=== ext_spike_router ===
### Clock routing, ext_spike_router

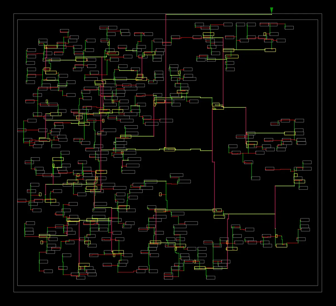

`config.mk`:
```
export PLATFORM = sky130hd
export DESIGN_NAME = ext_spike_router
export DESIGN_NICKNAME = d
export VERILOG_FILES = /design/src/rtl/ext_spike_router.sv
export SDC_FILE = /design/constraint.sdc
export NUM_CORES = 1
export LEC_CHECK = 0
export ABC_CLOCK_PERIOD_IN_PS = 47300
export CORE_ASPECT_RATIO = 0.9
export CORE_MARGIN = 3
export CORE_UTILIZATION = 47
export CTS_CLUSTER_DIAMETER = 150
export DETAILED_ROUTE_END_ITERATION = 12
export GPL_TIMING_DRIVEN = 0
export HOLD_SLACK_MARGIN = 0.15
export PLACE_DENSITY = 0.69
export SYNTH_ARGS = -nofsm -noshare
export SYNTH_HDL_FRONTEND = slang
export SYNTH_SLANG_ARGS = --single-unit
```
`constraint.sdc`:
```
create_clock -name clk -period 47.3 [get_ports clk]
set_clock_uncertainty 0.05 [all_clocks]
set_input_delay 9.46 -clock clk [delete_from_list [all_inputs] [get_ports clk]]
set_output_delay 9.46 -clock clk [all_outputs]
set_load 0.005 [all_outputs]
```
`src/rtl/ext_spike_router.sv`:
```
// ext_spike_router
//   Registered spike crossbar in front of the synapse array. Each synapse
//   row gets one output spike per cycle, chosen from (highest first): the
//   external stimulus spike for that row, the row's pending slot, then
//   neuron-column feedback spikes routed by a writable per-column table.
//   The second candidate is parked in a one-deep pending slot; any further
//   candidates are dropped and counted in a saturating drop counter.
//
// Ports
//   clk              system clock
//   reset            synchronous, active-low reset
//   nrn_spike_valid  [NUM_COLS]           one-cycle spike pulse per column
//   ext_valid        [NUM_SYNAPSE_ROWS]   external spike per row
//   ext_addr         [ROWS*ADDR_WIDTH]    external address, row r at [r*AW +: AW]
//   route_we         routing-table write strobe
//   route_col        column index to write (ignored if >= NUM_COLS)
//   route_mask       [NUM_SYNAPSE_ROWS]   rows receiving this column's spikes
//   route_addr       [ADDR_WIDTH]         address attached to routed spikes
//   row_valid        [NUM_SYNAPSE_ROWS]   registered spike pulse per row
//   row_addr         [ROWS*ADDR_WIDTH]    registered address, same packing
//   drop_count       [CNT_WIDTH]          saturating dropped-spike count
module ext_spike_router #(
  parameter int NUM_SYNAPSE_ROWS = 20,
  parameter int NUM_COLS         = 2,
  parameter int ADDR_WIDTH       = 6,
  parameter int CNT_WIDTH        = 16,
  localparam int COL_W = (NUM_COLS > 1) ? $clog2(NUM_COLS) : 1
) (
  input  logic                                   clk,
  input  logic                                   reset,
  input  logic [NUM_COLS-1:0]                    nrn_spike_valid,
  input  logic [NUM_SYNAPSE_ROWS-1:0]            ext_valid,
  input  logic [NUM_SYNAPSE_ROWS*ADDR_WIDTH-1:0] ext_addr,
  input  logic                                   route_we,
  input  logic [COL_W-1:0]                       route_col,
  input  logic [NUM_SYNAPSE_ROWS-1:0]            route_mask,
  input  logic [ADDR_WIDTH-1:0]                  route_addr,
  output logic [NUM_SYNAPSE_ROWS-1:0]            row_valid,
  output logic [NUM_SYNAPSE_ROWS*ADDR_WIDTH-1:0] row_addr,
  output logic [CNT_WIDTH-1:0]                   drop_count
);

  // Candidate slots per row: 0 = external, 1 = pending, 2.. = columns.
  localparam int NCAND = NUM_COLS + 2;
  localparam logic [COL_W:0] NUM_COLS_V = (COL_W+1)'(NUM_COLS);

  logic [NUM_SYNAPSE_ROWS-1:0]            tbl_mask [NUM_COLS];
  logic [ADDR_WIDTH-1:0]                  tbl_addr [NUM_COLS];

  logic [NUM_SYNAPSE_ROWS-1:0]            pend_valid;
  logic [NUM_SYNAPSE_ROWS*ADDR_WIDTH-1:0] pend_addr;

  logic [NUM_SYNAPSE_ROWS-1:0]            nxt_valid;
  logic [NUM_SYNAPSE_ROWS*ADDR_WIDTH-1:0] nxt_addr;
  logic [NUM_SYNAPSE_ROWS-1:0]            nxt_pend_valid;
  logic [NUM_SYNAPSE_ROWS*ADDR_WIDTH-1:0] nxt_pend_addr;
  logic [CNT_WIDTH-1:0]                   nxt_drop;

  logic                                   cand_v [NCAND];
  logic [ADDR_WIDTH-1:0]                  cand_a [NCAND];
  int unsigned                            cand_n;
  logic [31:0]                            drops;
  logic [CNT_WIDTH+31:0]                  drop_sum;

  // Per-row arbitration: walk candidates in priority order; first wins,
  // second is parked, the rest are dropped.
  always_comb begin
    nxt_valid      = '0;
    nxt_addr       = row_addr;
    nxt_pend_valid = '0;
    nxt_pend_addr  = pend_addr;
    drops          = '0;
    cand_n         = 0;
    for (int unsigned k = 0; k < NCAND; k++) begin
      cand_v[k] = 1'b0;
      cand_a[k] = '0;
    end

    for (int unsigned r = 0; r < NUM_SYNAPSE_ROWS; r++) begin
      cand_v[0] = ext_valid[r];
      cand_a[0] = ext_addr[r*ADDR_WIDTH +: ADDR_WIDTH];
      cand_v[1] = pend_valid[r];
      cand_a[1] = pend_addr[r*ADDR_WIDTH +: ADDR_WIDTH];
      for (int unsigned c = 0; c < NUM_COLS; c++) begin
        cand_v[c+2] = nrn_spike_valid[c] & tbl_mask[c][r];
        cand_a[c+2] = tbl_addr[c];
      end

      cand_n = 0;
      for (int unsigned k = 0; k < NCAND; k++) begin
        if (cand_v[k]) begin
          if (cand_n == 0) begin
            nxt_valid[r]                           = 1'b1;
            nxt_addr[r*ADDR_WIDTH +: ADDR_WIDTH]   = cand_a[k];
          end else if (cand_n == 1) begin
            nxt_pend_valid[r]                         = 1'b1;
            nxt_pend_addr[r*ADDR_WIDTH +: ADDR_WIDTH] = cand_a[k];
          end else begin
            drops = drops + 32'd1;
          end
          cand_n = cand_n + 1;
        end
      end
    end

    // Widened add so a large per-cycle burst cannot wrap before saturation.
    drop_sum = {32'd0, drop_count} + {{CNT_WIDTH{1'b0}}, drops};
    if (drop_sum > {32'd0, {CNT_WIDTH{1'b1}}})
      nxt_drop = '1;
    else
      nxt_drop = drop_sum[CNT_WIDTH-1:0];
  end

  always_ff @(posedge clk) begin
    if (!reset) begin
      row_valid  <= '0;
      row_addr   <= '0;
      pend_valid <= '0;
      pend_addr  <= '0;
      drop_count <= '0;
      for (int unsigned c = 0; c < NUM_COLS; c++) begin
        tbl_mask[c] <= '0;
        tbl_addr[c] <= '0;
      end
    end else begin
      row_valid  <= nxt_valid;
      row_addr   <= nxt_addr;
      pend_valid <= nxt_pend_valid;
      pend_addr  <= nxt_pend_addr;
      drop_count <= nxt_drop;
      // Arbitration above reads the old table, so a write is seen next cycle.
      if (route_we && ({1'b0, route_col} < NUM_COLS_V)) begin
        tbl_mask[route_col] <= route_mask;
        tbl_addr[route_col] <= route_addr;
      end
    end
  end

endmodule

```
=== pcs_tx_gearbox_feed ===
## src/rtl/pcs_pkg.sv

```systemverilog
// Shared 64b/66b PCS definitions: sync headers, the idle control block and small sizing helpers.
package pcs_pkg;

  localparam logic [1:0] HEAD_DATA = 2'b01;
  localparam logic [1:0] HEAD_CTRL = 2'b10;

  typedef struct packed {
    logic [1:0]  head;
    logic [63:0] data;
  } pcs_block_t;

  // All-idle control block, unscrambled.
  localparam pcs_block_t IDLE_BLOCK = '{head: HEAD_CTRL, data: 64'h1E};

  // Counter width for an index that spans 0..n-1, never narrower than one bit.
  function automatic int unsigned idx_width(input int unsigned n);
    return (n > 1) ? $clog2(n) : 1;
  endfunction

endpackage

```

## src/rtl/pcs_tx_seq_cnt.sv

```systemverilog
// Gearbox sequence/beat counter: CNT_N beats per sequence step, one pause cycle at SEQ_FULL.
module pcs_tx_seq_cnt
  import pcs_pkg::*;
#(
  parameter int unsigned CNT_N    = 1,
  parameter int unsigned SEQ_FULL = 32,
  parameter int unsigned SEQ_W    = 6,
  parameter int unsigned BEAT_W   = idx_width(CNT_N)
) (
  input  logic              clk,
  input  logic              nreset,
  output logic [SEQ_W-1:0]  seq_o,
  output logic [BEAT_W-1:0] beat_next_o,
  output logic              last_beat_o,
  output logic              pause_o,
  output logic              pause_next_o
);

  logic [SEQ_W-1:0]  seq_q, seq_d;
  logic [BEAT_W-1:0] beat_q, beat_d;
  logic              pause, last_beat, pause_next;

  always_comb begin
    pause      = (seq_q == SEQ_W'(SEQ_FULL));
    last_beat  = !pause && (beat_q == BEAT_W'(CNT_N - 1));
    pause_next = last_beat && (seq_q == SEQ_W'(SEQ_FULL - 1));
    seq_d      = seq_q;
    beat_d     = beat_q;
    if (pause) begin
      seq_d = '0;
    end else if (last_beat) begin
      seq_d  = seq_q + 1'b1;
      beat_d = '0;
    end else begin
      beat_d = beat_q + 1'b1;
    end
  end

  always_ff @(posedge clk or negedge nreset) begin
    if (!nreset) begin
      seq_q  <= '0;
      beat_q <= '0;
    end else begin
      seq_q  <= seq_d;
      beat_q <= beat_d;
    end
  end

  assign seq_o        = seq_q;
  assign beat_next_o  = beat_d;
  assign last_beat_o  = last_beat;
  assign pause_o      = pause;
  assign pause_next_o = pause_next;

endmodule

```

## src/rtl/pcs_tx_gearbox_feed.sv

```systemverilog
// Feeds 66-bit blocks to the TX gearbox as DATA_W beats with periodic pause cycles.
// Optional PCS_TX_IDLE_INSERT_EN: underflowed block slots carry a full idle control block.
module pcs_tx_gearbox_feed
  import pcs_pkg::*;
#(
  parameter int unsigned BLOCK_DATA_W = 64,
  parameter int unsigned DATA_W       = 64,
  parameter int unsigned HEAD_W       = 2,
  parameter int unsigned SEQ_FULL     = DATA_W / HEAD_W,
  parameter int unsigned SEQ_W        = $clog2(DATA_W / HEAD_W + 1)
) (
  input  logic                    clk,
  input  logic                    nreset,
  input  logic                    in_valid_i,
  output logic                    in_ready_o,
  input  logic [HEAD_W-1:0]       in_head_i,
  input  logic [BLOCK_DATA_W-1:0] in_data_i,
  output logic [SEQ_W-1:0]        seq_o,
  output logic [HEAD_W-1:0]       head_o,
  output logic [DATA_W-1:0]       data_o,
  output logic                    underflow_o
);

  localparam int unsigned CNT_N  = BLOCK_DATA_W / DATA_W;
  localparam int unsigned BEAT_W = idx_width(CNT_N);

  logic [BEAT_W-1:0]       beat_next;
  logic                    last_beat, pause, pause_next;
  logic                    ready, accept;

  logic                    blk_v_q, blk_v_d;
  logic [HEAD_W-1:0]       blk_head_q, blk_head_d;
  logic [BLOCK_DATA_W-1:0] blk_data_q, blk_data_d;
  logic [HEAD_W-1:0]       head_q, head_d;
  logic [DATA_W-1:0]       data_q, data_d;
  logic                    underflow_q, underflow_d;

  pcs_tx_seq_cnt #(
    .CNT_N    (CNT_N),
    .SEQ_FULL (SEQ_FULL),
    .SEQ_W    (SEQ_W),
    .BEAT_W   (BEAT_W)
  ) u_seq_cnt (
    .clk          (clk),
    .nreset       (nreset),
    .seq_o        (seq_o),
    .beat_next_o  (beat_next),
    .last_beat_o  (last_beat),
    .pause_o      (pause),
    .pause_next_o (pause_next)
  );

`ifdef PCS_TX_IDLE_INSERT_EN
  // Blocks only enter on a slot boundary, so an idle slot is never cut short.
  assign ready = (last_beat | pause) & ~pause_next;
`else
  // The register is always empty in a pause cycle, so including pause changes nothing.
  assign ready = (last_beat | pause | ~blk_v_q) & ~pause_next;
`endif
  assign accept = in_valid_i & ready;

  always_comb begin
    blk_v_d    = blk_v_q;
    blk_head_d = blk_head_q;
    blk_data_d = blk_data_q;
    if (accept) begin
      blk_v_d    = 1'b1;
      blk_head_d = in_head_i;
      blk_data_d = in_data_i;
    end else if (last_beat) begin
      blk_v_d = 1'b0;
    end
  end

  // Outputs are registered from next state so they line up with seq_o.
  always_comb begin
    head_d      = '0;
    data_d      = '0;
    underflow_d = 1'b0;
    if (!pause_next) begin
      if (blk_v_d) begin
        head_d = blk_head_d;
        data_d = DATA_W'(blk_data_d >> (DATA_W * 32'(beat_next)));
      end else begin
        underflow_d = 1'b1;
`ifdef PCS_TX_IDLE_INSERT_EN
        head_d = HEAD_W'(IDLE_BLOCK.head);
        data_d = DATA_W'(BLOCK_DATA_W'(IDLE_BLOCK.data) >> (DATA_W * 32'(beat_next)));
`endif
      end
    end
  end

  always_ff @(posedge clk or negedge nreset) begin
    if (!nreset) begin
      blk_v_q     <= 1'b0;
      blk_head_q  <= '0;
      blk_data_q  <= '0;
      head_q      <= '0;
      data_q      <= '0;
      underflow_q <= 1'b0;
    end else begin
      blk_v_q     <= blk_v_d;
      blk_head_q  <= blk_head_d;
      blk_data_q  <= blk_data_d;
      head_q      <= head_d;
      data_q      <= data_d;
      underflow_q <= underflow_d;
    end
  end

  assign in_ready_o  = ready;
  assign head_o      = head_q;
  assign data_o      = data_q;
  assign underflow_o = underflow_q;

endmodule
```

## config.mk

```make
export PLATFORM = sky130hd
export DESIGN_NAME = pcs_tx_gearbox_feed
export DESIGN_NICKNAME = d
export VERILOG_FILES = /design/src/rtl/pcs_pkg.sv /design/src/rtl/pcs_tx_seq_cnt.sv /design/src/rtl/pcs_tx_gearbox_feed.sv
export SDC_FILE = /design/constraint.sdc
export NUM_CORES = 1
export LEC_CHECK = 0
export CAP_MARGIN = 0
export CORE_UTILIZATION = 26
export DETAILED_ROUTE_END_ITERATION = 12
export HOLD_SLACK_MARGIN = 0.1
export SYNTH_ARGS = -nofsm -noshare
export SYNTH_HDL_FRONTEND = slang
export SYNTH_SLANG_ARGS = --single-unit
export TNS_END_PERCENT = 30
```

## constraint.sdc

```tcl
create_clock -name clk -period 3.69 [get_ports clk]
set_clock_uncertainty 0.05 [all_clocks]
set_input_delay 0.369 -clock clk [delete_from_list [all_inputs] [get_ports clk]]
set_output_delay 0.369 -clock clk [all_outputs]
set_load 0.005 [all_outputs]
```

=== fft_uart_ctrl ===
## src/rtl/fft_pkg.sv

```systemverilog
// Shared widths, state encodings and the byte-select helper for the FFT/UART frame controller.
package fft_pkg;

  localparam int WORD_SIZE   = 16;
  localparam int DATA_LENGTH = 8;
  localparam int FRACTION    = 8;
  localparam int STAGE       = 4;
  localparam int N_POINTS    = 2 ** STAGE;
  localparam int RES_WIDTH   = 2 * WORD_SIZE;

  typedef enum logic [2:0] {
    S_RX_LO    = 3'd0,
    S_RX_HI    = 3'd1,
    S_START    = 3'd2,
    S_WAIT_FFT = 3'd3,
    S_RD       = 3'd4,
    S_LATCH    = 3'd5,
    S_XMIT     = 3'd6
  } ctrl_state_t;

  typedef enum logic [1:0] {
    SER_IDLE  = 2'd0,
    S_TX      = 2'd1,
    S_TX_WAIT = 2'd2
  } ser_state_t;

  // Byte j of a result word laid out as {im, re}: re low, re high, im low, im high.
  function automatic logic [DATA_LENGTH-1:0] word_byte(input logic [RES_WIDTH-1:0] w,
                                                       input logic [1:0] j);
    case (j)
      2'd0:    word_byte = w[0 +: DATA_LENGTH];
      2'd1:    word_byte = w[DATA_LENGTH +: DATA_LENGTH];
      2'd2:    word_byte = w[2*DATA_LENGTH +: DATA_LENGTH];
      2'd3:    word_byte = w[3*DATA_LENGTH +: DATA_LENGTH];
      default: word_byte = {DATA_LENGTH{1'b0}};
    endcase
  endfunction

endpackage

```

## src/rtl/fft_uart_ctrl_tx_serializer.sv

```systemverilog
// Splits one 32-bit result word into four UART TX byte handshakes.
module fft_tx_serializer
  import fft_pkg::*;
(
  input  logic                   clk,
  input  logic                   rst,
  input  logic                   load,
  input  logic [RES_WIDTH-1:0]   word,
  input  logic                   tx_done,
  output logic [DATA_LENGTH-1:0] tx_byte,
  output logic                   tx_start,
  output logic                   word_done
);

  ser_state_t             state_r, state_n;
  logic [RES_WIDTH-1:0]   word_r, word_n;
  logic [1:0]             j_r, j_n;
  logic [DATA_LENGTH-1:0] byte_r, byte_n;
  logic                   start_r, start_n;
  logic                   done_r, done_n;

  // Serializer state and output registers.
  always_ff @(posedge clk or posedge rst) begin
    if (rst) begin
      state_r <= SER_IDLE;
      word_r  <= {RES_WIDTH{1'b0}};
      j_r     <= 2'd0;
      byte_r  <= {DATA_LENGTH{1'b0}};
      start_r <= 1'b0;
      done_r  <= 1'b0;
    end else begin
      state_r <= state_n;
      word_r  <= word_n;
      j_r     <= j_n;
      byte_r  <= byte_n;
      start_r <= start_n;
      done_r  <= done_n;
    end
  end

  // Next-state logic; the TX byte only changes when a new start is issued.
  always_comb begin
    state_n = state_r;
    word_n  = word_r;
    j_n     = j_r;
    byte_n  = byte_r;
    start_n = 1'b0;
    done_n  = 1'b0;
    case (state_r)
      SER_IDLE: begin
        if (load) begin
          word_n  = word;
          j_n     = 2'd0;
          state_n = S_TX;
        end else begin
          state_n = SER_IDLE;
        end
      end
      S_TX: begin
        byte_n  = word_byte(word_r, j_r);
        start_n = 1'b1;
        state_n = S_TX_WAIT;
      end
      S_TX_WAIT: begin
        if (tx_done) begin
          if (j_r != 2'd3) begin
            j_n     = j_r + 2'd1;
            state_n = S_TX;
          end else begin
            done_n  = 1'b1;
            state_n = SER_IDLE;
          end
        end else begin
          state_n = S_TX_WAIT;
        end
      end
      default: state_n = SER_IDLE;
    endcase
  end

  assign tx_byte   = byte_r;
  assign tx_start  = start_r;
  assign word_done = done_r;

endmodule

```

## src/rtl/fft_uart_ctrl.sv

```systemverilog
// Frame sequencer: UART RX samples -> FFT input buffer, start/await FFT, stream 16 results out on UART TX.
module fft_uart_ctrl
  import fft_pkg::*;
#(
  parameter int FFT_TIMEOUT = 4096
) (
  input  logic                   i_clk,
  input  logic                   i_rst,
  input  logic [DATA_LENGTH-1:0] i_rx_byte,
  input  logic                   i_rx_valid,
  input  logic                   i_rx_error,
  output logic [STAGE-1:0]       o_smp_addr,
  output logic [WORD_SIZE-1:0]   o_smp_data,
  output logic                   o_smp_we,
  output logic                   o_fft_start,
  input  logic                   i_fft_done,
  output logic [STAGE-1:0]       o_res_addr,
  input  logic [WORD_SIZE-1:0]   i_res_re,
  input  logic [WORD_SIZE-1:0]   i_res_im,
  output logic [DATA_LENGTH-1:0] o_tx_byte,
  output logic                   o_tx_start,
  input  logic                   i_tx_done,
  output logic                   o_busy,
  output logic                   o_err
);

  localparam int TMO_W = $clog2(FFT_TIMEOUT);
  localparam logic [TMO_W-1:0] TMO_LAST = TMO_W'(FFT_TIMEOUT - 1);
  localparam logic [STAGE-1:0] LAST_IDX = STAGE'(N_POINTS - 1);

  ctrl_state_t            state_r, state_n;
  logic [STAGE-1:0]       k_r, k_n, b_r, b_n, smp_addr_r, smp_addr_n, res_addr_r, res_addr_n;
  logic [DATA_LENGTH-1:0] low_r, low_n;
  logic [WORD_SIZE-1:0]   smp_data_r, smp_data_n;
  logic [TMO_W-1:0]       tmo_r, tmo_n;
  logic                   smp_we_r, smp_we_n, start_r, start_n;
  logic                   err_r, err_n, busy_r, busy_n;
  logic                   ser_done;

  // Controller state and registered outputs.
  always_ff @(posedge i_clk or posedge i_rst) begin
    if (i_rst) begin
      state_r    <= S_RX_LO;
      k_r        <= {STAGE{1'b0}};
      b_r        <= {STAGE{1'b0}};
      low_r      <= {DATA_LENGTH{1'b0}};
      smp_addr_r <= {STAGE{1'b0}};
      smp_data_r <= {WORD_SIZE{1'b0}};
      smp_we_r   <= 1'b0;
      start_r    <= 1'b0;
      tmo_r      <= {TMO_W{1'b0}};
      res_addr_r <= {STAGE{1'b0}};
      err_r      <= 1'b0;
      busy_r     <= 1'b0;
    end else begin
      state_r    <= state_n;
      k_r        <= k_n;
      b_r        <= b_n;
      low_r      <= low_n;
      smp_addr_r <= smp_addr_n;
      smp_data_r <= smp_data_n;
      smp_we_r   <= smp_we_n;
      start_r    <= start_n;
      tmo_r      <= tmo_n;
      res_addr_r <= res_addr_n;
      err_r      <= err_n;
      busy_r     <= busy_n;
    end
  end

  // Frame sequencing; the result address leads S_RD so read data is valid in S_LATCH.
  always_comb begin
    state_n    = state_r;
    k_n        = k_r;
    b_n        = b_r;
    low_n      = low_r;
    smp_addr_n = smp_addr_r;
    smp_data_n = smp_data_r;
    smp_we_n   = 1'b0;
    start_n    = 1'b0;
    tmo_n      = tmo_r;
    res_addr_n = res_addr_r;
    err_n      = 1'b0;
    busy_n     = busy_r;
    case (state_r)
      S_RX_LO: begin
        if (i_rx_error) begin
          k_n     = {STAGE{1'b0}};
          err_n   = 1'b1;
          state_n = S_RX_LO;
        end else if (i_rx_valid) begin
          low_n   = i_rx_byte;
          state_n = S_RX_HI;
        end else begin
          state_n = S_RX_LO;
        end
      end
      S_RX_HI: begin
        if (i_rx_error) begin
          k_n     = {STAGE{1'b0}};
          err_n   = 1'b1;
          state_n = S_RX_LO;
        end else if (i_rx_valid) begin
          smp_data_n = {i_rx_byte, low_r};
          smp_addr_n = k_r;
          smp_we_n   = 1'b1;
          if (k_r != LAST_IDX) begin
            k_n     = k_r + {{(STAGE-1){1'b0}}, 1'b1};
            state_n = S_RX_LO;
          end else begin
            state_n = S_START;
          end
        end else begin
          state_n = S_RX_HI;
        end
      end
      S_START: begin
        start_n = 1'b1;
        tmo_n   = {TMO_W{1'b0}};
        state_n = S_WAIT_FFT;
      end
      S_WAIT_FFT: begin
        if (i_fft_done) begin
          b_n        = {STAGE{1'b0}};
          res_addr_n = {STAGE{1'b0}};
          state_n    = S_RD;
        end else if (tmo_r == TMO_LAST) begin
          err_n   = 1'b1;
          k_n     = {STAGE{1'b0}};
          state_n = S_RX_LO;
        end else begin
          tmo_n = tmo_r + {{(TMO_W-1){1'b0}}, 1'b1};
        end
      end
      S_RD:    state_n = S_LATCH;
      S_LATCH: state_n = S_XMIT;
      S_XMIT: begin
        if (ser_done) begin
          if (b_r != LAST_IDX) begin
            b_n        = b_r + {{(STAGE-1){1'b0}}, 1'b1};
            res_addr_n = b_r + {{(STAGE-1){1'b0}}, 1'b1};
            state_n    = S_RD;
          end else begin
            k_n     = {STAGE{1'b0}};
            state_n = S_RX_LO;
          end
        end else begin
          state_n = S_XMIT;
        end
      end
      default: begin
        k_n     = {STAGE{1'b0}};
        state_n = S_RX_LO;
      end
    endcase
    busy_n = (state_n != S_RX_LO) || (k_n != {STAGE{1'b0}});
  end

  fft_tx_serializer u_ser (
    .clk       (i_clk),
    .rst       (i_rst),
    .load      (state_r == S_LATCH),
    .word      ({i_res_im, i_res_re}),
    .tx_done   (i_tx_done),
    .tx_byte   (o_tx_byte),
    .tx_start  (o_tx_start),
    .word_done (ser_done)
  );

  assign o_smp_addr  = smp_addr_r;
  assign o_smp_data  = smp_data_r;
  assign o_smp_we    = smp_we_r;
  assign o_fft_start = start_r;
  assign o_res_addr  = res_addr_r;
  assign o_busy      = busy_r;
  assign o_err       = err_r;

endmodule

```

## config.mk

```make
export PLATFORM = sky130hd
export DESIGN_NAME = fft_uart_ctrl
export DESIGN_NICKNAME = d
export VERILOG_FILES = /design/src/rtl/fft_pkg.sv /design/src/rtl/fft_uart_ctrl_tx_serializer.sv /design/src/rtl/fft_uart_ctrl.sv
export SDC_FILE = /design/constraint.sdc
export NUM_CORES = 1
export LEC_CHECK = 0
export CAP_MARGIN = 40
export CORE_UTILIZATION = 45
export DETAILED_ROUTE_END_ITERATION = 10
export PLACE_DENSITY = 0.78
export SETUP_SLACK_MARGIN = 0.02
export SYNTH_ARGS = -nofsm -noshare
export SYNTH_HDL_FRONTEND = slang
export SYNTH_SLANG_ARGS = --single-unit
```

## constraint.sdc

```tcl
create_clock -name i_clk -period 3.2 [get_ports i_clk]
set_input_delay 0.32 -clock i_clk [delete_from_list [all_inputs] [get_ports i_clk]]
set_output_delay 0.32 -clock i_clk [all_outputs]
set_load 0.01 [all_outputs]
```

=== mem_port_arbiter ===
## src/rtl/mem_port_arbiter.sv

```systemverilog
// rtl/mem_port_arbiter.sv - round-robin arbiter sharing the data memory between CPU and loader
//
// Purpose: grants one of two req/ack requesters, latches its command, drives
// one memory access, waits out the read latency and returns a one-cycle ack.
//
// Ports:
//   clk, reset                   clock; asynchronous active-high reset
//   cpu_req/we/addr/wdata        CPU command, req held until cpu_ack
//   cpu_ack, cpu_rdata           CPU completion pulse and registered read data
//   ldr_req/we/addr/wdata        loader command, same protocol as the CPU
//   ldr_ack, ldr_rdata           loader completion pulse and read data
//   mem_en, mem_we               one-cycle memory strobe and write enable
//   mem_addr, mem_wdata          latched command fields
//   mem_rdata                    memory read data, RD_LAT cycles after mem_en
//   busy, owner                  not-IDLE flag; current owner (0 CPU, 1 loader)
module mem_port_arbiter #(
  parameter int AW     = 16,
  parameter int DW     = 16,
  parameter int RD_LAT = 1
) (
  input  logic          clk,
  input  logic          reset,
  input  logic          cpu_req,
  input  logic          cpu_we,
  input  logic [AW-1:0] cpu_addr,
  input  logic [DW-1:0] cpu_wdata,
  output logic          cpu_ack,
  output logic [DW-1:0] cpu_rdata,
  input  logic          ldr_req,
  input  logic          ldr_we,
  input  logic [AW-1:0] ldr_addr,
  input  logic [DW-1:0] ldr_wdata,
  output logic          ldr_ack,
  output logic [DW-1:0] ldr_rdata,
  output logic          mem_en,
  output logic          mem_we,
  output logic [AW-1:0] mem_addr,
  output logic [DW-1:0] mem_wdata,
  input  logic [DW-1:0] mem_rdata,
  output logic          busy,
  output logic          owner
);

  typedef enum logic [1:0] {IDLE, ISSUE, WAIT, DONE} state_t;

  localparam logic [2:0] LAT = 3'(RD_LAT);

  state_t     state, state_nxt;
  logic       we_q;
  logic [2:0] cnt;
  logic       last_grant;
  logic       grant_any;
  logic       grant_ldr;

  // On a tie the loader wins only if the CPU had the previous grant.
  always_comb begin
    grant_any = cpu_req | ldr_req;
    grant_ldr = ldr_req & (~cpu_req | ~last_grant);
  end

  always_ff @(posedge clk or posedge reset) begin
    if (reset) state <= IDLE;
    else       state <= state_nxt;
  end

  always_comb begin
    state_nxt = state;
    mem_en    = 1'b0;
    mem_we    = 1'b0;
    cpu_ack   = 1'b0;
    ldr_ack   = 1'b0;
    busy      = 1'b1;
    case (state)
      IDLE: begin
        busy = 1'b0;
        if (grant_any) state_nxt = ISSUE;
      end
      ISSUE: begin
        mem_en    = 1'b1;
        mem_we    = we_q;
        state_nxt = we_q ? DONE : WAIT;
      end
      WAIT: begin
        if (cnt == LAT) state_nxt = DONE;
      end
      DONE: begin
        cpu_ack   = ~owner;
        ldr_ack   = owner;
        state_nxt = IDLE;
      end
      default: state_nxt = IDLE;
    endcase
  end

  always_ff @(posedge clk or posedge reset) begin
    if (reset) begin
      we_q       <= 1'b0;
      cnt        <= 3'd0;
      last_grant <= 1'b1;
      owner      <= 1'b0;
      mem_addr   <= '0;
      mem_wdata  <= '0;
      cpu_rdata  <= '0;
      ldr_rdata  <= '0;
    end else begin
      case (state)
        IDLE: begin
          if (grant_any) begin
            we_q       <= grant_ldr ? ldr_we    : cpu_we;
            mem_addr   <= grant_ldr ? ldr_addr  : cpu_addr;
            mem_wdata  <= grant_ldr ? ldr_wdata : cpu_wdata;
            owner      <= grant_ldr;
            last_grant <= grant_ldr;
          end
        end
        ISSUE: begin
          if (!we_q) cnt <= 3'd1;
        end
        WAIT: begin
          // cnt counts cycles since the strobe; data is valid when it reaches RD_LAT.
          if (cnt == LAT) begin
            if (owner) ldr_rdata <= mem_rdata;
            else       cpu_rdata <= mem_rdata;
          end else begin
            cnt <= cnt + 3'd1;
          end
        end
        default: ;
      endcase
    end
  end

endmodule

```

## config.mk

```make
export PLATFORM = sky130hd
export DESIGN_NAME = mem_port_arbiter
export DESIGN_NICKNAME = d
export VERILOG_FILES = /design/src/rtl/mem_port_arbiter.sv
export SDC_FILE = /design/constraint.sdc
export NUM_CORES = 1
export LEC_CHECK = 0
export CORE_MARGIN = 10
export CORE_UTILIZATION = 44
export CTS_CLUSTER_DIAMETER = 200
export DETAILED_ROUTE_END_ITERATION = 7
export PLACE_DENSITY = 0.85
export SYNTH_ARGS = -nofsm -noshare
export SYNTH_HDL_FRONTEND = slang
export SYNTH_SLANG_ARGS = --single-unit
export TNS_END_PERCENT = 5
```

## constraint.sdc

```tcl
create_clock -name clk -period 4.89 [get_ports clk]
set_input_delay 0.489 -clock clk [delete_from_list [all_inputs] [get_ports clk]]
set_output_delay 0.489 -clock clk [all_outputs]
set_load 0.01 [all_outputs]
```


## Gallery

Clock wires, drivers and flops.
image #1
Scale bar: 20 µm.
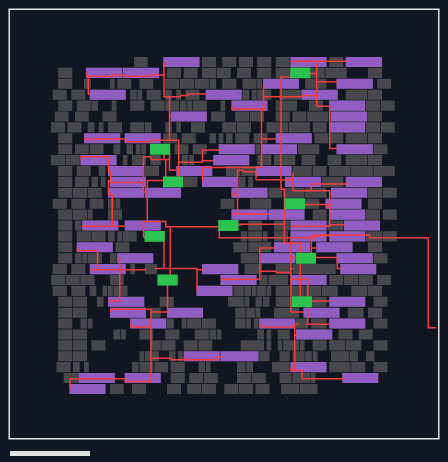
image #2
Scale bar: 20 µm.
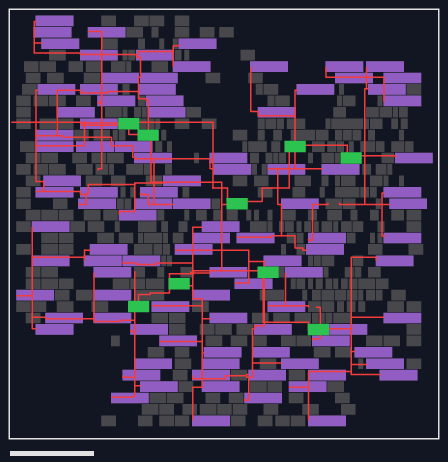
image #3
Scale bar: 100 µm.
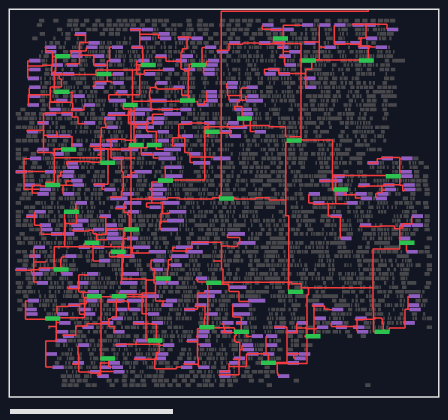
image #4
Scale bar: 50 µm.
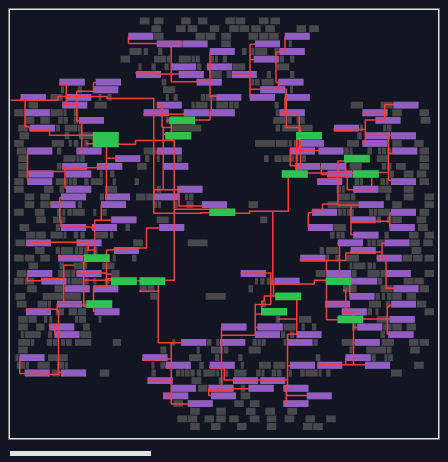
Image #3 comes from ext_spike_router.
Image #4 comes from pcs_tx_gearbox_feed.
Image #2 comes from fft_uart_ctrl.
Image #1 comes from mem_port_arbiter.
Of these, most sequential cells: image #3
Of these, largest die: image #3

Key to image #4:
clock drivers -> green  # count 17
flip-flops -> purple  # count 141
clock wires -> red  # length 1890 µm
routed clock nets = 18

### Clock routing, mem_port_arbiter

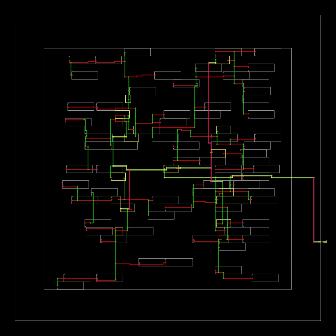
CTS sink cnt: 72
Setup Skew: 11.31 ps
clock latency at the later pin of the worst-skew pair: 340 ps
Clock Buffer Count: 10
clock group total power: 0.000482 W

==> flow_summary.yaml, mem_port_arbiter <==
# synthesis and place-and-route metrics
critical_path:
  path_common_cell: "inv_1"
  slowest_delay_ps: 570
logic_synthesis:
  synthCells: 264
  aoi_share_pct: 7.959
  fp_nets: 357
  postSynthSeqShare_pct: 54.36
final_timing:
  fin_setup_tns_ps: 0
  slew_viol_final: 0
  min_period_ps: 2433
global_route:
  antenna_found_initial: 0
  globalRoute.totalOverflow: 0
  use_met1_pct: 19.57
pwr:
  total_power_w: 0.003075
  p_sw_w: 0.001049
  pg_seq_w: 0.00106
  ir_worst_vdd_mv: 0.2271
finish:
  comb_cells: 171
  bufAreaShareNonClock_pct: 30.60
  lay_top_count: "clkdlybuf4s50_1"
min_path:
  min_to: "mem_wdata[15]"
  worstHoldStart: "mem_wdata[15]"
run_status:
  outcome: "finished, final reports clean"
drt:
  wirelength_um: 9659
  viasPerCell: 4.937
placed_design:
  post-dp-hpwl_um: 7437
mem_port_arbiter: stage by stage:
| step | instance area (µm²) | hold slack, ps |
|---|---|---|
| 2_1_floorplan | 3317 | 450.2 |
| 5_1_grt | 5120 | 503.0 |
| 3_3_place_gp | 4915 | 460.3 |
| 4_1_cts | 5120 | 488.6 |
| 6_report | 5120 | 480.6 |
| 3_5_place_dp | 4915 | 469.9 |
mem_port_arbiter: cell usage after synthesis, drive strengths merged:
library cell / n / share of area (%)
nand2b: 1 / 0.41
nand2: 35 / 4.0
buf: 11 / 2.8
a221oi: 1 / 0.26
ha: 7 / 2.6
mux2: 33 / 13
dfstp: 1 / 0.79
clkbuf: 3 / 0.34
inv: 7 / 0.94
and2: 1 / 0.19
or4: 1 / 0.23
nand3: 2 / 0.68
o311a: 1 / 0.34
dfrtp: 71 / 54
a22oi: 1 / 0.23
a21bo: 1 / 0.30
o21bai: 1 / 0.23
nor2b: 2 / 0.38
mux2i: 33 / 10
and2b: 1 / 0.30
o211ai: 1 / 0.23
o21ai: 37 / 5.6
a21oi: 1 / 0.15
nand4: 1 / 0.19
a31oi: 2 / 0.38
a2bb2oi: 1 / 0.26
nor2: 5 / 0.57
nor3: 2 / 0.64
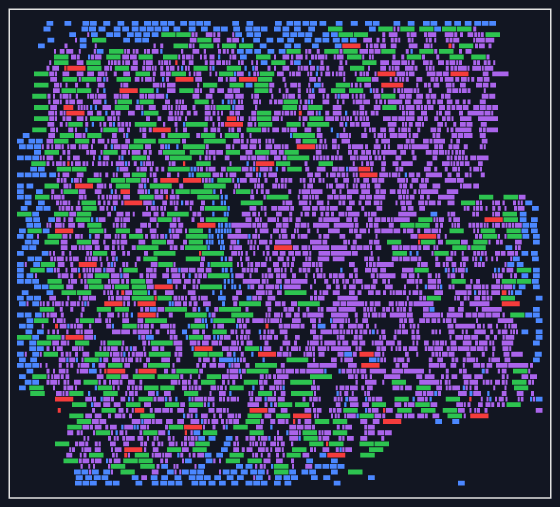
*Placement by cell class, ext_spike_router*
remaining buffers and delay cells -> blue  # cells 579, share of their area 13%
sequential cells -> green  # cells 348, share of their area 23%
clock drivers and dummy loads -> red  # cells 73, share of their area 3.9%
combinational and other logic -> purple  # cells 2861, share of their area 60%

Notes on 'Clock routing' of ext_spike_router above:
clock latency at the later pin of the worst-skew pair: 590 ps
CTS sink cnt: 348
Clock Buffer Count: 56

==> flow_summary.yaml, ext_spike_router <==
# synthesis and place-and-route metrics
drt:
  dr_wl_met3_um: 13100
  routed-via-count: 28365
  wirelength_um: 107400
final_timing:
  hold_violations: 0
  slew_headroom_pct: -3.772
  slew_viol_final: 11
  finalClockPeriodUsage_pct: 85.68
die:
  die_width_um: 261.9
finish:
  comb_share_pct: 56.63
  synthToLayoutAreaGrowth_pct: 20.13
  nNonClkBuffers: 579
  largest_class: "multi-input combinational cells"
  fin_util_pct: 57.74
  antennaDiodeCount: 9
critical_path:
  required_ps: 47760
  cp_max_fo: 10
  crit_type: "input port to register"
run_status:
  violations: "capacitance limit, slew limit"
  outcome: "finished with violations"
global_route:
  grt.total_usage_pct: 33.19
  antenna_found_initial: 5
  grt_pass1_vias: 25364
  grt_pass1_wl_um: 156900
logic_synthesis:
  ys_warn_count: 0
  postSynthSeqShare_pct: 27.03
flow_run:
  drv_cap: 2
ext_spike_router: flip-flops by register name, indices dropped and copies added (netlist names):
name        count
pend_valid     20
tbl_mask       40
tbl_addr       12
row_addr      120
row_valid      20
drop_count     16
pend_addr     120
ext_spike_router: power breakdown:
group          total, W  internal [W]  leakage (nW)  switching [W]
Sequential     0.000355      0.000332          2.95      0.0000228
Clock          0.000312      0.000175         0.626       0.000137
Combinational  0.000434      0.000182          9.49       0.000252
ext_spike_router: logic make-up after synthesis:
family	synth area share, %
muxes	9.913
other	0.01354
and+or+nand+nor	21.52
AOI/OAI and AO/OA	20.45
adders and majority gates	5.338
buffers and inverters	5.063
DFF	27.03
xor gates and xnor gates	10.68
ext_spike_router: path summary, 6_finish.rpt:
path                          to  slack (ps)  cells after the start
setup / recovery  drop_count[14]        6770                    152
hold reg to reg    pend_addr[89]         520                      2
setup reg to reg  drop_count[14]       15840                    151
hold / removal     pend_addr[89]         520                      2
ext_spike_router: worst max-delay path, delay by kind of cell:
family | cells | cell delay [ps]
compound gates | 50 | 10550
xor+xnor | 1 | 160
fa+ha+maj | 39 | 11830
buf+inv | 19 | 2750
mux | 8 | 2060
simple gates | 35 | 4150
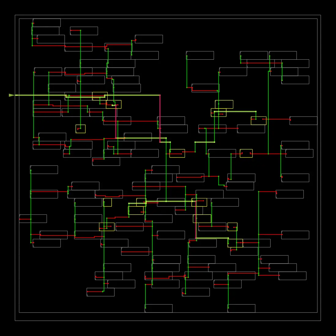
*Clock routing, fft_uart_ctrl*
Flops: 101
clock latency at the later pin of the worst-skew pair: 370 ps
CTS sink cnt: 101

==> flow_summary.yaml, fft_uart_ctrl <==
# synthesis and place-and-route metrics
critical_path:
  critPathTopFamily: "flip-flops"
  slowest_stage: "dfrtp_1"
  cp.depth: 6
  cp.arrival_ps: 2490
  path_buffers: 1
logic_synthesis:
  ys_warn_count: 0
  ys_ff: 101
  synthCells: 374
  mux_share_pct: 15.53
  yosysUniqueCellTypes: 52
  ys_cells: 374
  simple_gate_share_pct: 12.57
  fp_nets: 427
  area_leaders: "dfrtp_1 56%, mux2_2 7.8%, mux2_1 7.5%"
finish:
  fin_util_pct: 57.84
  fin_cells: 589
final_timing:
  fmax_mhz: 453.8
  setup_slack_ps: 996.2
  clock_skew_ps: 17.94
  whs_ps: 349.6
pwr:
  power_frac_seq_pct: 54.5
global_route:
  use_met1_pct: 23.24
  grt_max_degree: 61
  grt.total_usage_pct: 18.47
drt:
  dr.pass1.iters: 4
cts:
  root_buffer: "clkbuf_8"
  htreeDepth: 3
run_status:
  outcome: "finished, final reports clean"
die:
  fp_util_pct: 46.13
[fft_uart_ctrl: flip-flops by register name, summed over array words and instances (netlist names), 2 cells and up]
name and count:
u_ser.state_r 2, u_ser.tx_byte 8, state_r 3, o_smp_addr 4
k_r 4, o_smp_data 16, u_ser.word_r 32, o_res_addr 4
tmo_r 12, u_ser.j_r 2, low_r 8
[fft_uart_ctrl: final cells by class]
cell class | instances | area [µm²]
fill | 818 | 4101
sequential | 101 | 2527
multi-input combinational | 244 | 1837
timing repair buffer | 85 | 855.8
tap | 133 | 166.4
clock buffer | 9 | 123.9
clock inverter | 7 | 77.57
inverter | 10 | 40.04
[fft_uart_ctrl: power by group through the flow]
| stage | sequential (W) | clock [W] | combinational, W |
|---|---|---|---|
| after floorplan | 0.00150 | 0 | 0.000142 |
| after global placement | 0.00147 | 0 | 0.000405 |
| after detailed placement | 0.00148 | 0 | 0.000414 |
| after CTS | 0.00145 | 0.000834 | 0.000414 |
| after global routing | 0.00147 | 0.000891 | 0.000435 |
| final | 0.00145 | 0.000805 | 0.000408 |
### Supply network, pcs_tx_gearbox_feed

Scale bar: 50 µm. Pins as bars on the die edge.
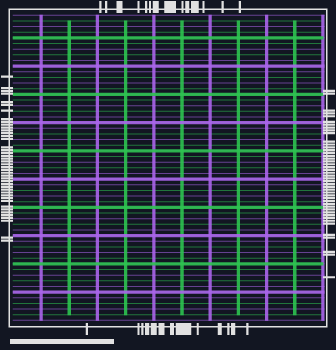
VSS -> purple
VDD -> green
signal pins = 143
met5 straps = 10
rows = 54
met1 rails = 55
met4 straps = 11

==> flow_summary.yaml, pcs_tx_gearbox_feed <==
# synthesis and place-and-route metrics
run_status:
  outcome: "finished with violations"
  violations: "DRC"
pwr:
  p_sw_w: 0.0008768
  power_leader: "clock"
min_path:
  min_to: "blk_data_q[55]"
logic_synthesis:
  edf_count: 0
  common_cells: "141 x dfrtp_1, 68 x nand2_1, 66 x nand3_1, 60 x a211oi_2, 59 x o21ai_0"
  ys_sh_adder_pct: 0.4271
  synth_top_cell_by_count: "dfrtp_1"
  flop_cell: "dfrtp_1"
  ys_sh_xor_pct: 0.5979
placed_design:
  globalplace.congestion: 0.7030
  dpl.cell_count: 875
  post-dp-hpwl_um: 9143
drt:
  drc: 22
  dr_wl_met2_um: 6789
critical_path:
  endpoint_kind: "output pin"
  cp.depth: 7
cts:
  path_clk_slew_ps: 60
final_timing:
  hold_violations: 0
  tightest_slew_ps: 820.0
global_route:
  antenna_found_initial: 0
==> pcs_tx_gearbox_feed: area by class of cell <==
class	instances	area, µm²	area share, %
Clock buffer	22	484.2	6.004
Multi-Input combinational cell	297	1991	24.68
Sequential cell	141	3528	43.75
Timing Repair Buffer	153	1558	19.31
Clock inverter	10	135.1	1.675
Inverter	5	18.77	0.2327
Tap cell	280	350.3	4.344
==> pcs_tx_gearbox_feed: sequential cells by signal, summed over array words and instances, names as in the netlist <==
name              count
blk_data_q           64
blk_head_q            2
blk_v_q               1
data_o               64
head_o                2
u_seq_cnt.beat_q      1
u_seq_cnt.seq_o       6
underflow_o           1
==> pcs_tx_gearbox_feed: per-layer routing <==
metal  up-vias  GRT usage (%)
met3        14          3.765
li1       1982              -
met4         0          4.519
met5         -              0
met2       132          21.02
met1      2110          17.91
==> pcs_tx_gearbox_feed: per-stage QoR <==
step	power, W	hold WS, ps	area, µm²	worst slack (ps)	util (%)
after floorplan	0.001891	23.41	5859	1886	-
after global placement	0.002136	438.9	7436	1117	33.86
after detailed placement	0.002139	446.4	7436	1116	33.86
after CTS	0.003945	458.9	8065	847.3	36.73
after global routing	0.004057	483.4	8065	730.9	36.73
final	0.003891	455.2	8065	910.4	36.73

=== mmio_io_controller_flat ===
File: config.mk
export PLATFORM = sky130hd
export DESIGN_NAME = mmio_io_controller_flat
export DESIGN_NICKNAME = d
export VERILOG_FILES = /design/src/rtl/mmio_io_controller_pkg.sv /design/src/rtl/mmio_io_controller_if.sv /design/src/rtl/mmio_io_controller_sync_debounce.sv /design/src/rtl/mmio_io_controller.sv /design/src/flat_wrapper.sv
export SDC_FILE = /design/constraint.sdc
export NUM_CORES = 1
export LEC_CHECK = 0
export CORE_UTILIZATION = 55
export CTS_CLUSTER_SIZE = 12
export DETAILED_ROUTE_END_ITERATION = 16
export GPL_ROUTABILITY_DRIVEN = 0
export PLACE_DENSITY_LB_ADDON = 0.1
export SYNTH_ARGS = -nofsm -noshare
export SYNTH_HDL_FRONTEND = slang
export SYNTH_SLANG_ARGS = --single-unit
File: constraint.sdc
create_clock -name clk -period 11.1 [get_ports clk]
set_clock_uncertainty 0.1 [all_clocks]
set_input_delay 2.22 -clock clk [delete_from_list [all_inputs] [get_ports clk]]
set_output_delay 2.22 -clock clk [all_outputs]
set_load 0.01 [all_outputs]
File: src/rtl/mmio_io_controller_pkg.sv
// MMIO controller shared definitions:
// default register map and control/status helpers.
package mmio_pkg;

  localparam logic [31:0] ADDR_HEX   = 32'hF000_0000;
  localparam logic [31:0] ADDR_LEDR  = 32'hF000_0004;
  localparam logic [31:0] ADDR_KDATA = 32'hF000_0010;
  localparam logic [31:0] ADDR_SDATA = 32'hF000_0014;
  localparam logic [31:0] ADDR_KCTRL = 32'hF000_0110;
  localparam logic [31:0] ADDR_SCTRL = 32'hF000_0114;
  localparam logic [31:0] ADDR_TCNT  = 32'hF000_0020;
  localparam logic [31:0] ADDR_TLIM  = 32'hF000_0024;
  localparam logic [31:0] ADDR_TCTL  = 32'hF000_0120;

  localparam int CTRL_READY_BIT   = 0;
  localparam int CTRL_OVERRUN_BIT = 2;

  typedef struct packed {
    logic ovr;
    logic ready;
  } ctrl_t;

  // An event always wins over a clear for ready; a read clear in
  // the same cycle keeps a pending overrun from being raised.
  function automatic ctrl_t ctrl_next(
    input ctrl_t c,
    input logic  ev,
    input logic  clr,
    input logic  wr,
    input logic  w_rdy,
    input logic  w_ovr
  );
    ctrl_t n;
    n = c;
    if (wr && !w_ovr) n.ovr = 1'b0;
    if (wr && !w_rdy) n.ready = 1'b0;
    if (clr) n.ready = 1'b0;
    if (ev) begin
      if (c.ready && !clr) n.ovr = 1'b1;
      n.ready = 1'b1;
    end
    return n;
  endfunction

  function automatic logic [2:0] ctrl_bits(input ctrl_t c);
    logic [2:0] b;
    b = '0;
    b[CTRL_READY_BIT]   = c.ready;
    b[CTRL_OVERRUN_BIT] = c.ovr;
    return b;
  endfunction

endpackage

File: src/rtl/mmio_io_controller_if.sv
// CPU data-port bus into the MMIO controller.
// Master drives address/strobes, slave answers read data.
interface mmio_if #(
  parameter int DBITS = 32
);
  logic [DBITS-1:0] addr;
  logic             wr_en;
  logic             rd_en;
  logic [DBITS-1:0] wr_data;
  logic [DBITS-1:0] rd_data;
  logic             io_sel;

  modport master (
    output addr, wr_en, rd_en, wr_data,
    input  rd_data, io_sel
  );

  modport slave (
    input  addr, wr_en, rd_en, wr_data,
    output rd_data, io_sel
  );
endinterface

File: src/rtl/mmio_io_controller_sync_debounce.sv
// Two-flop synchroniser plus debouncer for board inputs;
// change pulses in the cycle the debounced value is updated.
module io_sync_debounce #(
  parameter int WIDTH  = 4,
  parameter int CYCLES = 4,
  parameter bit INVERT = 1'b0
) (
  input  logic             clk,
  input  logic             reset,
  input  logic [WIDTH-1:0] raw,
  output logic [WIDTH-1:0] value,
  output logic             change
);
  localparam int CW = $clog2(CYCLES + 2);

  logic [WIDTH-1:0] s1, s2, cand;
  logic [CW-1:0]    cnt, run;
  logic             accept;

  // run counts consecutive cycles the synced input has held
  assign run    = (s2 == cand) ? cnt + CW'(1) : CW'(1);
  assign accept = run >= CW'(CYCLES);
  assign change = accept && (s2 != value);

  always_ff @(posedge clk or posedge reset) begin
    if (reset) begin
      s1    <= '0;
      s2    <= '0;
      cand  <= '0;
      cnt   <= '0;
      value <= '0;
    end else begin
      s1   <= INVERT ? ~raw : raw;
      s2   <= s1;
      cand <= s2;
      cnt  <= accept ? CW'(CYCLES) : run;
      if (change) value <= s2;
    end
  end
endmodule

File: src/rtl/mmio_io_controller.sv
// Memory-mapped I/O block: HEX/LEDR outputs, debounced
// KEY/SW inputs with ready/overrun status, interval timer.
module mmio_io_controller
  import mmio_pkg::*;
#(
  parameter int          DBITS           = 32,
  parameter int          HEX_BITS        = 16,
  parameter int          LEDR_BITS       = 10,
  parameter int          KEY_BITS        = 4,
  parameter int          SW_BITS         = 10,
  parameter bit          KEY_ACTIVE_LOW  = 1'b1,
  parameter int          DEBOUNCE_CYCLES = 500000,
  parameter int          TICK_CYCLES     = 50000,
  parameter logic [31:0] A_HEX           = ADDR_HEX,
  parameter logic [31:0] A_LEDR          = ADDR_LEDR,
  parameter logic [31:0] A_KDATA         = ADDR_KDATA,
  parameter logic [31:0] A_SDATA         = ADDR_SDATA,
  parameter logic [31:0] A_KCTRL         = ADDR_KCTRL,
  parameter logic [31:0] A_SCTRL         = ADDR_SCTRL,
  parameter logic [31:0] A_TCNT          = ADDR_TCNT,
  parameter logic [31:0] A_TLIM          = ADDR_TLIM,
  parameter logic [31:0] A_TCTL          = ADDR_TCTL
) (
  input  logic                 clk,
  input  logic                 reset,
  mmio_if.slave                bus,
  input  logic [KEY_BITS-1:0]  key_in,
  input  logic [SW_BITS-1:0]   sw_in,
  output logic [HEX_BITS-1:0]  hex_out,
  output logic [LEDR_BITS-1:0] ledr_out,
  output logic                 timer_irq
);
  localparam int PW = (TICK_CYCLES > 1) ? $clog2(TICK_CYCLES) : 1;

  logic h_hex, h_ledr, h_kdat, h_sdat;
  logic h_kctl, h_sctl, h_tcnt, h_tlim, h_tctl;

  assign h_hex  = bus.addr == DBITS'(A_HEX);
  assign h_ledr = bus.addr == DBITS'(A_LEDR);
  assign h_kdat = bus.addr == DBITS'(A_KDATA);
  assign h_sdat = bus.addr == DBITS'(A_SDATA);
  assign h_kctl = bus.addr == DBITS'(A_KCTRL);
  assign h_sctl = bus.addr == DBITS'(A_SCTRL);
  assign h_tcnt = bus.addr == DBITS'(A_TCNT);
  assign h_tlim = bus.addr == DBITS'(A_TLIM);
  assign h_tctl = bus.addr == DBITS'(A_TCTL);

  assign bus.io_sel = h_hex | h_ledr | h_kdat | h_sdat
                    | h_kctl | h_sctl | h_tcnt | h_tlim | h_tctl;

  logic [KEY_BITS-1:0] kdata;
  logic [SW_BITS-1:0]  sdata;
  logic                kev, sev, tev;
  ctrl_t               kctl, sctl, tctl;
  logic [DBITS-1:0]    tcnt, tlim;
  logic [PW-1:0]       presc;
  logic                tick, wrap;

  io_sync_debounce #(
    .WIDTH (KEY_BITS),
    .CYCLES(DEBOUNCE_CYCLES),
    .INVERT(KEY_ACTIVE_LOW)
  ) u_key (
    .clk   (clk),
    .reset (reset),
    .raw   (key_in),
    .value (kdata),
    .change(kev)
  );

  io_sync_debounce #(
    .WIDTH (SW_BITS),
    .CYCLES(DEBOUNCE_CYCLES),
    .INVERT(1'b0)
  ) u_sw (
    .clk   (clk),
    .reset (reset),
    .raw   (sw_in),
    .value (sdata),
    .change(sev)
  );

  always_comb begin
    bus.rd_data = '0;
    unique case (1'b1)
      h_hex:   bus.rd_data = DBITS'(hex_out);
      h_ledr:  bus.rd_data = DBITS'(ledr_out);
      h_kdat:  bus.rd_data = DBITS'(kdata);
      h_sdat:  bus.rd_data = DBITS'(sdata);
      h_kctl:  bus.rd_data = DBITS'(ctrl_bits(kctl));
      h_sctl:  bus.rd_data = DBITS'(ctrl_bits(sctl));
      h_tcnt:  bus.rd_data = tcnt;
      h_tlim:  bus.rd_data = tlim;
      h_tctl:  bus.rd_data = DBITS'(ctrl_bits(tctl));
      default: bus.rd_data = '0;
    endcase
  end

  logic w_tcnt, w_tlim;
  assign w_tcnt = bus.wr_en && h_tcnt;
  assign w_tlim = bus.wr_en && h_tlim;

  // CPU writes to the timer suppress that cycle's advance
  assign tick = presc == PW'(TICK_CYCLES - 1);
  assign wrap = tick && (tlim != '0) && (tcnt == tlim - DBITS'(1));
  assign tev  = wrap && !w_tcnt && !w_tlim;

  always_ff @(posedge clk or posedge reset) begin
    if (reset) begin
      hex_out  <= '0;
      ledr_out <= '0;
    end else begin
      if (bus.wr_en && h_hex)  hex_out  <= bus.wr_data[HEX_BITS-1:0];
      if (bus.wr_en && h_ledr) ledr_out <= bus.wr_data[LEDR_BITS-1:0];
    end
  end

  always_ff @(posedge clk or posedge reset) begin
    if (reset) begin
      tcnt  <= '0;
      tlim  <= '0;
      presc <= '0;
    end else if (w_tlim) begin
      tlim  <= bus.wr_data;
      tcnt  <= '0;
      presc <= '0;
    end else if (w_tcnt) begin
      tcnt  <= bus.wr_data;
      presc <= '0;
    end else begin
      presc <= tick ? '0 : presc + PW'(1);
      if (tick) tcnt <= wrap ? '0 : tcnt + DBITS'(1);
    end
  end

  logic w_rdy, w_ovr;
  assign w_rdy = bus.wr_data[CTRL_READY_BIT];
  assign w_ovr = bus.wr_data[CTRL_OVERRUN_BIT];

  always_ff @(posedge clk or posedge reset) begin
    if (reset) begin
      kctl <= '0;
      sctl <= '0;
      tctl <= '0;
    end else begin
      kctl <= ctrl_next(kctl, kev, bus.rd_en && h_kdat,
                        bus.wr_en && h_kctl, w_rdy, w_ovr);
      sctl <= ctrl_next(sctl, sev, bus.rd_en && h_sdat,
                        bus.wr_en && h_sctl, w_rdy, w_ovr);
      tctl <= ctrl_next(tctl, tev, 1'b0,
                        bus.wr_en && h_tctl, w_rdy, w_ovr);
    end
  end

  assign timer_irq = tctl.ready;
endmodule

File: src/flat_wrapper.sv
// flat-port wrapper written by rule: the top's interface ports become plain ports
module mmio_io_controller_flat import mmio_pkg::*;
#(
  parameter int          DBITS           = 32,
  parameter int          HEX_BITS        = 16,
  parameter int          LEDR_BITS       = 10,
  parameter int          KEY_BITS        = 4,
  parameter int          SW_BITS         = 10,
  parameter bit          KEY_ACTIVE_LOW  = 1'b1,
  parameter int          DEBOUNCE_CYCLES = 500000,
  parameter int          TICK_CYCLES     = 50000,
  parameter logic [31:0] A_HEX           = ADDR_HEX,
  parameter logic [31:0] A_LEDR          = ADDR_LEDR,
  parameter logic [31:0] A_KDATA         = ADDR_KDATA,
  parameter logic [31:0] A_SDATA         = ADDR_SDATA,
  parameter logic [31:0] A_KCTRL         = ADDR_KCTRL,
  parameter logic [31:0] A_SCTRL         = ADDR_SCTRL,
  parameter logic [31:0] A_TCNT          = ADDR_TCNT,
  parameter logic [31:0] A_TLIM          = ADDR_TLIM,
  parameter logic [31:0] A_TCTL          = ADDR_TCTL
)
  (clk, reset, key_in, sw_in, hex_out, ledr_out, timer_irq, bus_addr, bus_wr_en, bus_rd_en, bus_wr_data, bus_rd_data, bus_io_sel);
  mmio_if #(.DBITS(DBITS)) bus_i ();
  input  logic clk;
  input  logic reset;
  input  logic [KEY_BITS-1:0] key_in;
  input  logic [SW_BITS-1:0] sw_in;
  output logic [HEX_BITS-1:0] hex_out;
  output logic [LEDR_BITS-1:0] ledr_out;
  output logic timer_irq;
  input wire logic [$bits(bus_i.addr)-1:0] bus_addr;
  input wire logic [$bits(bus_i.wr_en)-1:0] bus_wr_en;
  input wire logic [$bits(bus_i.rd_en)-1:0] bus_rd_en;
  input wire logic [$bits(bus_i.wr_data)-1:0] bus_wr_data;
  output wire logic [$bits(bus_i.rd_data)-1:0] bus_rd_data;
  output wire logic [$bits(bus_i.io_sel)-1:0] bus_io_sel;
  assign bus_i.addr = bus_addr;
  assign bus_i.wr_en = bus_wr_en;
  assign bus_i.rd_en = bus_rd_en;
  assign bus_i.wr_data = bus_wr_data;
  assign bus_rd_data = bus_i.rd_data;
  assign bus_io_sel = bus_i.io_sel;
  mmio_io_controller #(.DBITS(DBITS), .HEX_BITS(HEX_BITS), .LEDR_BITS(LEDR_BITS), .KEY_BITS(KEY_BITS), .SW_BITS(SW_BITS), .KEY_ACTIVE_LOW(KEY_ACTIVE_LOW), .DEBOUNCE_CYCLES(DEBOUNCE_CYCLES), .TICK_CYCLES(TICK_CYCLES), .A_HEX(A_HEX), .A_LEDR(A_LEDR), .A_KDATA(A_KDATA), .A_SDATA(A_SDATA), .A_KCTRL(A_KCTRL), .A_SCTRL(A_SCTRL), .A_TCNT(A_TCNT), .A_TLIM(A_TLIM), .A_TCTL(A_TCTL)) u_core (.clk(clk), .reset(reset), .bus(bus_i), .key_in(key_in), .sw_in(sw_in), .hex_out(hex_out), .ledr_out(ledr_out), .timer_irq(timer_irq));
endmodule
=== systolic_ctrl ===
--- config.mk ---
export PLATFORM = sky130hd
export DESIGN_NAME = systolic_ctrl
export DESIGN_NICKNAME = d
export VERILOG_FILES = /design/src/rtl/systolic_ctrl.sv
export SDC_FILE = /design/constraint.sdc
export NUM_CORES = 1
export LEC_CHECK = 0
export ABC_AREA = 1
export ABC_CLOCK_PERIOD_IN_PS = 7100
export CORE_AREA = 2 2 86 88
export CTS_BUF_LIST = sky130_fd_sc_hd__clkbuf_8
export CTS_CLUSTER_DIAMETER = 100
export CTS_CLUSTER_SIZE = 24
export DETAILED_ROUTE_END_ITERATION = 8
export DIE_AREA = 0 0 88 90
export PLACE_DENSITY = 0.77
export SETUP_SLACK_MARGIN = 0.4
export SLEW_MARGIN = 20
export SYNTH_ARGS = -nofsm -noshare
export SYNTH_HDL_FRONTEND = slang
export SYNTH_SLANG_ARGS = --single-unit
export TNS_END_PERCENT = 10
--- constraint.sdc ---
create_clock -name clk -period 7.1 [get_ports clk]
set_input_delay 1.42 -clock clk [delete_from_list [all_inputs] [get_ports clk]]
set_output_delay 1.42 -clock clk [all_outputs]
set_load 0.01 [all_outputs]
--- src/rtl/systolic_ctrl.sv ---
// ---------------------------------------------------------------------------
// systolic_ctrl -- job sequencer for an N x N output-stationary GEMM array.
//
// A job runs IDLE -> CLEAR -> FEED -> DRAIN -> DONE -> IDLE. CLEAR wipes the
// PE registers for one cycle. FEED streams K operands into the array with the
// usual diagonal skew. DRAIN walks the result rows out of the bottom edge.
// DONE pulses once. A zero-length job skips FEED and DRAIN entirely.
//
// Ports
//   clk, rst        clock and synchronous active-high reset
//   start, k_len    one-cycle job request and reduction length (IDLE only)
//   abort           kills a running job (CLEAR/FEED/DRAIN); the array is wiped
//                   in the IDLE cycle that follows
//   pe_state        PE mode bus, fixed at GEMM (2'b00)
//   sync_reset      clears PE buffer/input/product registers
//   a_en, b_en      skewed row/column operand feed enables
//   gemm_valid      accumulate enable per anti-diagonal d = i + j
//   drain_valid,
//   drain_row       result row leaving the array and its index
//   busy, done      job in progress / one-cycle completion pulse
// ---------------------------------------------------------------------------
module systolic_ctrl #(
  parameter int N  = 4,
  parameter int KW = 8
) (
  input  logic                 clk,
  input  logic                 rst,
  input  logic                 start,
  input  logic                 abort,
  input  logic [KW-1:0]        k_len,
  output logic [1:0]           pe_state,
  output logic                 sync_reset,
  output logic [N-1:0]         a_en,
  output logic [N-1:0]         b_en,
  output logic [2*N-2:0]       gemm_valid,
  output logic                 drain_valid,
  output logic [$clog2(N)-1:0] drain_row,
  output logic                 busy,
  output logic                 done
);

  // Counter width holds kq + 2N - 3 even when kq is at its maximum.
  localparam int CW = KW + $clog2(2*N);
  localparam int RW = $clog2(N);

  typedef enum logic [2:0] {
    S_IDLE,
    S_CLEAR,
    S_FEED,
    S_DRAIN,
    S_DONE
  } state_e;

  state_e          state_q, state_d;
  logic [CW-1:0]   cnt_q, cnt_d;
  logic [KW-1:0]   kq_q, kq_d;
  logic            abort_q, abort_d;

  logic [CW-1:0]   kq_ext;
  logic [CW-1:0]   feed_last;

  assign kq_ext    = CW'(kq_q);
  // Index of the final FEED cycle: F - 1 = kq + 2N - 3.
  assign feed_last = kq_ext + CW'(2*N - 3);

  always_ff @(posedge clk) begin
    if (rst) begin
      state_q <= S_IDLE;
      cnt_q   <= '0;
      kq_q    <= '0;
      abort_q <= 1'b0;
    end else begin
      state_q <= state_d;
      cnt_q   <= cnt_d;
      kq_q    <= kq_d;
      abort_q <= abort_d;
    end
  end

  always_comb begin
    state_d     = state_q;
    cnt_d       = cnt_q;
    kq_d        = kq_q;
    abort_d     = 1'b0;
    pe_state    = 2'b00;
    sync_reset  = 1'b0;
    a_en        = '0;
    b_en        = '0;
    gemm_valid  = '0;
    drain_valid = 1'b0;
    drain_row   = '0;
    busy        = 1'b0;
    done        = 1'b0;

    unique case (state_q)
      S_IDLE: begin
        // abort_q marks the cleanup cycle after an aborted job.
        sync_reset = abort_q;
        if (start) begin
          state_d = S_CLEAR;
          kq_d    = k_len;
          cnt_d   = '0;
        end
      end

      S_CLEAR: begin
        sync_reset = 1'b1;
        busy       = 1'b1;
        cnt_d      = '0;
        if (abort) begin
          state_d = S_IDLE;
          abort_d = 1'b1;
        end else if (kq_q == '0) begin
          state_d = S_DONE;
        end else begin
          state_d = S_FEED;
        end
      end

      S_FEED: begin
        busy = 1'b1;
        // Lane x is active for the kq cycles starting at skew offset x.
        for (int i = 0; i < N; i++) begin
          a_en[i] = (cnt_q >= CW'(i)) && (cnt_q < CW'(i) + kq_ext);
          b_en[i] = (cnt_q >= CW'(i)) && (cnt_q < CW'(i) + kq_ext);
        end
        for (int d = 0; d < 2*N-1; d++) begin
          gemm_valid[d] = (cnt_q >= CW'(d)) && (cnt_q < CW'(d) + kq_ext);
        end
        // Abort wins over expiry of the feed counter.
        if (abort) begin
          state_d = S_IDLE;
          abort_d = 1'b1;
        end else if (cnt_q == feed_last) begin
          state_d = S_DRAIN;
          cnt_d   = '0;
        end else begin
          cnt_d = cnt_q + CW'(1);
        end
      end

      S_DRAIN: begin
        busy        = 1'b1;
        drain_valid = 1'b1;
        drain_row   = RW'(cnt_q);
        if (abort) begin
          state_d = S_IDLE;
          abort_d = 1'b1;
        end else if (cnt_q == CW'(N-1)) begin
          state_d = S_DONE;
          cnt_d   = '0;
        end else begin
          cnt_d = cnt_q + CW'(1);
        end
      end

      S_DONE: begin
        done    = 1'b1;
        state_d = S_IDLE;
      end

      default: begin
        state_d = S_IDLE;
      end
    endcase
  end

endmodule

=== mult_mat_seq ===
**src/rtl/mult_mat_seq.sv**
```systemverilog
// mult_mat_seq: sequential unsigned matrix multiplier, C(NxP) = A(NxM) * B(MxP).
// One multiply-accumulate per enabled clock. The full result and the overflow
// flag are published together when the operation completes.
// Optional feature: define MULT_MAT_SAT_EN to saturate each result element at
// 2^Bit-1 instead of keeping its Bit LSBs. ovf behaves the same either way.
//
// state | meaning
// IDLE  | waiting for start
// LOAD  | capture operands, clear accumulator and indices
// MAC   | acc += A(i,k)*B(k,j), one k per enabled edge
// WRITE | reduce acc into C(i,j), advance (i,j)
// DONE  | result/ovf published, done pulse for one enabled cycle
module mult_mat_seq #(
    parameter int Bit = 3,
    parameter int N   = 2,
    parameter int M   = 2,
    parameter int P   = 2
) (
    input  logic               clk,
    input  logic               rst_n,
    input  logic               clk_enable,
    input  logic               start,
    input  logic [Bit*N*M-1:0] matriz_A,
    input  logic [Bit*M*P-1:0] matriz_B,
    output logic               busy,
    output logic               done,
    output logic               ovf,
    output logic [Bit*N*P-1:0] matriz_resultado
);

    localparam int IW = (N > 1) ? $clog2(N) : 1;
    localparam int JW = (P > 1) ? $clog2(P) : 1;
    localparam int KW = (M > 1) ? $clog2(M) : 1;
    localparam int PW = 2 * Bit;
    // Wide enough to hold M products of (2^Bit-1)^2 without wrapping.
    localparam int AW = 2 * Bit + $clog2(M + 1);
    localparam logic [AW-1:0] C_MAX = {{(AW - Bit){1'b0}}, {Bit{1'b1}}};

    typedef enum logic [2:0] {
        IDLE  = 3'd0,
        LOAD  = 3'd1,
        MAC   = 3'd2,
        WRITE = 3'd3,
        DONE  = 3'd4
    } state_t;

    state_t             r_state;
    state_t             w_next;

    logic [Bit*N*M-1:0] r_a;
    logic [Bit*M*P-1:0] r_b;
    logic [Bit*N*P-1:0] r_buf;
    logic [Bit*N*P-1:0] r_res;
    logic [AW-1:0]      r_acc;
    logic [IW-1:0]      r_i;
    logic [JW-1:0]      r_j;
    logic [KW-1:0]      r_k;
    logic               r_ovf_acc;
    logic               r_ovf;

    logic [Bit-1:0]     w_a_elem;
    logic [Bit-1:0]     w_b_elem;
    logic [PW-1:0]      w_prod;
    logic [Bit-1:0]     w_red;
    logic               w_elem_ovf;
    logic               w_last_k;
    logic               w_last_j;
    logic               w_last_i;
    logic [Bit*N*P-1:0] w_buf_next;

    assign w_last_k = (r_k == KW'(M - 1));
    assign w_last_j = (r_j == JW'(P - 1));
    assign w_last_i = (r_i == IW'(N - 1));

    assign matriz_resultado = r_res;
    assign ovf              = r_ovf;

    // Operand selection: A(i,k) row-major, B(k,j) column-major.
    always_comb begin
        w_a_elem = '0;
        w_b_elem = '0;
        for (int ii = 0; ii < N; ii++) begin
            for (int kk = 0; kk < M; kk++) begin
                if (r_i == IW'(ii) && r_k == KW'(kk)) begin
                    w_a_elem = r_a[(ii*M + kk)*Bit +: Bit];
                end
            end
        end
        for (int jj = 0; jj < P; jj++) begin
            for (int kk = 0; kk < M; kk++) begin
                if (r_j == JW'(jj) && r_k == KW'(kk)) begin
                    w_b_elem = r_b[(jj*M + kk)*Bit +: Bit];
                end
            end
        end
    end

    assign w_prod = PW'(w_a_elem) * PW'(w_b_elem);

    // Reduce the finished accumulator to one result element.
    always_comb begin
        w_elem_ovf = (r_acc > C_MAX);
`ifdef MULT_MAT_SAT_EN
        w_red = w_elem_ovf ? {Bit{1'b1}} : r_acc[Bit-1:0];
`else
        w_red = r_acc[Bit-1:0];
`endif
    end

    // Buffer contents including the element being written this cycle, so the
    // last element reaches the output on the same edge that enters DONE.
    always_comb begin
        w_buf_next = r_buf;
        for (int ii = 0; ii < N; ii++) begin
            for (int jj = 0; jj < P; jj++) begin
                if (r_state == WRITE && r_i == IW'(ii) && r_j == JW'(jj)) begin
                    w_buf_next[(ii*P + jj)*Bit +: Bit] = w_red;
                end
            end
        end
    end

    // State register.
    always_ff @(posedge clk or negedge rst_n) begin
        if (!rst_n) begin
            r_state <= IDLE;
        end else if (clk_enable) begin
            r_state <= w_next;
        end
    end

    // Next-state and status decode.
    always_comb begin
        w_next = r_state;
        busy   = 1'b1;
        done   = 1'b0;
        case (r_state)
            IDLE: begin
                busy = 1'b0;
                if (start) w_next = LOAD;
            end
            LOAD:  w_next = MAC;
            MAC:   if (w_last_k) w_next = WRITE;
            WRITE: w_next = (w_last_i && w_last_j) ? DONE : MAC;
            DONE: begin
                done   = 1'b1;
                w_next = IDLE;
            end
            default: begin
                busy   = 1'b0;
                w_next = IDLE;
            end
        endcase
    end

    // Datapath: operand capture, accumulation, indexing and result publish.
    always_ff @(posedge clk or negedge rst_n) begin
        if (!rst_n) begin
            r_a       <= '0;
            r_b       <= '0;
            r_buf     <= '0;
            r_res     <= '0;
            r_acc     <= '0;
            r_i       <= '0;
            r_j       <= '0;
            r_k       <= '0;
            r_ovf_acc <= 1'b0;
            r_ovf     <= 1'b0;
        end else if (clk_enable) begin
            case (r_state)
                LOAD: begin
                    r_a       <= matriz_A;
                    r_b       <= matriz_B;
                    r_acc     <= '0;
                    r_i       <= '0;
                    r_j       <= '0;
                    r_k       <= '0;
                    r_ovf_acc <= 1'b0;
                end
                MAC: begin
                    r_acc <= r_acc + AW'(w_prod);
                    if (!w_last_k) r_k <= r_k + KW'(1);
                end
                WRITE: begin
                    r_buf     <= w_buf_next;
                    r_acc     <= '0;
                    r_k       <= '0;
                    r_ovf_acc <= r_ovf_acc | w_elem_ovf;
                    if (w_last_j) begin
                        r_j <= '0;
                        r_i <= w_last_i ? '0 : r_i + IW'(1);
                    end else begin
                        r_j <= r_j + JW'(1);
                    end
                    if (w_last_i && w_last_j) begin
                        r_res <= w_buf_next;
                        r_ovf <= r_ovf_acc | w_elem_ovf;
                    end
                end
                default: ;
            endcase
        end
    end

endmodule

```
**config.mk**
```make
export PLATFORM = sky130hd
export DESIGN_NAME = mult_mat_seq
export DESIGN_NICKNAME = d
export VERILOG_FILES = /design/src/rtl/mult_mat_seq.sv
export SDC_FILE = /design/constraint.sdc
export NUM_CORES = 1
export LEC_CHECK = 0
export ABC_AREA = 1
export CAP_MARGIN = 10
export CORE_ASPECT_RATIO = 1.25
export CORE_MARGIN = 5
export CORE_UTILIZATION = 55
export DETAILED_ROUTE_END_ITERATION = 12
export PLACE_DENSITY = 0.8
export SETUP_SLACK_MARGIN = 0.5
export SLEW_MARGIN = 25
export SYNTH_ARGS = -nofsm -noshare
export SYNTH_HDL_FRONTEND = slang
export SYNTH_SLANG_ARGS = --single-unit
```
**constraint.sdc**
```tcl
create_clock -name clk -period 3.25 [get_ports clk]
set_input_delay 0.975 -clock clk [delete_from_list [all_inputs] [get_ports clk]]
set_output_delay 0.975 -clock clk [all_outputs]
set_load 0.01 [all_outputs]
```
=== ste_snd_dma_ctrl ===
`src/rtl/ste_snd_dma_ctrl.sv`:
```
// STE DMA-sound frame controller: frame registers, word address counter and FIFO refill sequencing.
// Optional frame-end interrupt pulse and its enables are built in when SND_DMA_SINT_EN is defined.
//
//  state | meaning
//  IDLE  | waiting for play & SREQ
//  REQ   | fetch request held until the arbiter grants (mack)
//  LOAD  | SLOAD_N held low for SLOAD_W cycles
//  CHK   | frame-end compare, loop reload or stop
module ste_snd_dma_ctrl #(
    parameter int ADDR_W  = 22,
    parameter int SLOAD_W = 4
) (
    input  logic              clk32,
    input  logic              rst,
    input  logic              CS,
    input  logic              RW,
    input  logic [5:0]        A,
    input  logic [15:0]       DIN,
    output logic [15:0]       DOUT,
    input  logic              SREQ,
    output logic              mreq,
    input  logic              mack,
    output logic [ADDR_W-2:0] maddr,
    output logic              SLOAD_N,
    output logic              playing,
    output logic              sint
);

    localparam int CW = ADDR_W - 1;
    localparam int HW = CW - 15;
    localparam int TW = (SLOAD_W > 2) ? $clog2(SLOAD_W) : 1;

    typedef enum logic [1:0] {IDLE, REQ, LOAD, CHK} state_t;

    state_t        state, state_n;
    logic          cs_d, wr;
    logic          play, play_n, loop, loop_n;
    logic          sie_loop, sie_once, en_loop_w, en_once_w;
    logic [CW-1:0] frame_start, start_n, frame_end, end_n;
    logic [CW-1:0] end_shadow, shadow_n, counter, counter_n;
    logic          mreq_n, sload_n_n, sint_n, reload;
    logic [CW-1:0] maddr_n;
    logic [TW-1:0] timer, timer_n;
    logic          unused_din;

    assign wr         = CS & ~RW & ~cs_d;
    assign playing    = play;
    assign unused_din = ^DIN[15:8];

`ifdef SND_DMA_SINT_EN
    assign en_loop_w = DIN[3];
    assign en_once_w = DIN[2];

    always_ff @(posedge clk32 or posedge rst) begin
        if (rst) begin
            sie_loop <= 1'b1;
            sie_once <= 1'b1;
        end else if (wr && A == 6'h00) begin
            sie_loop <= DIN[3];
            sie_once <= DIN[2];
        end
    end
`else
    assign en_loop_w = 1'b0;
    assign en_once_w = 1'b0;
    assign sie_loop  = 1'b0;
    assign sie_once  = 1'b0;
`endif

    always_comb begin
        state_n   = state;
        mreq_n    = mreq;
        maddr_n   = maddr;
        sload_n_n = SLOAD_N;
        timer_n   = timer;
        counter_n = counter;
        shadow_n  = end_shadow;
        play_n    = play;
        loop_n    = loop;
        start_n   = frame_start;
        end_n     = frame_end;
        sint_n    = 1'b0;
        reload    = 1'b0;

        case (state)
            IDLE: begin
                if (play && SREQ) begin
                    state_n = REQ;
                    mreq_n  = 1'b1;
                    maddr_n = counter;
                end
            end
            REQ: begin
                if (mack) begin
                    mreq_n    = 1'b0;
                    sload_n_n = 1'b0;
                    counter_n = counter + CW'(1);
                    timer_n   = TW'(SLOAD_W - 1);
                    state_n   = LOAD;
                end else if (!play) begin
                    mreq_n  = 1'b0;
                    state_n = IDLE;
                end
            end
            LOAD: begin
                if (timer == '0) begin
                    sload_n_n = 1'b1;
                    state_n   = CHK;
                end else begin
                    timer_n = timer - TW'(1);
                end
            end
            CHK: begin
                state_n = IDLE;
                if (counter >= end_shadow) begin
                    sint_n = loop ? sie_loop : sie_once;
                    if (loop) begin
                        reload    = 1'b1;
                        counter_n = frame_start;
                        shadow_n  = frame_end;
                        if (frame_start >= frame_end)
                            play_n = 1'b0;
                    end else begin
                        play_n = 1'b0;
                    end
                end
            end
            default: state_n = IDLE;
        endcase

        // CPU ctrl write overrides play/loop; a reload coinciding with play=0 is dropped
        if (wr) begin
            case (A)
                6'h00: begin
                    play_n = DIN[0];
                    loop_n = DIN[1];
                    if (reload && !DIN[0]) begin
                        counter_n = counter;
                        shadow_n  = end_shadow;
                    end
                    if (DIN[0] && !play) begin
                        counter_n = frame_start;
                        shadow_n  = frame_end;
                        if (frame_start >= frame_end) begin
                            play_n = 1'b0;
                            sint_n = DIN[1] ? en_loop_w : en_once_w;
                        end
                    end
                end
                6'h01: start_n[CW-1:15] = DIN[HW-1:0];
                6'h02: start_n[14:7]    = DIN[7:0];
                6'h03: start_n[6:0]     = DIN[7:1];
                6'h07: end_n[CW-1:15]   = DIN[HW-1:0];
                6'h08: end_n[14:7]      = DIN[7:0];
                6'h09: end_n[6:0]       = DIN[7:1];
                default: ;
            endcase
        end
    end

    always_ff @(posedge clk32 or posedge rst) begin
        if (rst) begin
            state       <= IDLE;
            cs_d        <= 1'b0;
            play        <= 1'b0;
            loop        <= 1'b0;
            frame_start <= '0;
            frame_end   <= '0;
            end_shadow  <= '0;
            counter     <= '0;
            mreq        <= 1'b0;
            maddr       <= '0;
            SLOAD_N     <= 1'b1;
            timer       <= '0;
            sint        <= 1'b0;
        end else begin
            state       <= state_n;
            cs_d        <= CS;
            play        <= play_n;
            loop        <= loop_n;
            frame_start <= start_n;
            frame_end   <= end_n;
            end_shadow  <= shadow_n;
            counter     <= counter_n;
            mreq        <= mreq_n;
            maddr       <= maddr_n;
            SLOAD_N     <= sload_n_n;
            timer       <= timer_n;
            sint        <= sint_n;
        end
    end

    // Byte-address register view: hi = [CW-1:15], mid = [14:7], lo = [6:0] plus a zero bit 0
    always_comb begin
        DOUT = '0;
        if (CS && RW) begin
            case (A)
                6'h00: DOUT = {12'h000, sie_loop, sie_once, loop, play};
                6'h01: DOUT = 16'(frame_start[CW-1:15]);
                6'h02: DOUT = {8'h00, frame_start[14:7]};
                6'h03: DOUT = {8'h00, frame_start[6:0], 1'b0};
                6'h04: DOUT = 16'(counter[CW-1:15]);
                6'h05: DOUT = {8'h00, counter[14:7]};
                6'h06: DOUT = {8'h00, counter[6:0], 1'b0};
                6'h07: DOUT = 16'(frame_end[CW-1:15]);
                6'h08: DOUT = {8'h00, frame_end[14:7]};
                6'h09: DOUT = {8'h00, frame_end[6:0], 1'b0};
                default: DOUT = '0;
            endcase
        end
    end

endmodule

```
`config.mk`:
```
export PLATFORM = sky130hd
export DESIGN_NAME = ste_snd_dma_ctrl
export DESIGN_NICKNAME = d
export VERILOG_FILES = /design/src/rtl/ste_snd_dma_ctrl.sv
export SDC_FILE = /design/constraint.sdc
export NUM_CORES = 1
export LEC_CHECK = 0
export ABC_AREA = 1
export CELL_PAD_IN_SITES_DETAIL_PLACEMENT = 0
export CELL_PAD_IN_SITES_GLOBAL_PLACEMENT = 1
export CORE_MARGIN = 2
export CORE_UTILIZATION = 41
export CTS_CLUSTER_SIZE = 14
export DETAILED_ROUTE_END_ITERATION = 6
export HOLD_SLACK_MARGIN = 0.12
export PLACE_DENSITY = 0.77
export SLEW_MARGIN = 10
export SYNTH_ARGS = -nofsm -noshare
export SYNTH_HDL_FRONTEND = slang
export SYNTH_SLANG_ARGS = --single-unit
export TNS_END_PERCENT = 5
```
`constraint.sdc`:
```
create_clock -name clk32 -period 4.5 [get_ports clk32]
set_input_delay 0.9 -clock clk32 [delete_from_list [all_inputs] [get_ports clk32]]
set_output_delay 0.9 -clock clk32 [all_outputs]
set_load 0.01 [all_outputs]
```
### Placement by cell class, ste_snd_dma_ctrl

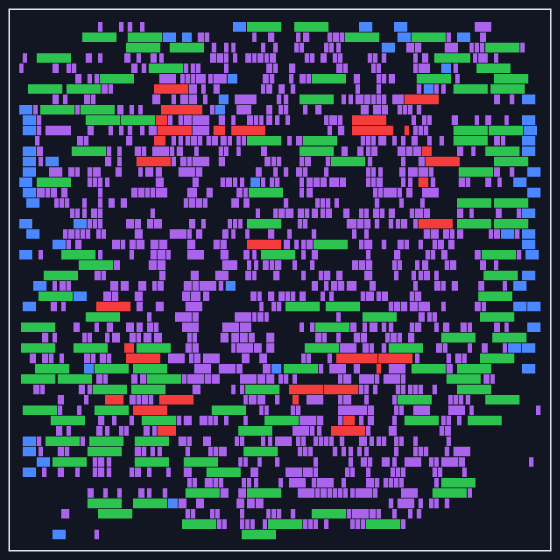
combinational and other logic -> purple  # cells 968, share of their area 54%
sequential cells -> green  # cells 114, share of their area 33%
clock drivers and dummy loads -> red  # cells 32, share of their area 7.0%
remaining buffers and delay cells -> blue  # cells 62, share of their area 6.8%

### Metal layers overlaid, ste_snd_dma_ctrl

Scale bar: 50 µm.
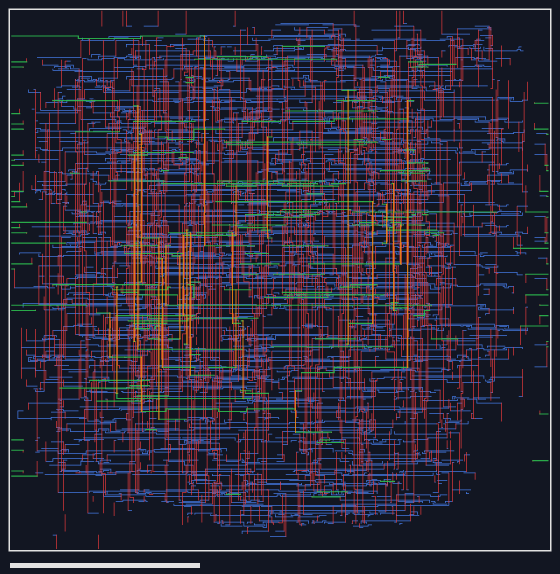
metal 1 -> blue  # wire length 12400 µm
metal 3 -> green  # wire length 1740 µm
metal 4 -> orange  # wire length 800 µm
metal 2 -> red  # wire length 11800 µm

==> flow_summary.yaml, ste_snd_dma_ctrl <==
# synthesis and place-and-route metrics
run_status:
  outcome: "finished, final reports clean"
pwr:
  clk-power_w: 0.00144
  power_leakage_nw: 4.362
  switching_share_pct: 37.09
  power_leader: "clock"
  power_frac_comb_pct: 25.3
final_timing:
  slew_viol_final: 0
placed_design:
  port_buffers: 51
  post-dp-hpwl_um: 20140
logic_synthesis:
  synth-async-reset-ratio_pct: 100.0
  simple_gate_share_pct: 31.13
  common_cells: "334 x nand2_1, 168 x inv_1, 115 x o21ai_0, 113 x dfrtp_1, 76 x nand3_1"
min_path:
  hold_path_class: "register to register"
  whs_path_depth: 2
finish:
  lay_top_count: "nand2_1"
  layout_top_cells: "334 x nand2_1, 167 x inv_1, 115 x o21ai_0"
  drive_above_1_share_pct: 5.612
  comb_area_mm2: 0.004060
cts:
  cts.repair.resized: 0
  clkSinkCount: 114
  htreeDepth: 4
die:
  coreArea_mm2: 0.01864
critical_path:
  ff2ff_setup_slack_ps: 1230
  required_ps: 3600
  cp_max_fo: 8
global_route:
  globalRoute.totalOverflow: 0
-- ste_snd_dma_ctrl: layer usage --
| metal | share of wire, % | GRT usage (%) |
|---|---|---|
| met5 | 0 | 0 |
| met4 | 3.0 | 9.895 |
| met3 | 6.5 | 5.231 |
| met2 | 44 | 42.62 |
| met1 | 46 | 38.30 |
-- ste_snd_dma_ctrl: registers in the layout (all words and copies together), names as in the netlist, named ones only --
signal       cells
counter         21
frame_start     21
timer            2
maddr           21
mreq             1
state            1
loop             1
SLOAD_N          1
end_shadow      21
frame_end       21
playing          1
cs_d             1
-- ste_snd_dma_ctrl: critical path: stages --
cell and delay (ps):
clkdlybuf4s50_1 410, nor2_2 160, inv_1 50, nor2_1 180, nand2_1 260, o22ai_1 260
a21oi_1 100, nand4_1 160, nand3_1 80, inv_1 50, clkdlybuf4s50_1 530
-- ste_snd_dma_ctrl: final cells by class --
class,instances,area share (%)
clock buffers,21,5.084
clock inverters,11,1.685
inverters,171,7.114
multi-input cells,797,44.83
flip-flops and latches,114,31.51
well taps,234,3.232
repair buffers,62,6.548
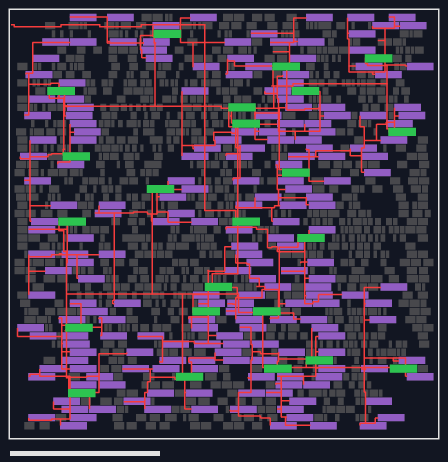
*Clock wires, drivers and flops, mmio_io_controller_flat*
Scale bar: 50 µm.
flip-flops -> purple  # count 206
clock drivers -> green  # count 23
clock wires -> red  # length 2470 µm
flops lie = spread over the die

==> flow_summary.yaml, mmio_io_controller_flat <==
# synthesis and place-and-route metrics
run_status:
  outcome: "finished, final reports clean"
finish:
  lay_top_count: "dfrtp_1"
  inv_count: 24
  reg_top3: "u_core.tcnt: 32 flops, u_core.tlim: 32 flops"
drt:
  drc: 0
  dr.pass1.iters: 7
cts:
  cts_hold_buf: 0
  numCtsBuffers: 23
min_path:
  hold_path_class: "register to register"
die:
  io_pins: 142
logic_synthesis:
  syn_area_per_cell_um2: 9.793
critical_path:
  r2r_start: "u_core.tlim[6]"
  slowest_stage: "nor2_1"
final_timing:
  min_period_ps: 8122
  tightest_slew_ps: 1239
-- mmio_io_controller_flat: per-layer routing --
layer | GRT usage, % | wire, µm | vias up | share of wire (%)
met5 | 0 | 0 | - | 0
met2 | 45.87 | 13030 | 333 | 46
met1 | 39.48 | 12420 | 4330 | 44
met3 | 3.466 | 2083 | 49 | 7.4
li1 | - | - | 4168 | -
met4 | 8.319 | 603 | 0 | 2.1
-- mmio_io_controller_flat: Yosys cell counts, types with 6 or more instances --
master	instances	area (µm²)
o21ai_0	27	135.1
a32oi_1	6	52.55
and2_1	9	56.30
a222oi_1	13	130.1
nor3_1	28	140.1
nand3_1	48	240.2
or4_1	7	52.55
nor4_1	22	137.6
nand2b_1	7	43.79
nand2_1	163	611.8
a22o_1	35	306.5
xnor2_1	90	788.3
and4_1	10	87.58
nor2_1	88	330.3
clkbuf_1	50	187.7
nand4_1	29	181.4
or3_1	14	87.58
and3_1	20	125.1
a21oi_1	14	70.07
mux2_2	43	484.2
xor2_1	58	508.0
dfrtp_1	206	5155
inv_1	24	90.09
ha_1	6	75.07
a22oi_1	16	120.1
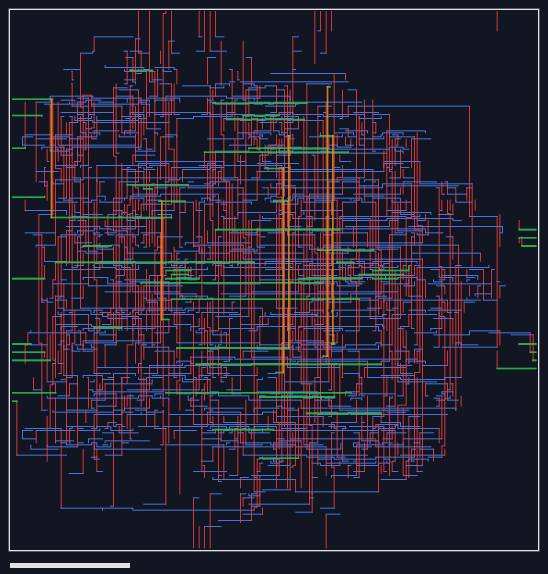
*Metal layers overlaid, systolic_ctrl*
Scale bar: 20 µm.
metal 2 -> red  # wire length 4450 µm
metal 3 -> green  # wire length 486 µm
metal 1 -> blue  # wire length 3900 µm
metal 4 -> orange  # wire length 188 µm

### Supply network, systolic_ctrl

Scale bar: 20 µm. Pins as bars on the die edge.
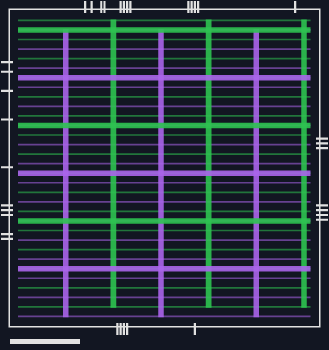
VSS -> purple
VDD -> green
met4 straps = 6
met1 rails = 32
rows = 31
met5 straps = 6
signal pins = 35

==> flow_summary.yaml, systolic_ctrl <==
# synthesis and place-and-route metrics
cts:
  cts_tree: "yes"
  postCtsSetupBuffers: 0
finish:
  bufAreaShareNonClock_pct: 8.660
  comb_cells: 392
die:
  well_tap_count: 99
  fp-row-count: 31
final_timing:
  clock_skew_ps: 3.419
min_path:
  worstHoldStart: "cnt_q[0]"
run_status:
  outcome: "finished, final reports clean"
placed_design:
  place_area_mm2: 0.003652
  pre_cts_slack_ps: 2705
global_route:
  globalRoute.totalOverflow: 0
drt:
  wire_per_inst_um: 14.94
pwr:
  pg_seq_w: 0.000188
  powerDensity_mw_per_mm2: 197.7
## systolic_ctrl: kinds of logic (layout without fill, tap and decap cells)
family	count (synthesis)	count (layout)	share of synthesized area, %
AND/OR/NAND/NOR	223	223	31.92
AND-OR/OR-AND	70	70	11.32
buffers and inverters	70	90	9.547
adder cells (fa/ha/maj)	67	67	25.28
XOR/XNOR	30	30	7.925
flip-flops	23	23	13.89
other	1	2	0.1131
## systolic_ctrl: layer usage
metal	track usage (%)	wire, µm
met1	31.24	3895
met2	41.04	4454
met3	1.377	486
met4	5.769	188
met5	0	0
## systolic_ctrl: sequential cells by signal, summed over array words and instances (netlist names)
| signal | count |
|---|---|
| abort_q | 1 |
| cnt_q | 11 |
| state_q | 3 |
| kq_q | 8 |
## systolic_ctrl: worst max-delay path, stage by stage (launching register included)
cell	delay, ps
dfxtp_1	570
nand2_1	220
nor3_2	280
nand2_1	100
xor2_1	210
nand2_1	70
o21ai_0	140
ha_1	290
nand3_1	80
inv_1	50
nand3_1	60
nand4_1	100
nor3_1	300
clkdlybuf4s50_1	610
### Metal layers overlaid, mult_mat_seq

Scale bar: 20 µm.
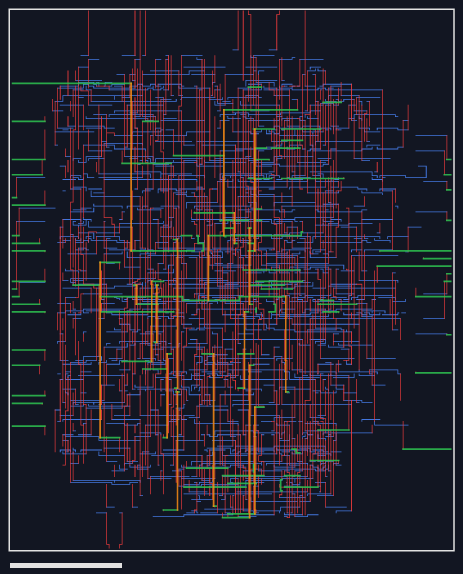
metal 4 -> orange  # wire length 331 µm
metal 3 -> green  # wire length 494 µm
metal 1 -> blue  # wire length 3380 µm
metal 2 -> red  # wire length 4470 µm

==> flow_summary.yaml, mult_mat_seq <==
# synthesis and place-and-route metrics
cts:
  root_buffer: "clkbuf_8"
  clkLatencyLatePin_ps: 350
  path_clk_slew_ps: 70
die:
  io_pins: 43
  well_tap_count: 66
logic_synthesis:
  syn_area_mm2: 0.003283
finish:
  comb_share_pct: 39.43
  flops: 61
  fin_area_mm2: 0.004392
  comb_area_mm2: 0.001732
  lay_top_count: "nand2_1"
pwr:
  ir_worst_vdd_mv: 0.7612
  powerDensity_mw_per_mm2: 1309
  power_leakage_nw: 2.267
final_timing:
  slew_headroom_pct: 50.90
  fin_setup_tns_ps: 0
  setup_slack_ps: 217.4
  whs_ps: 471.6
global_route:
  use_met1_pct: 28.16
  grtUsageMet3_pct: 5.195
  grt_pass1_vias: 3212
run_status:
  outcome: "finished, final reports clean"
flow_run:
  openroad.warnings: 29
placed_design:
  post-dp-hpwl_um: 5510
critical_path:
  crit_type: "register to register"
  slowest_delay_ps: 530
min_path:
  hold_path_class: "register to register"
drt:
  dr_wl_met3_um: 493
  viasPerCell: 5.602
  wirelength_um: 8677
-- mult_mat_seq: worst max-delay path: cells and delay by family (launching register included) --
family / cells / cell delay [ps]
buf+inv: 4 / 420
xor+xnor: 1 / 130
fa+ha+maj: 3 / 1350
flops: 1 / 450
simple gates: 5 / 470
compound gates: 1 / 90
-- mult_mat_seq: report_power, final --
group	switching [W]	internal [W]
Clock	0.000299	0.000471
Sequential	0.000251	0.00109
Combinational	0.00202	0.00162
-- mult_mat_seq: cell families (layout without fill, tap and decap cells) --
kind of cell	after synthesis	count (layout)
AOI/OAI and AO/OA	33	33
xor gates and xnor gates	1	1
adders and majority gates	14	14
buffers and inverters	73	137
DFF	61	61
and+or+nand+nor	248	248
-- mult_mat_seq: path summary, 6_finish.rpt --
| kind | start | to | slack [ps] | cells after the start |
|---|---|---|---|---|
| setup / recovery | r_k | r_acc[3] | 220 | 14 |
| hold / removal | r_b[1] | r_b[1] | 470 | 2 |
| setup reg to reg | r_k | r_acc[3] | 220 | 14 |
| hold reg to reg | r_b[1] | r_b[1] | 470 | 2 |
| max in group asynchronous | rst_n | r_k | 1930 | 2 |
| min in group asynchronous | rst_n | r_state[0] | 610 | 1 |

==> gallery <==
Clock routing.
(a)
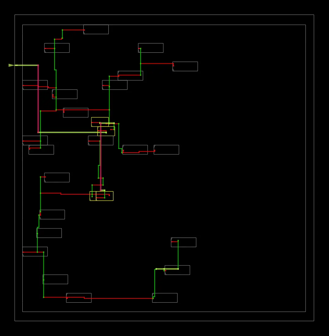
(b)
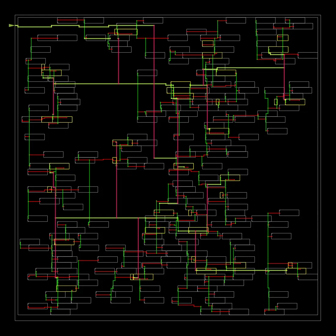
(c)
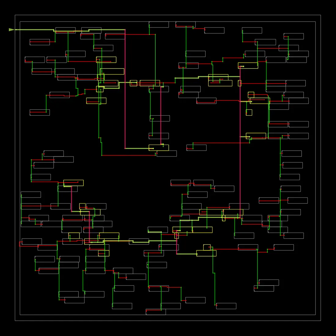
(d)
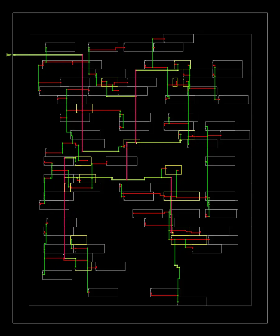
Of these, most clock buffers: (b)
Of these, fewest sequential cells: (a)
(c): ste_snd_dma_ctrl
(d): mult_mat_seq
(a): systolic_ctrl
(b): mmio_io_controller_flat



==> layout pictures side by side <==
Metal layers overlaid.
shot_01.png
Scale bar: 20 µm.
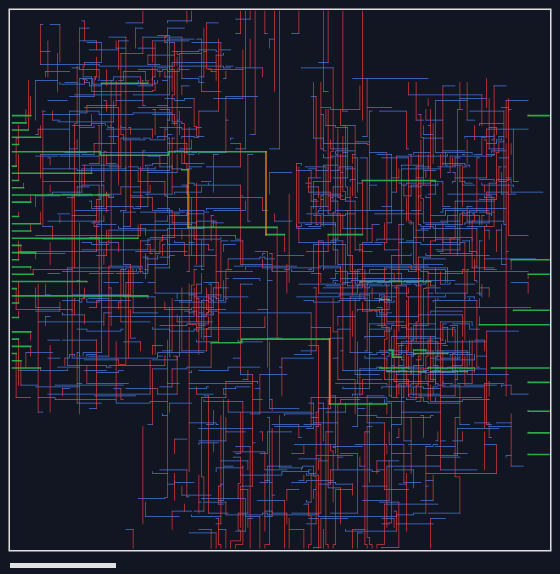
shot_02.png
Scale bar: 100 µm.
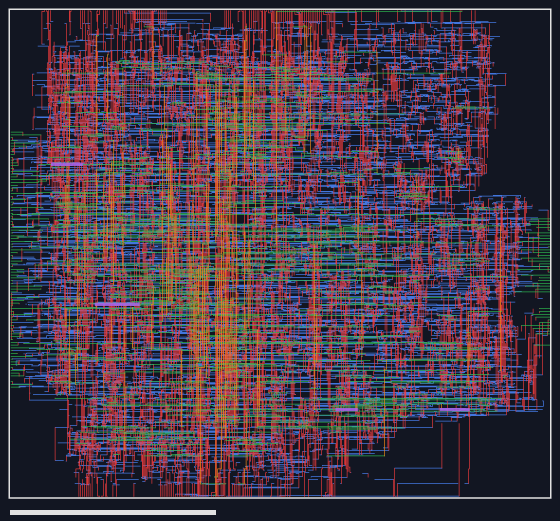
shot_03.png
Scale bar: 20 µm.
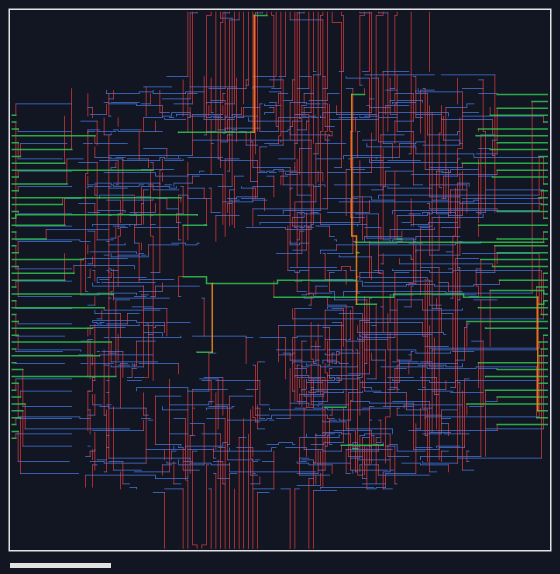
shot_04.png
Scale bar: 50 µm.
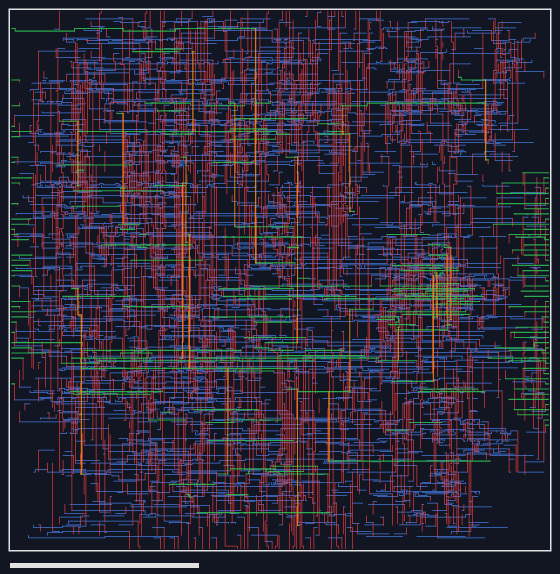
shot_05.png
Scale bar: 50 µm.
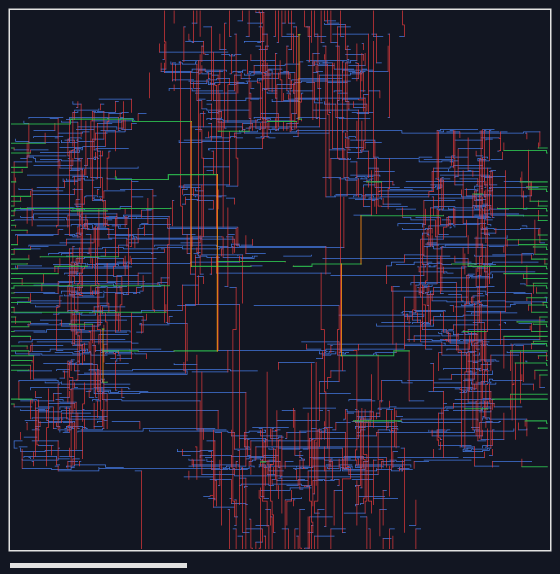
shot_05.png is pcs_tx_gearbox_feed.
shot_03.png is mem_port_arbiter.
shot_01.png is fft_uart_ctrl.
shot_02.png is ext_spike_router.
shot_04.png is mmio_io_controller_flat.
Of these, largest die: shot_02.png


==> gallery <==
Placement by cell class.
panel A
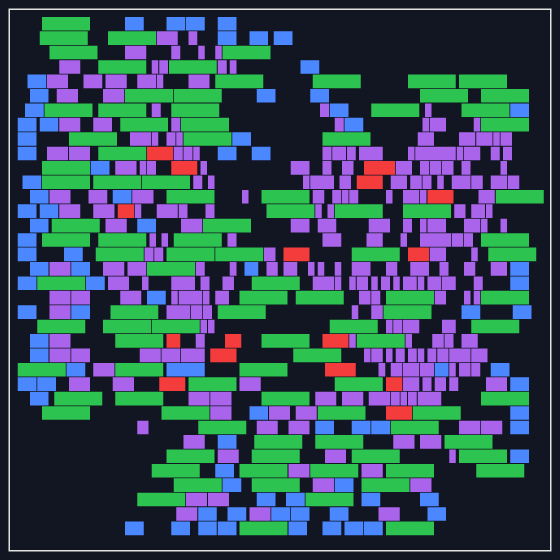
panel B
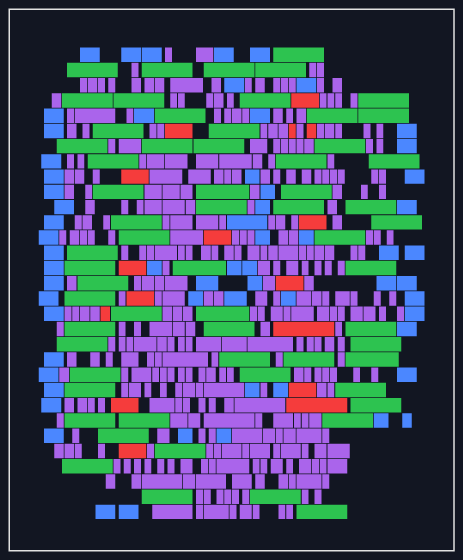
panel C
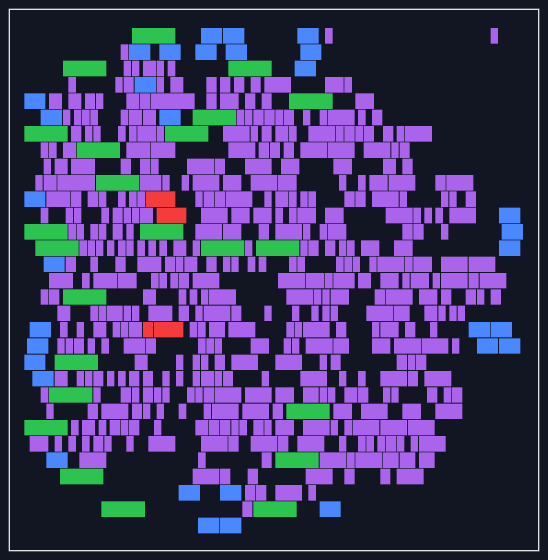
panel D
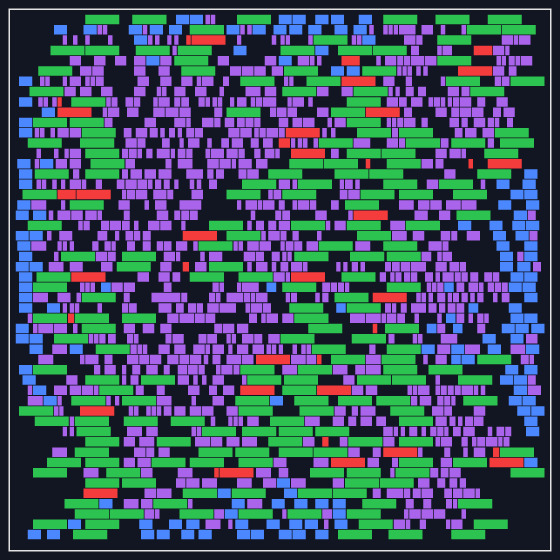
panel E
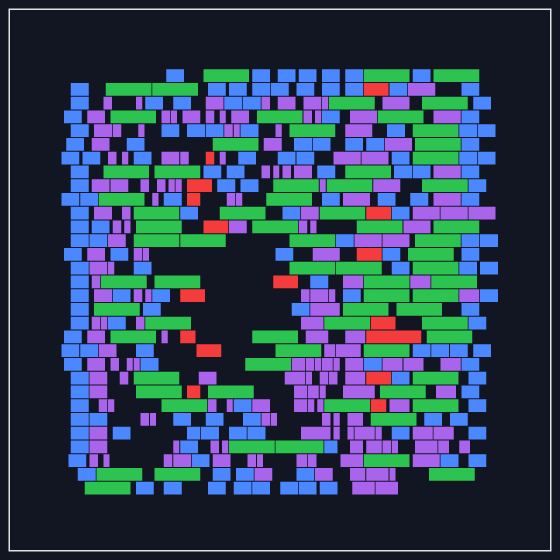
panel F
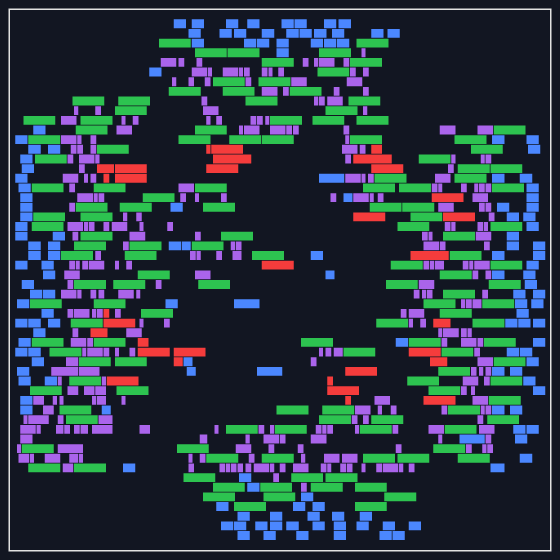
panel C: systolic_ctrl
panel D: mmio_io_controller_flat
panel E: mem_port_arbiter
panel B: mult_mat_seq
panel F: pcs_tx_gearbox_feed
panel A: fft_uart_ctrl
Of these, fewest sequential cells: panel C

No activity file was given, so power comes from the tool's default toggle rates.
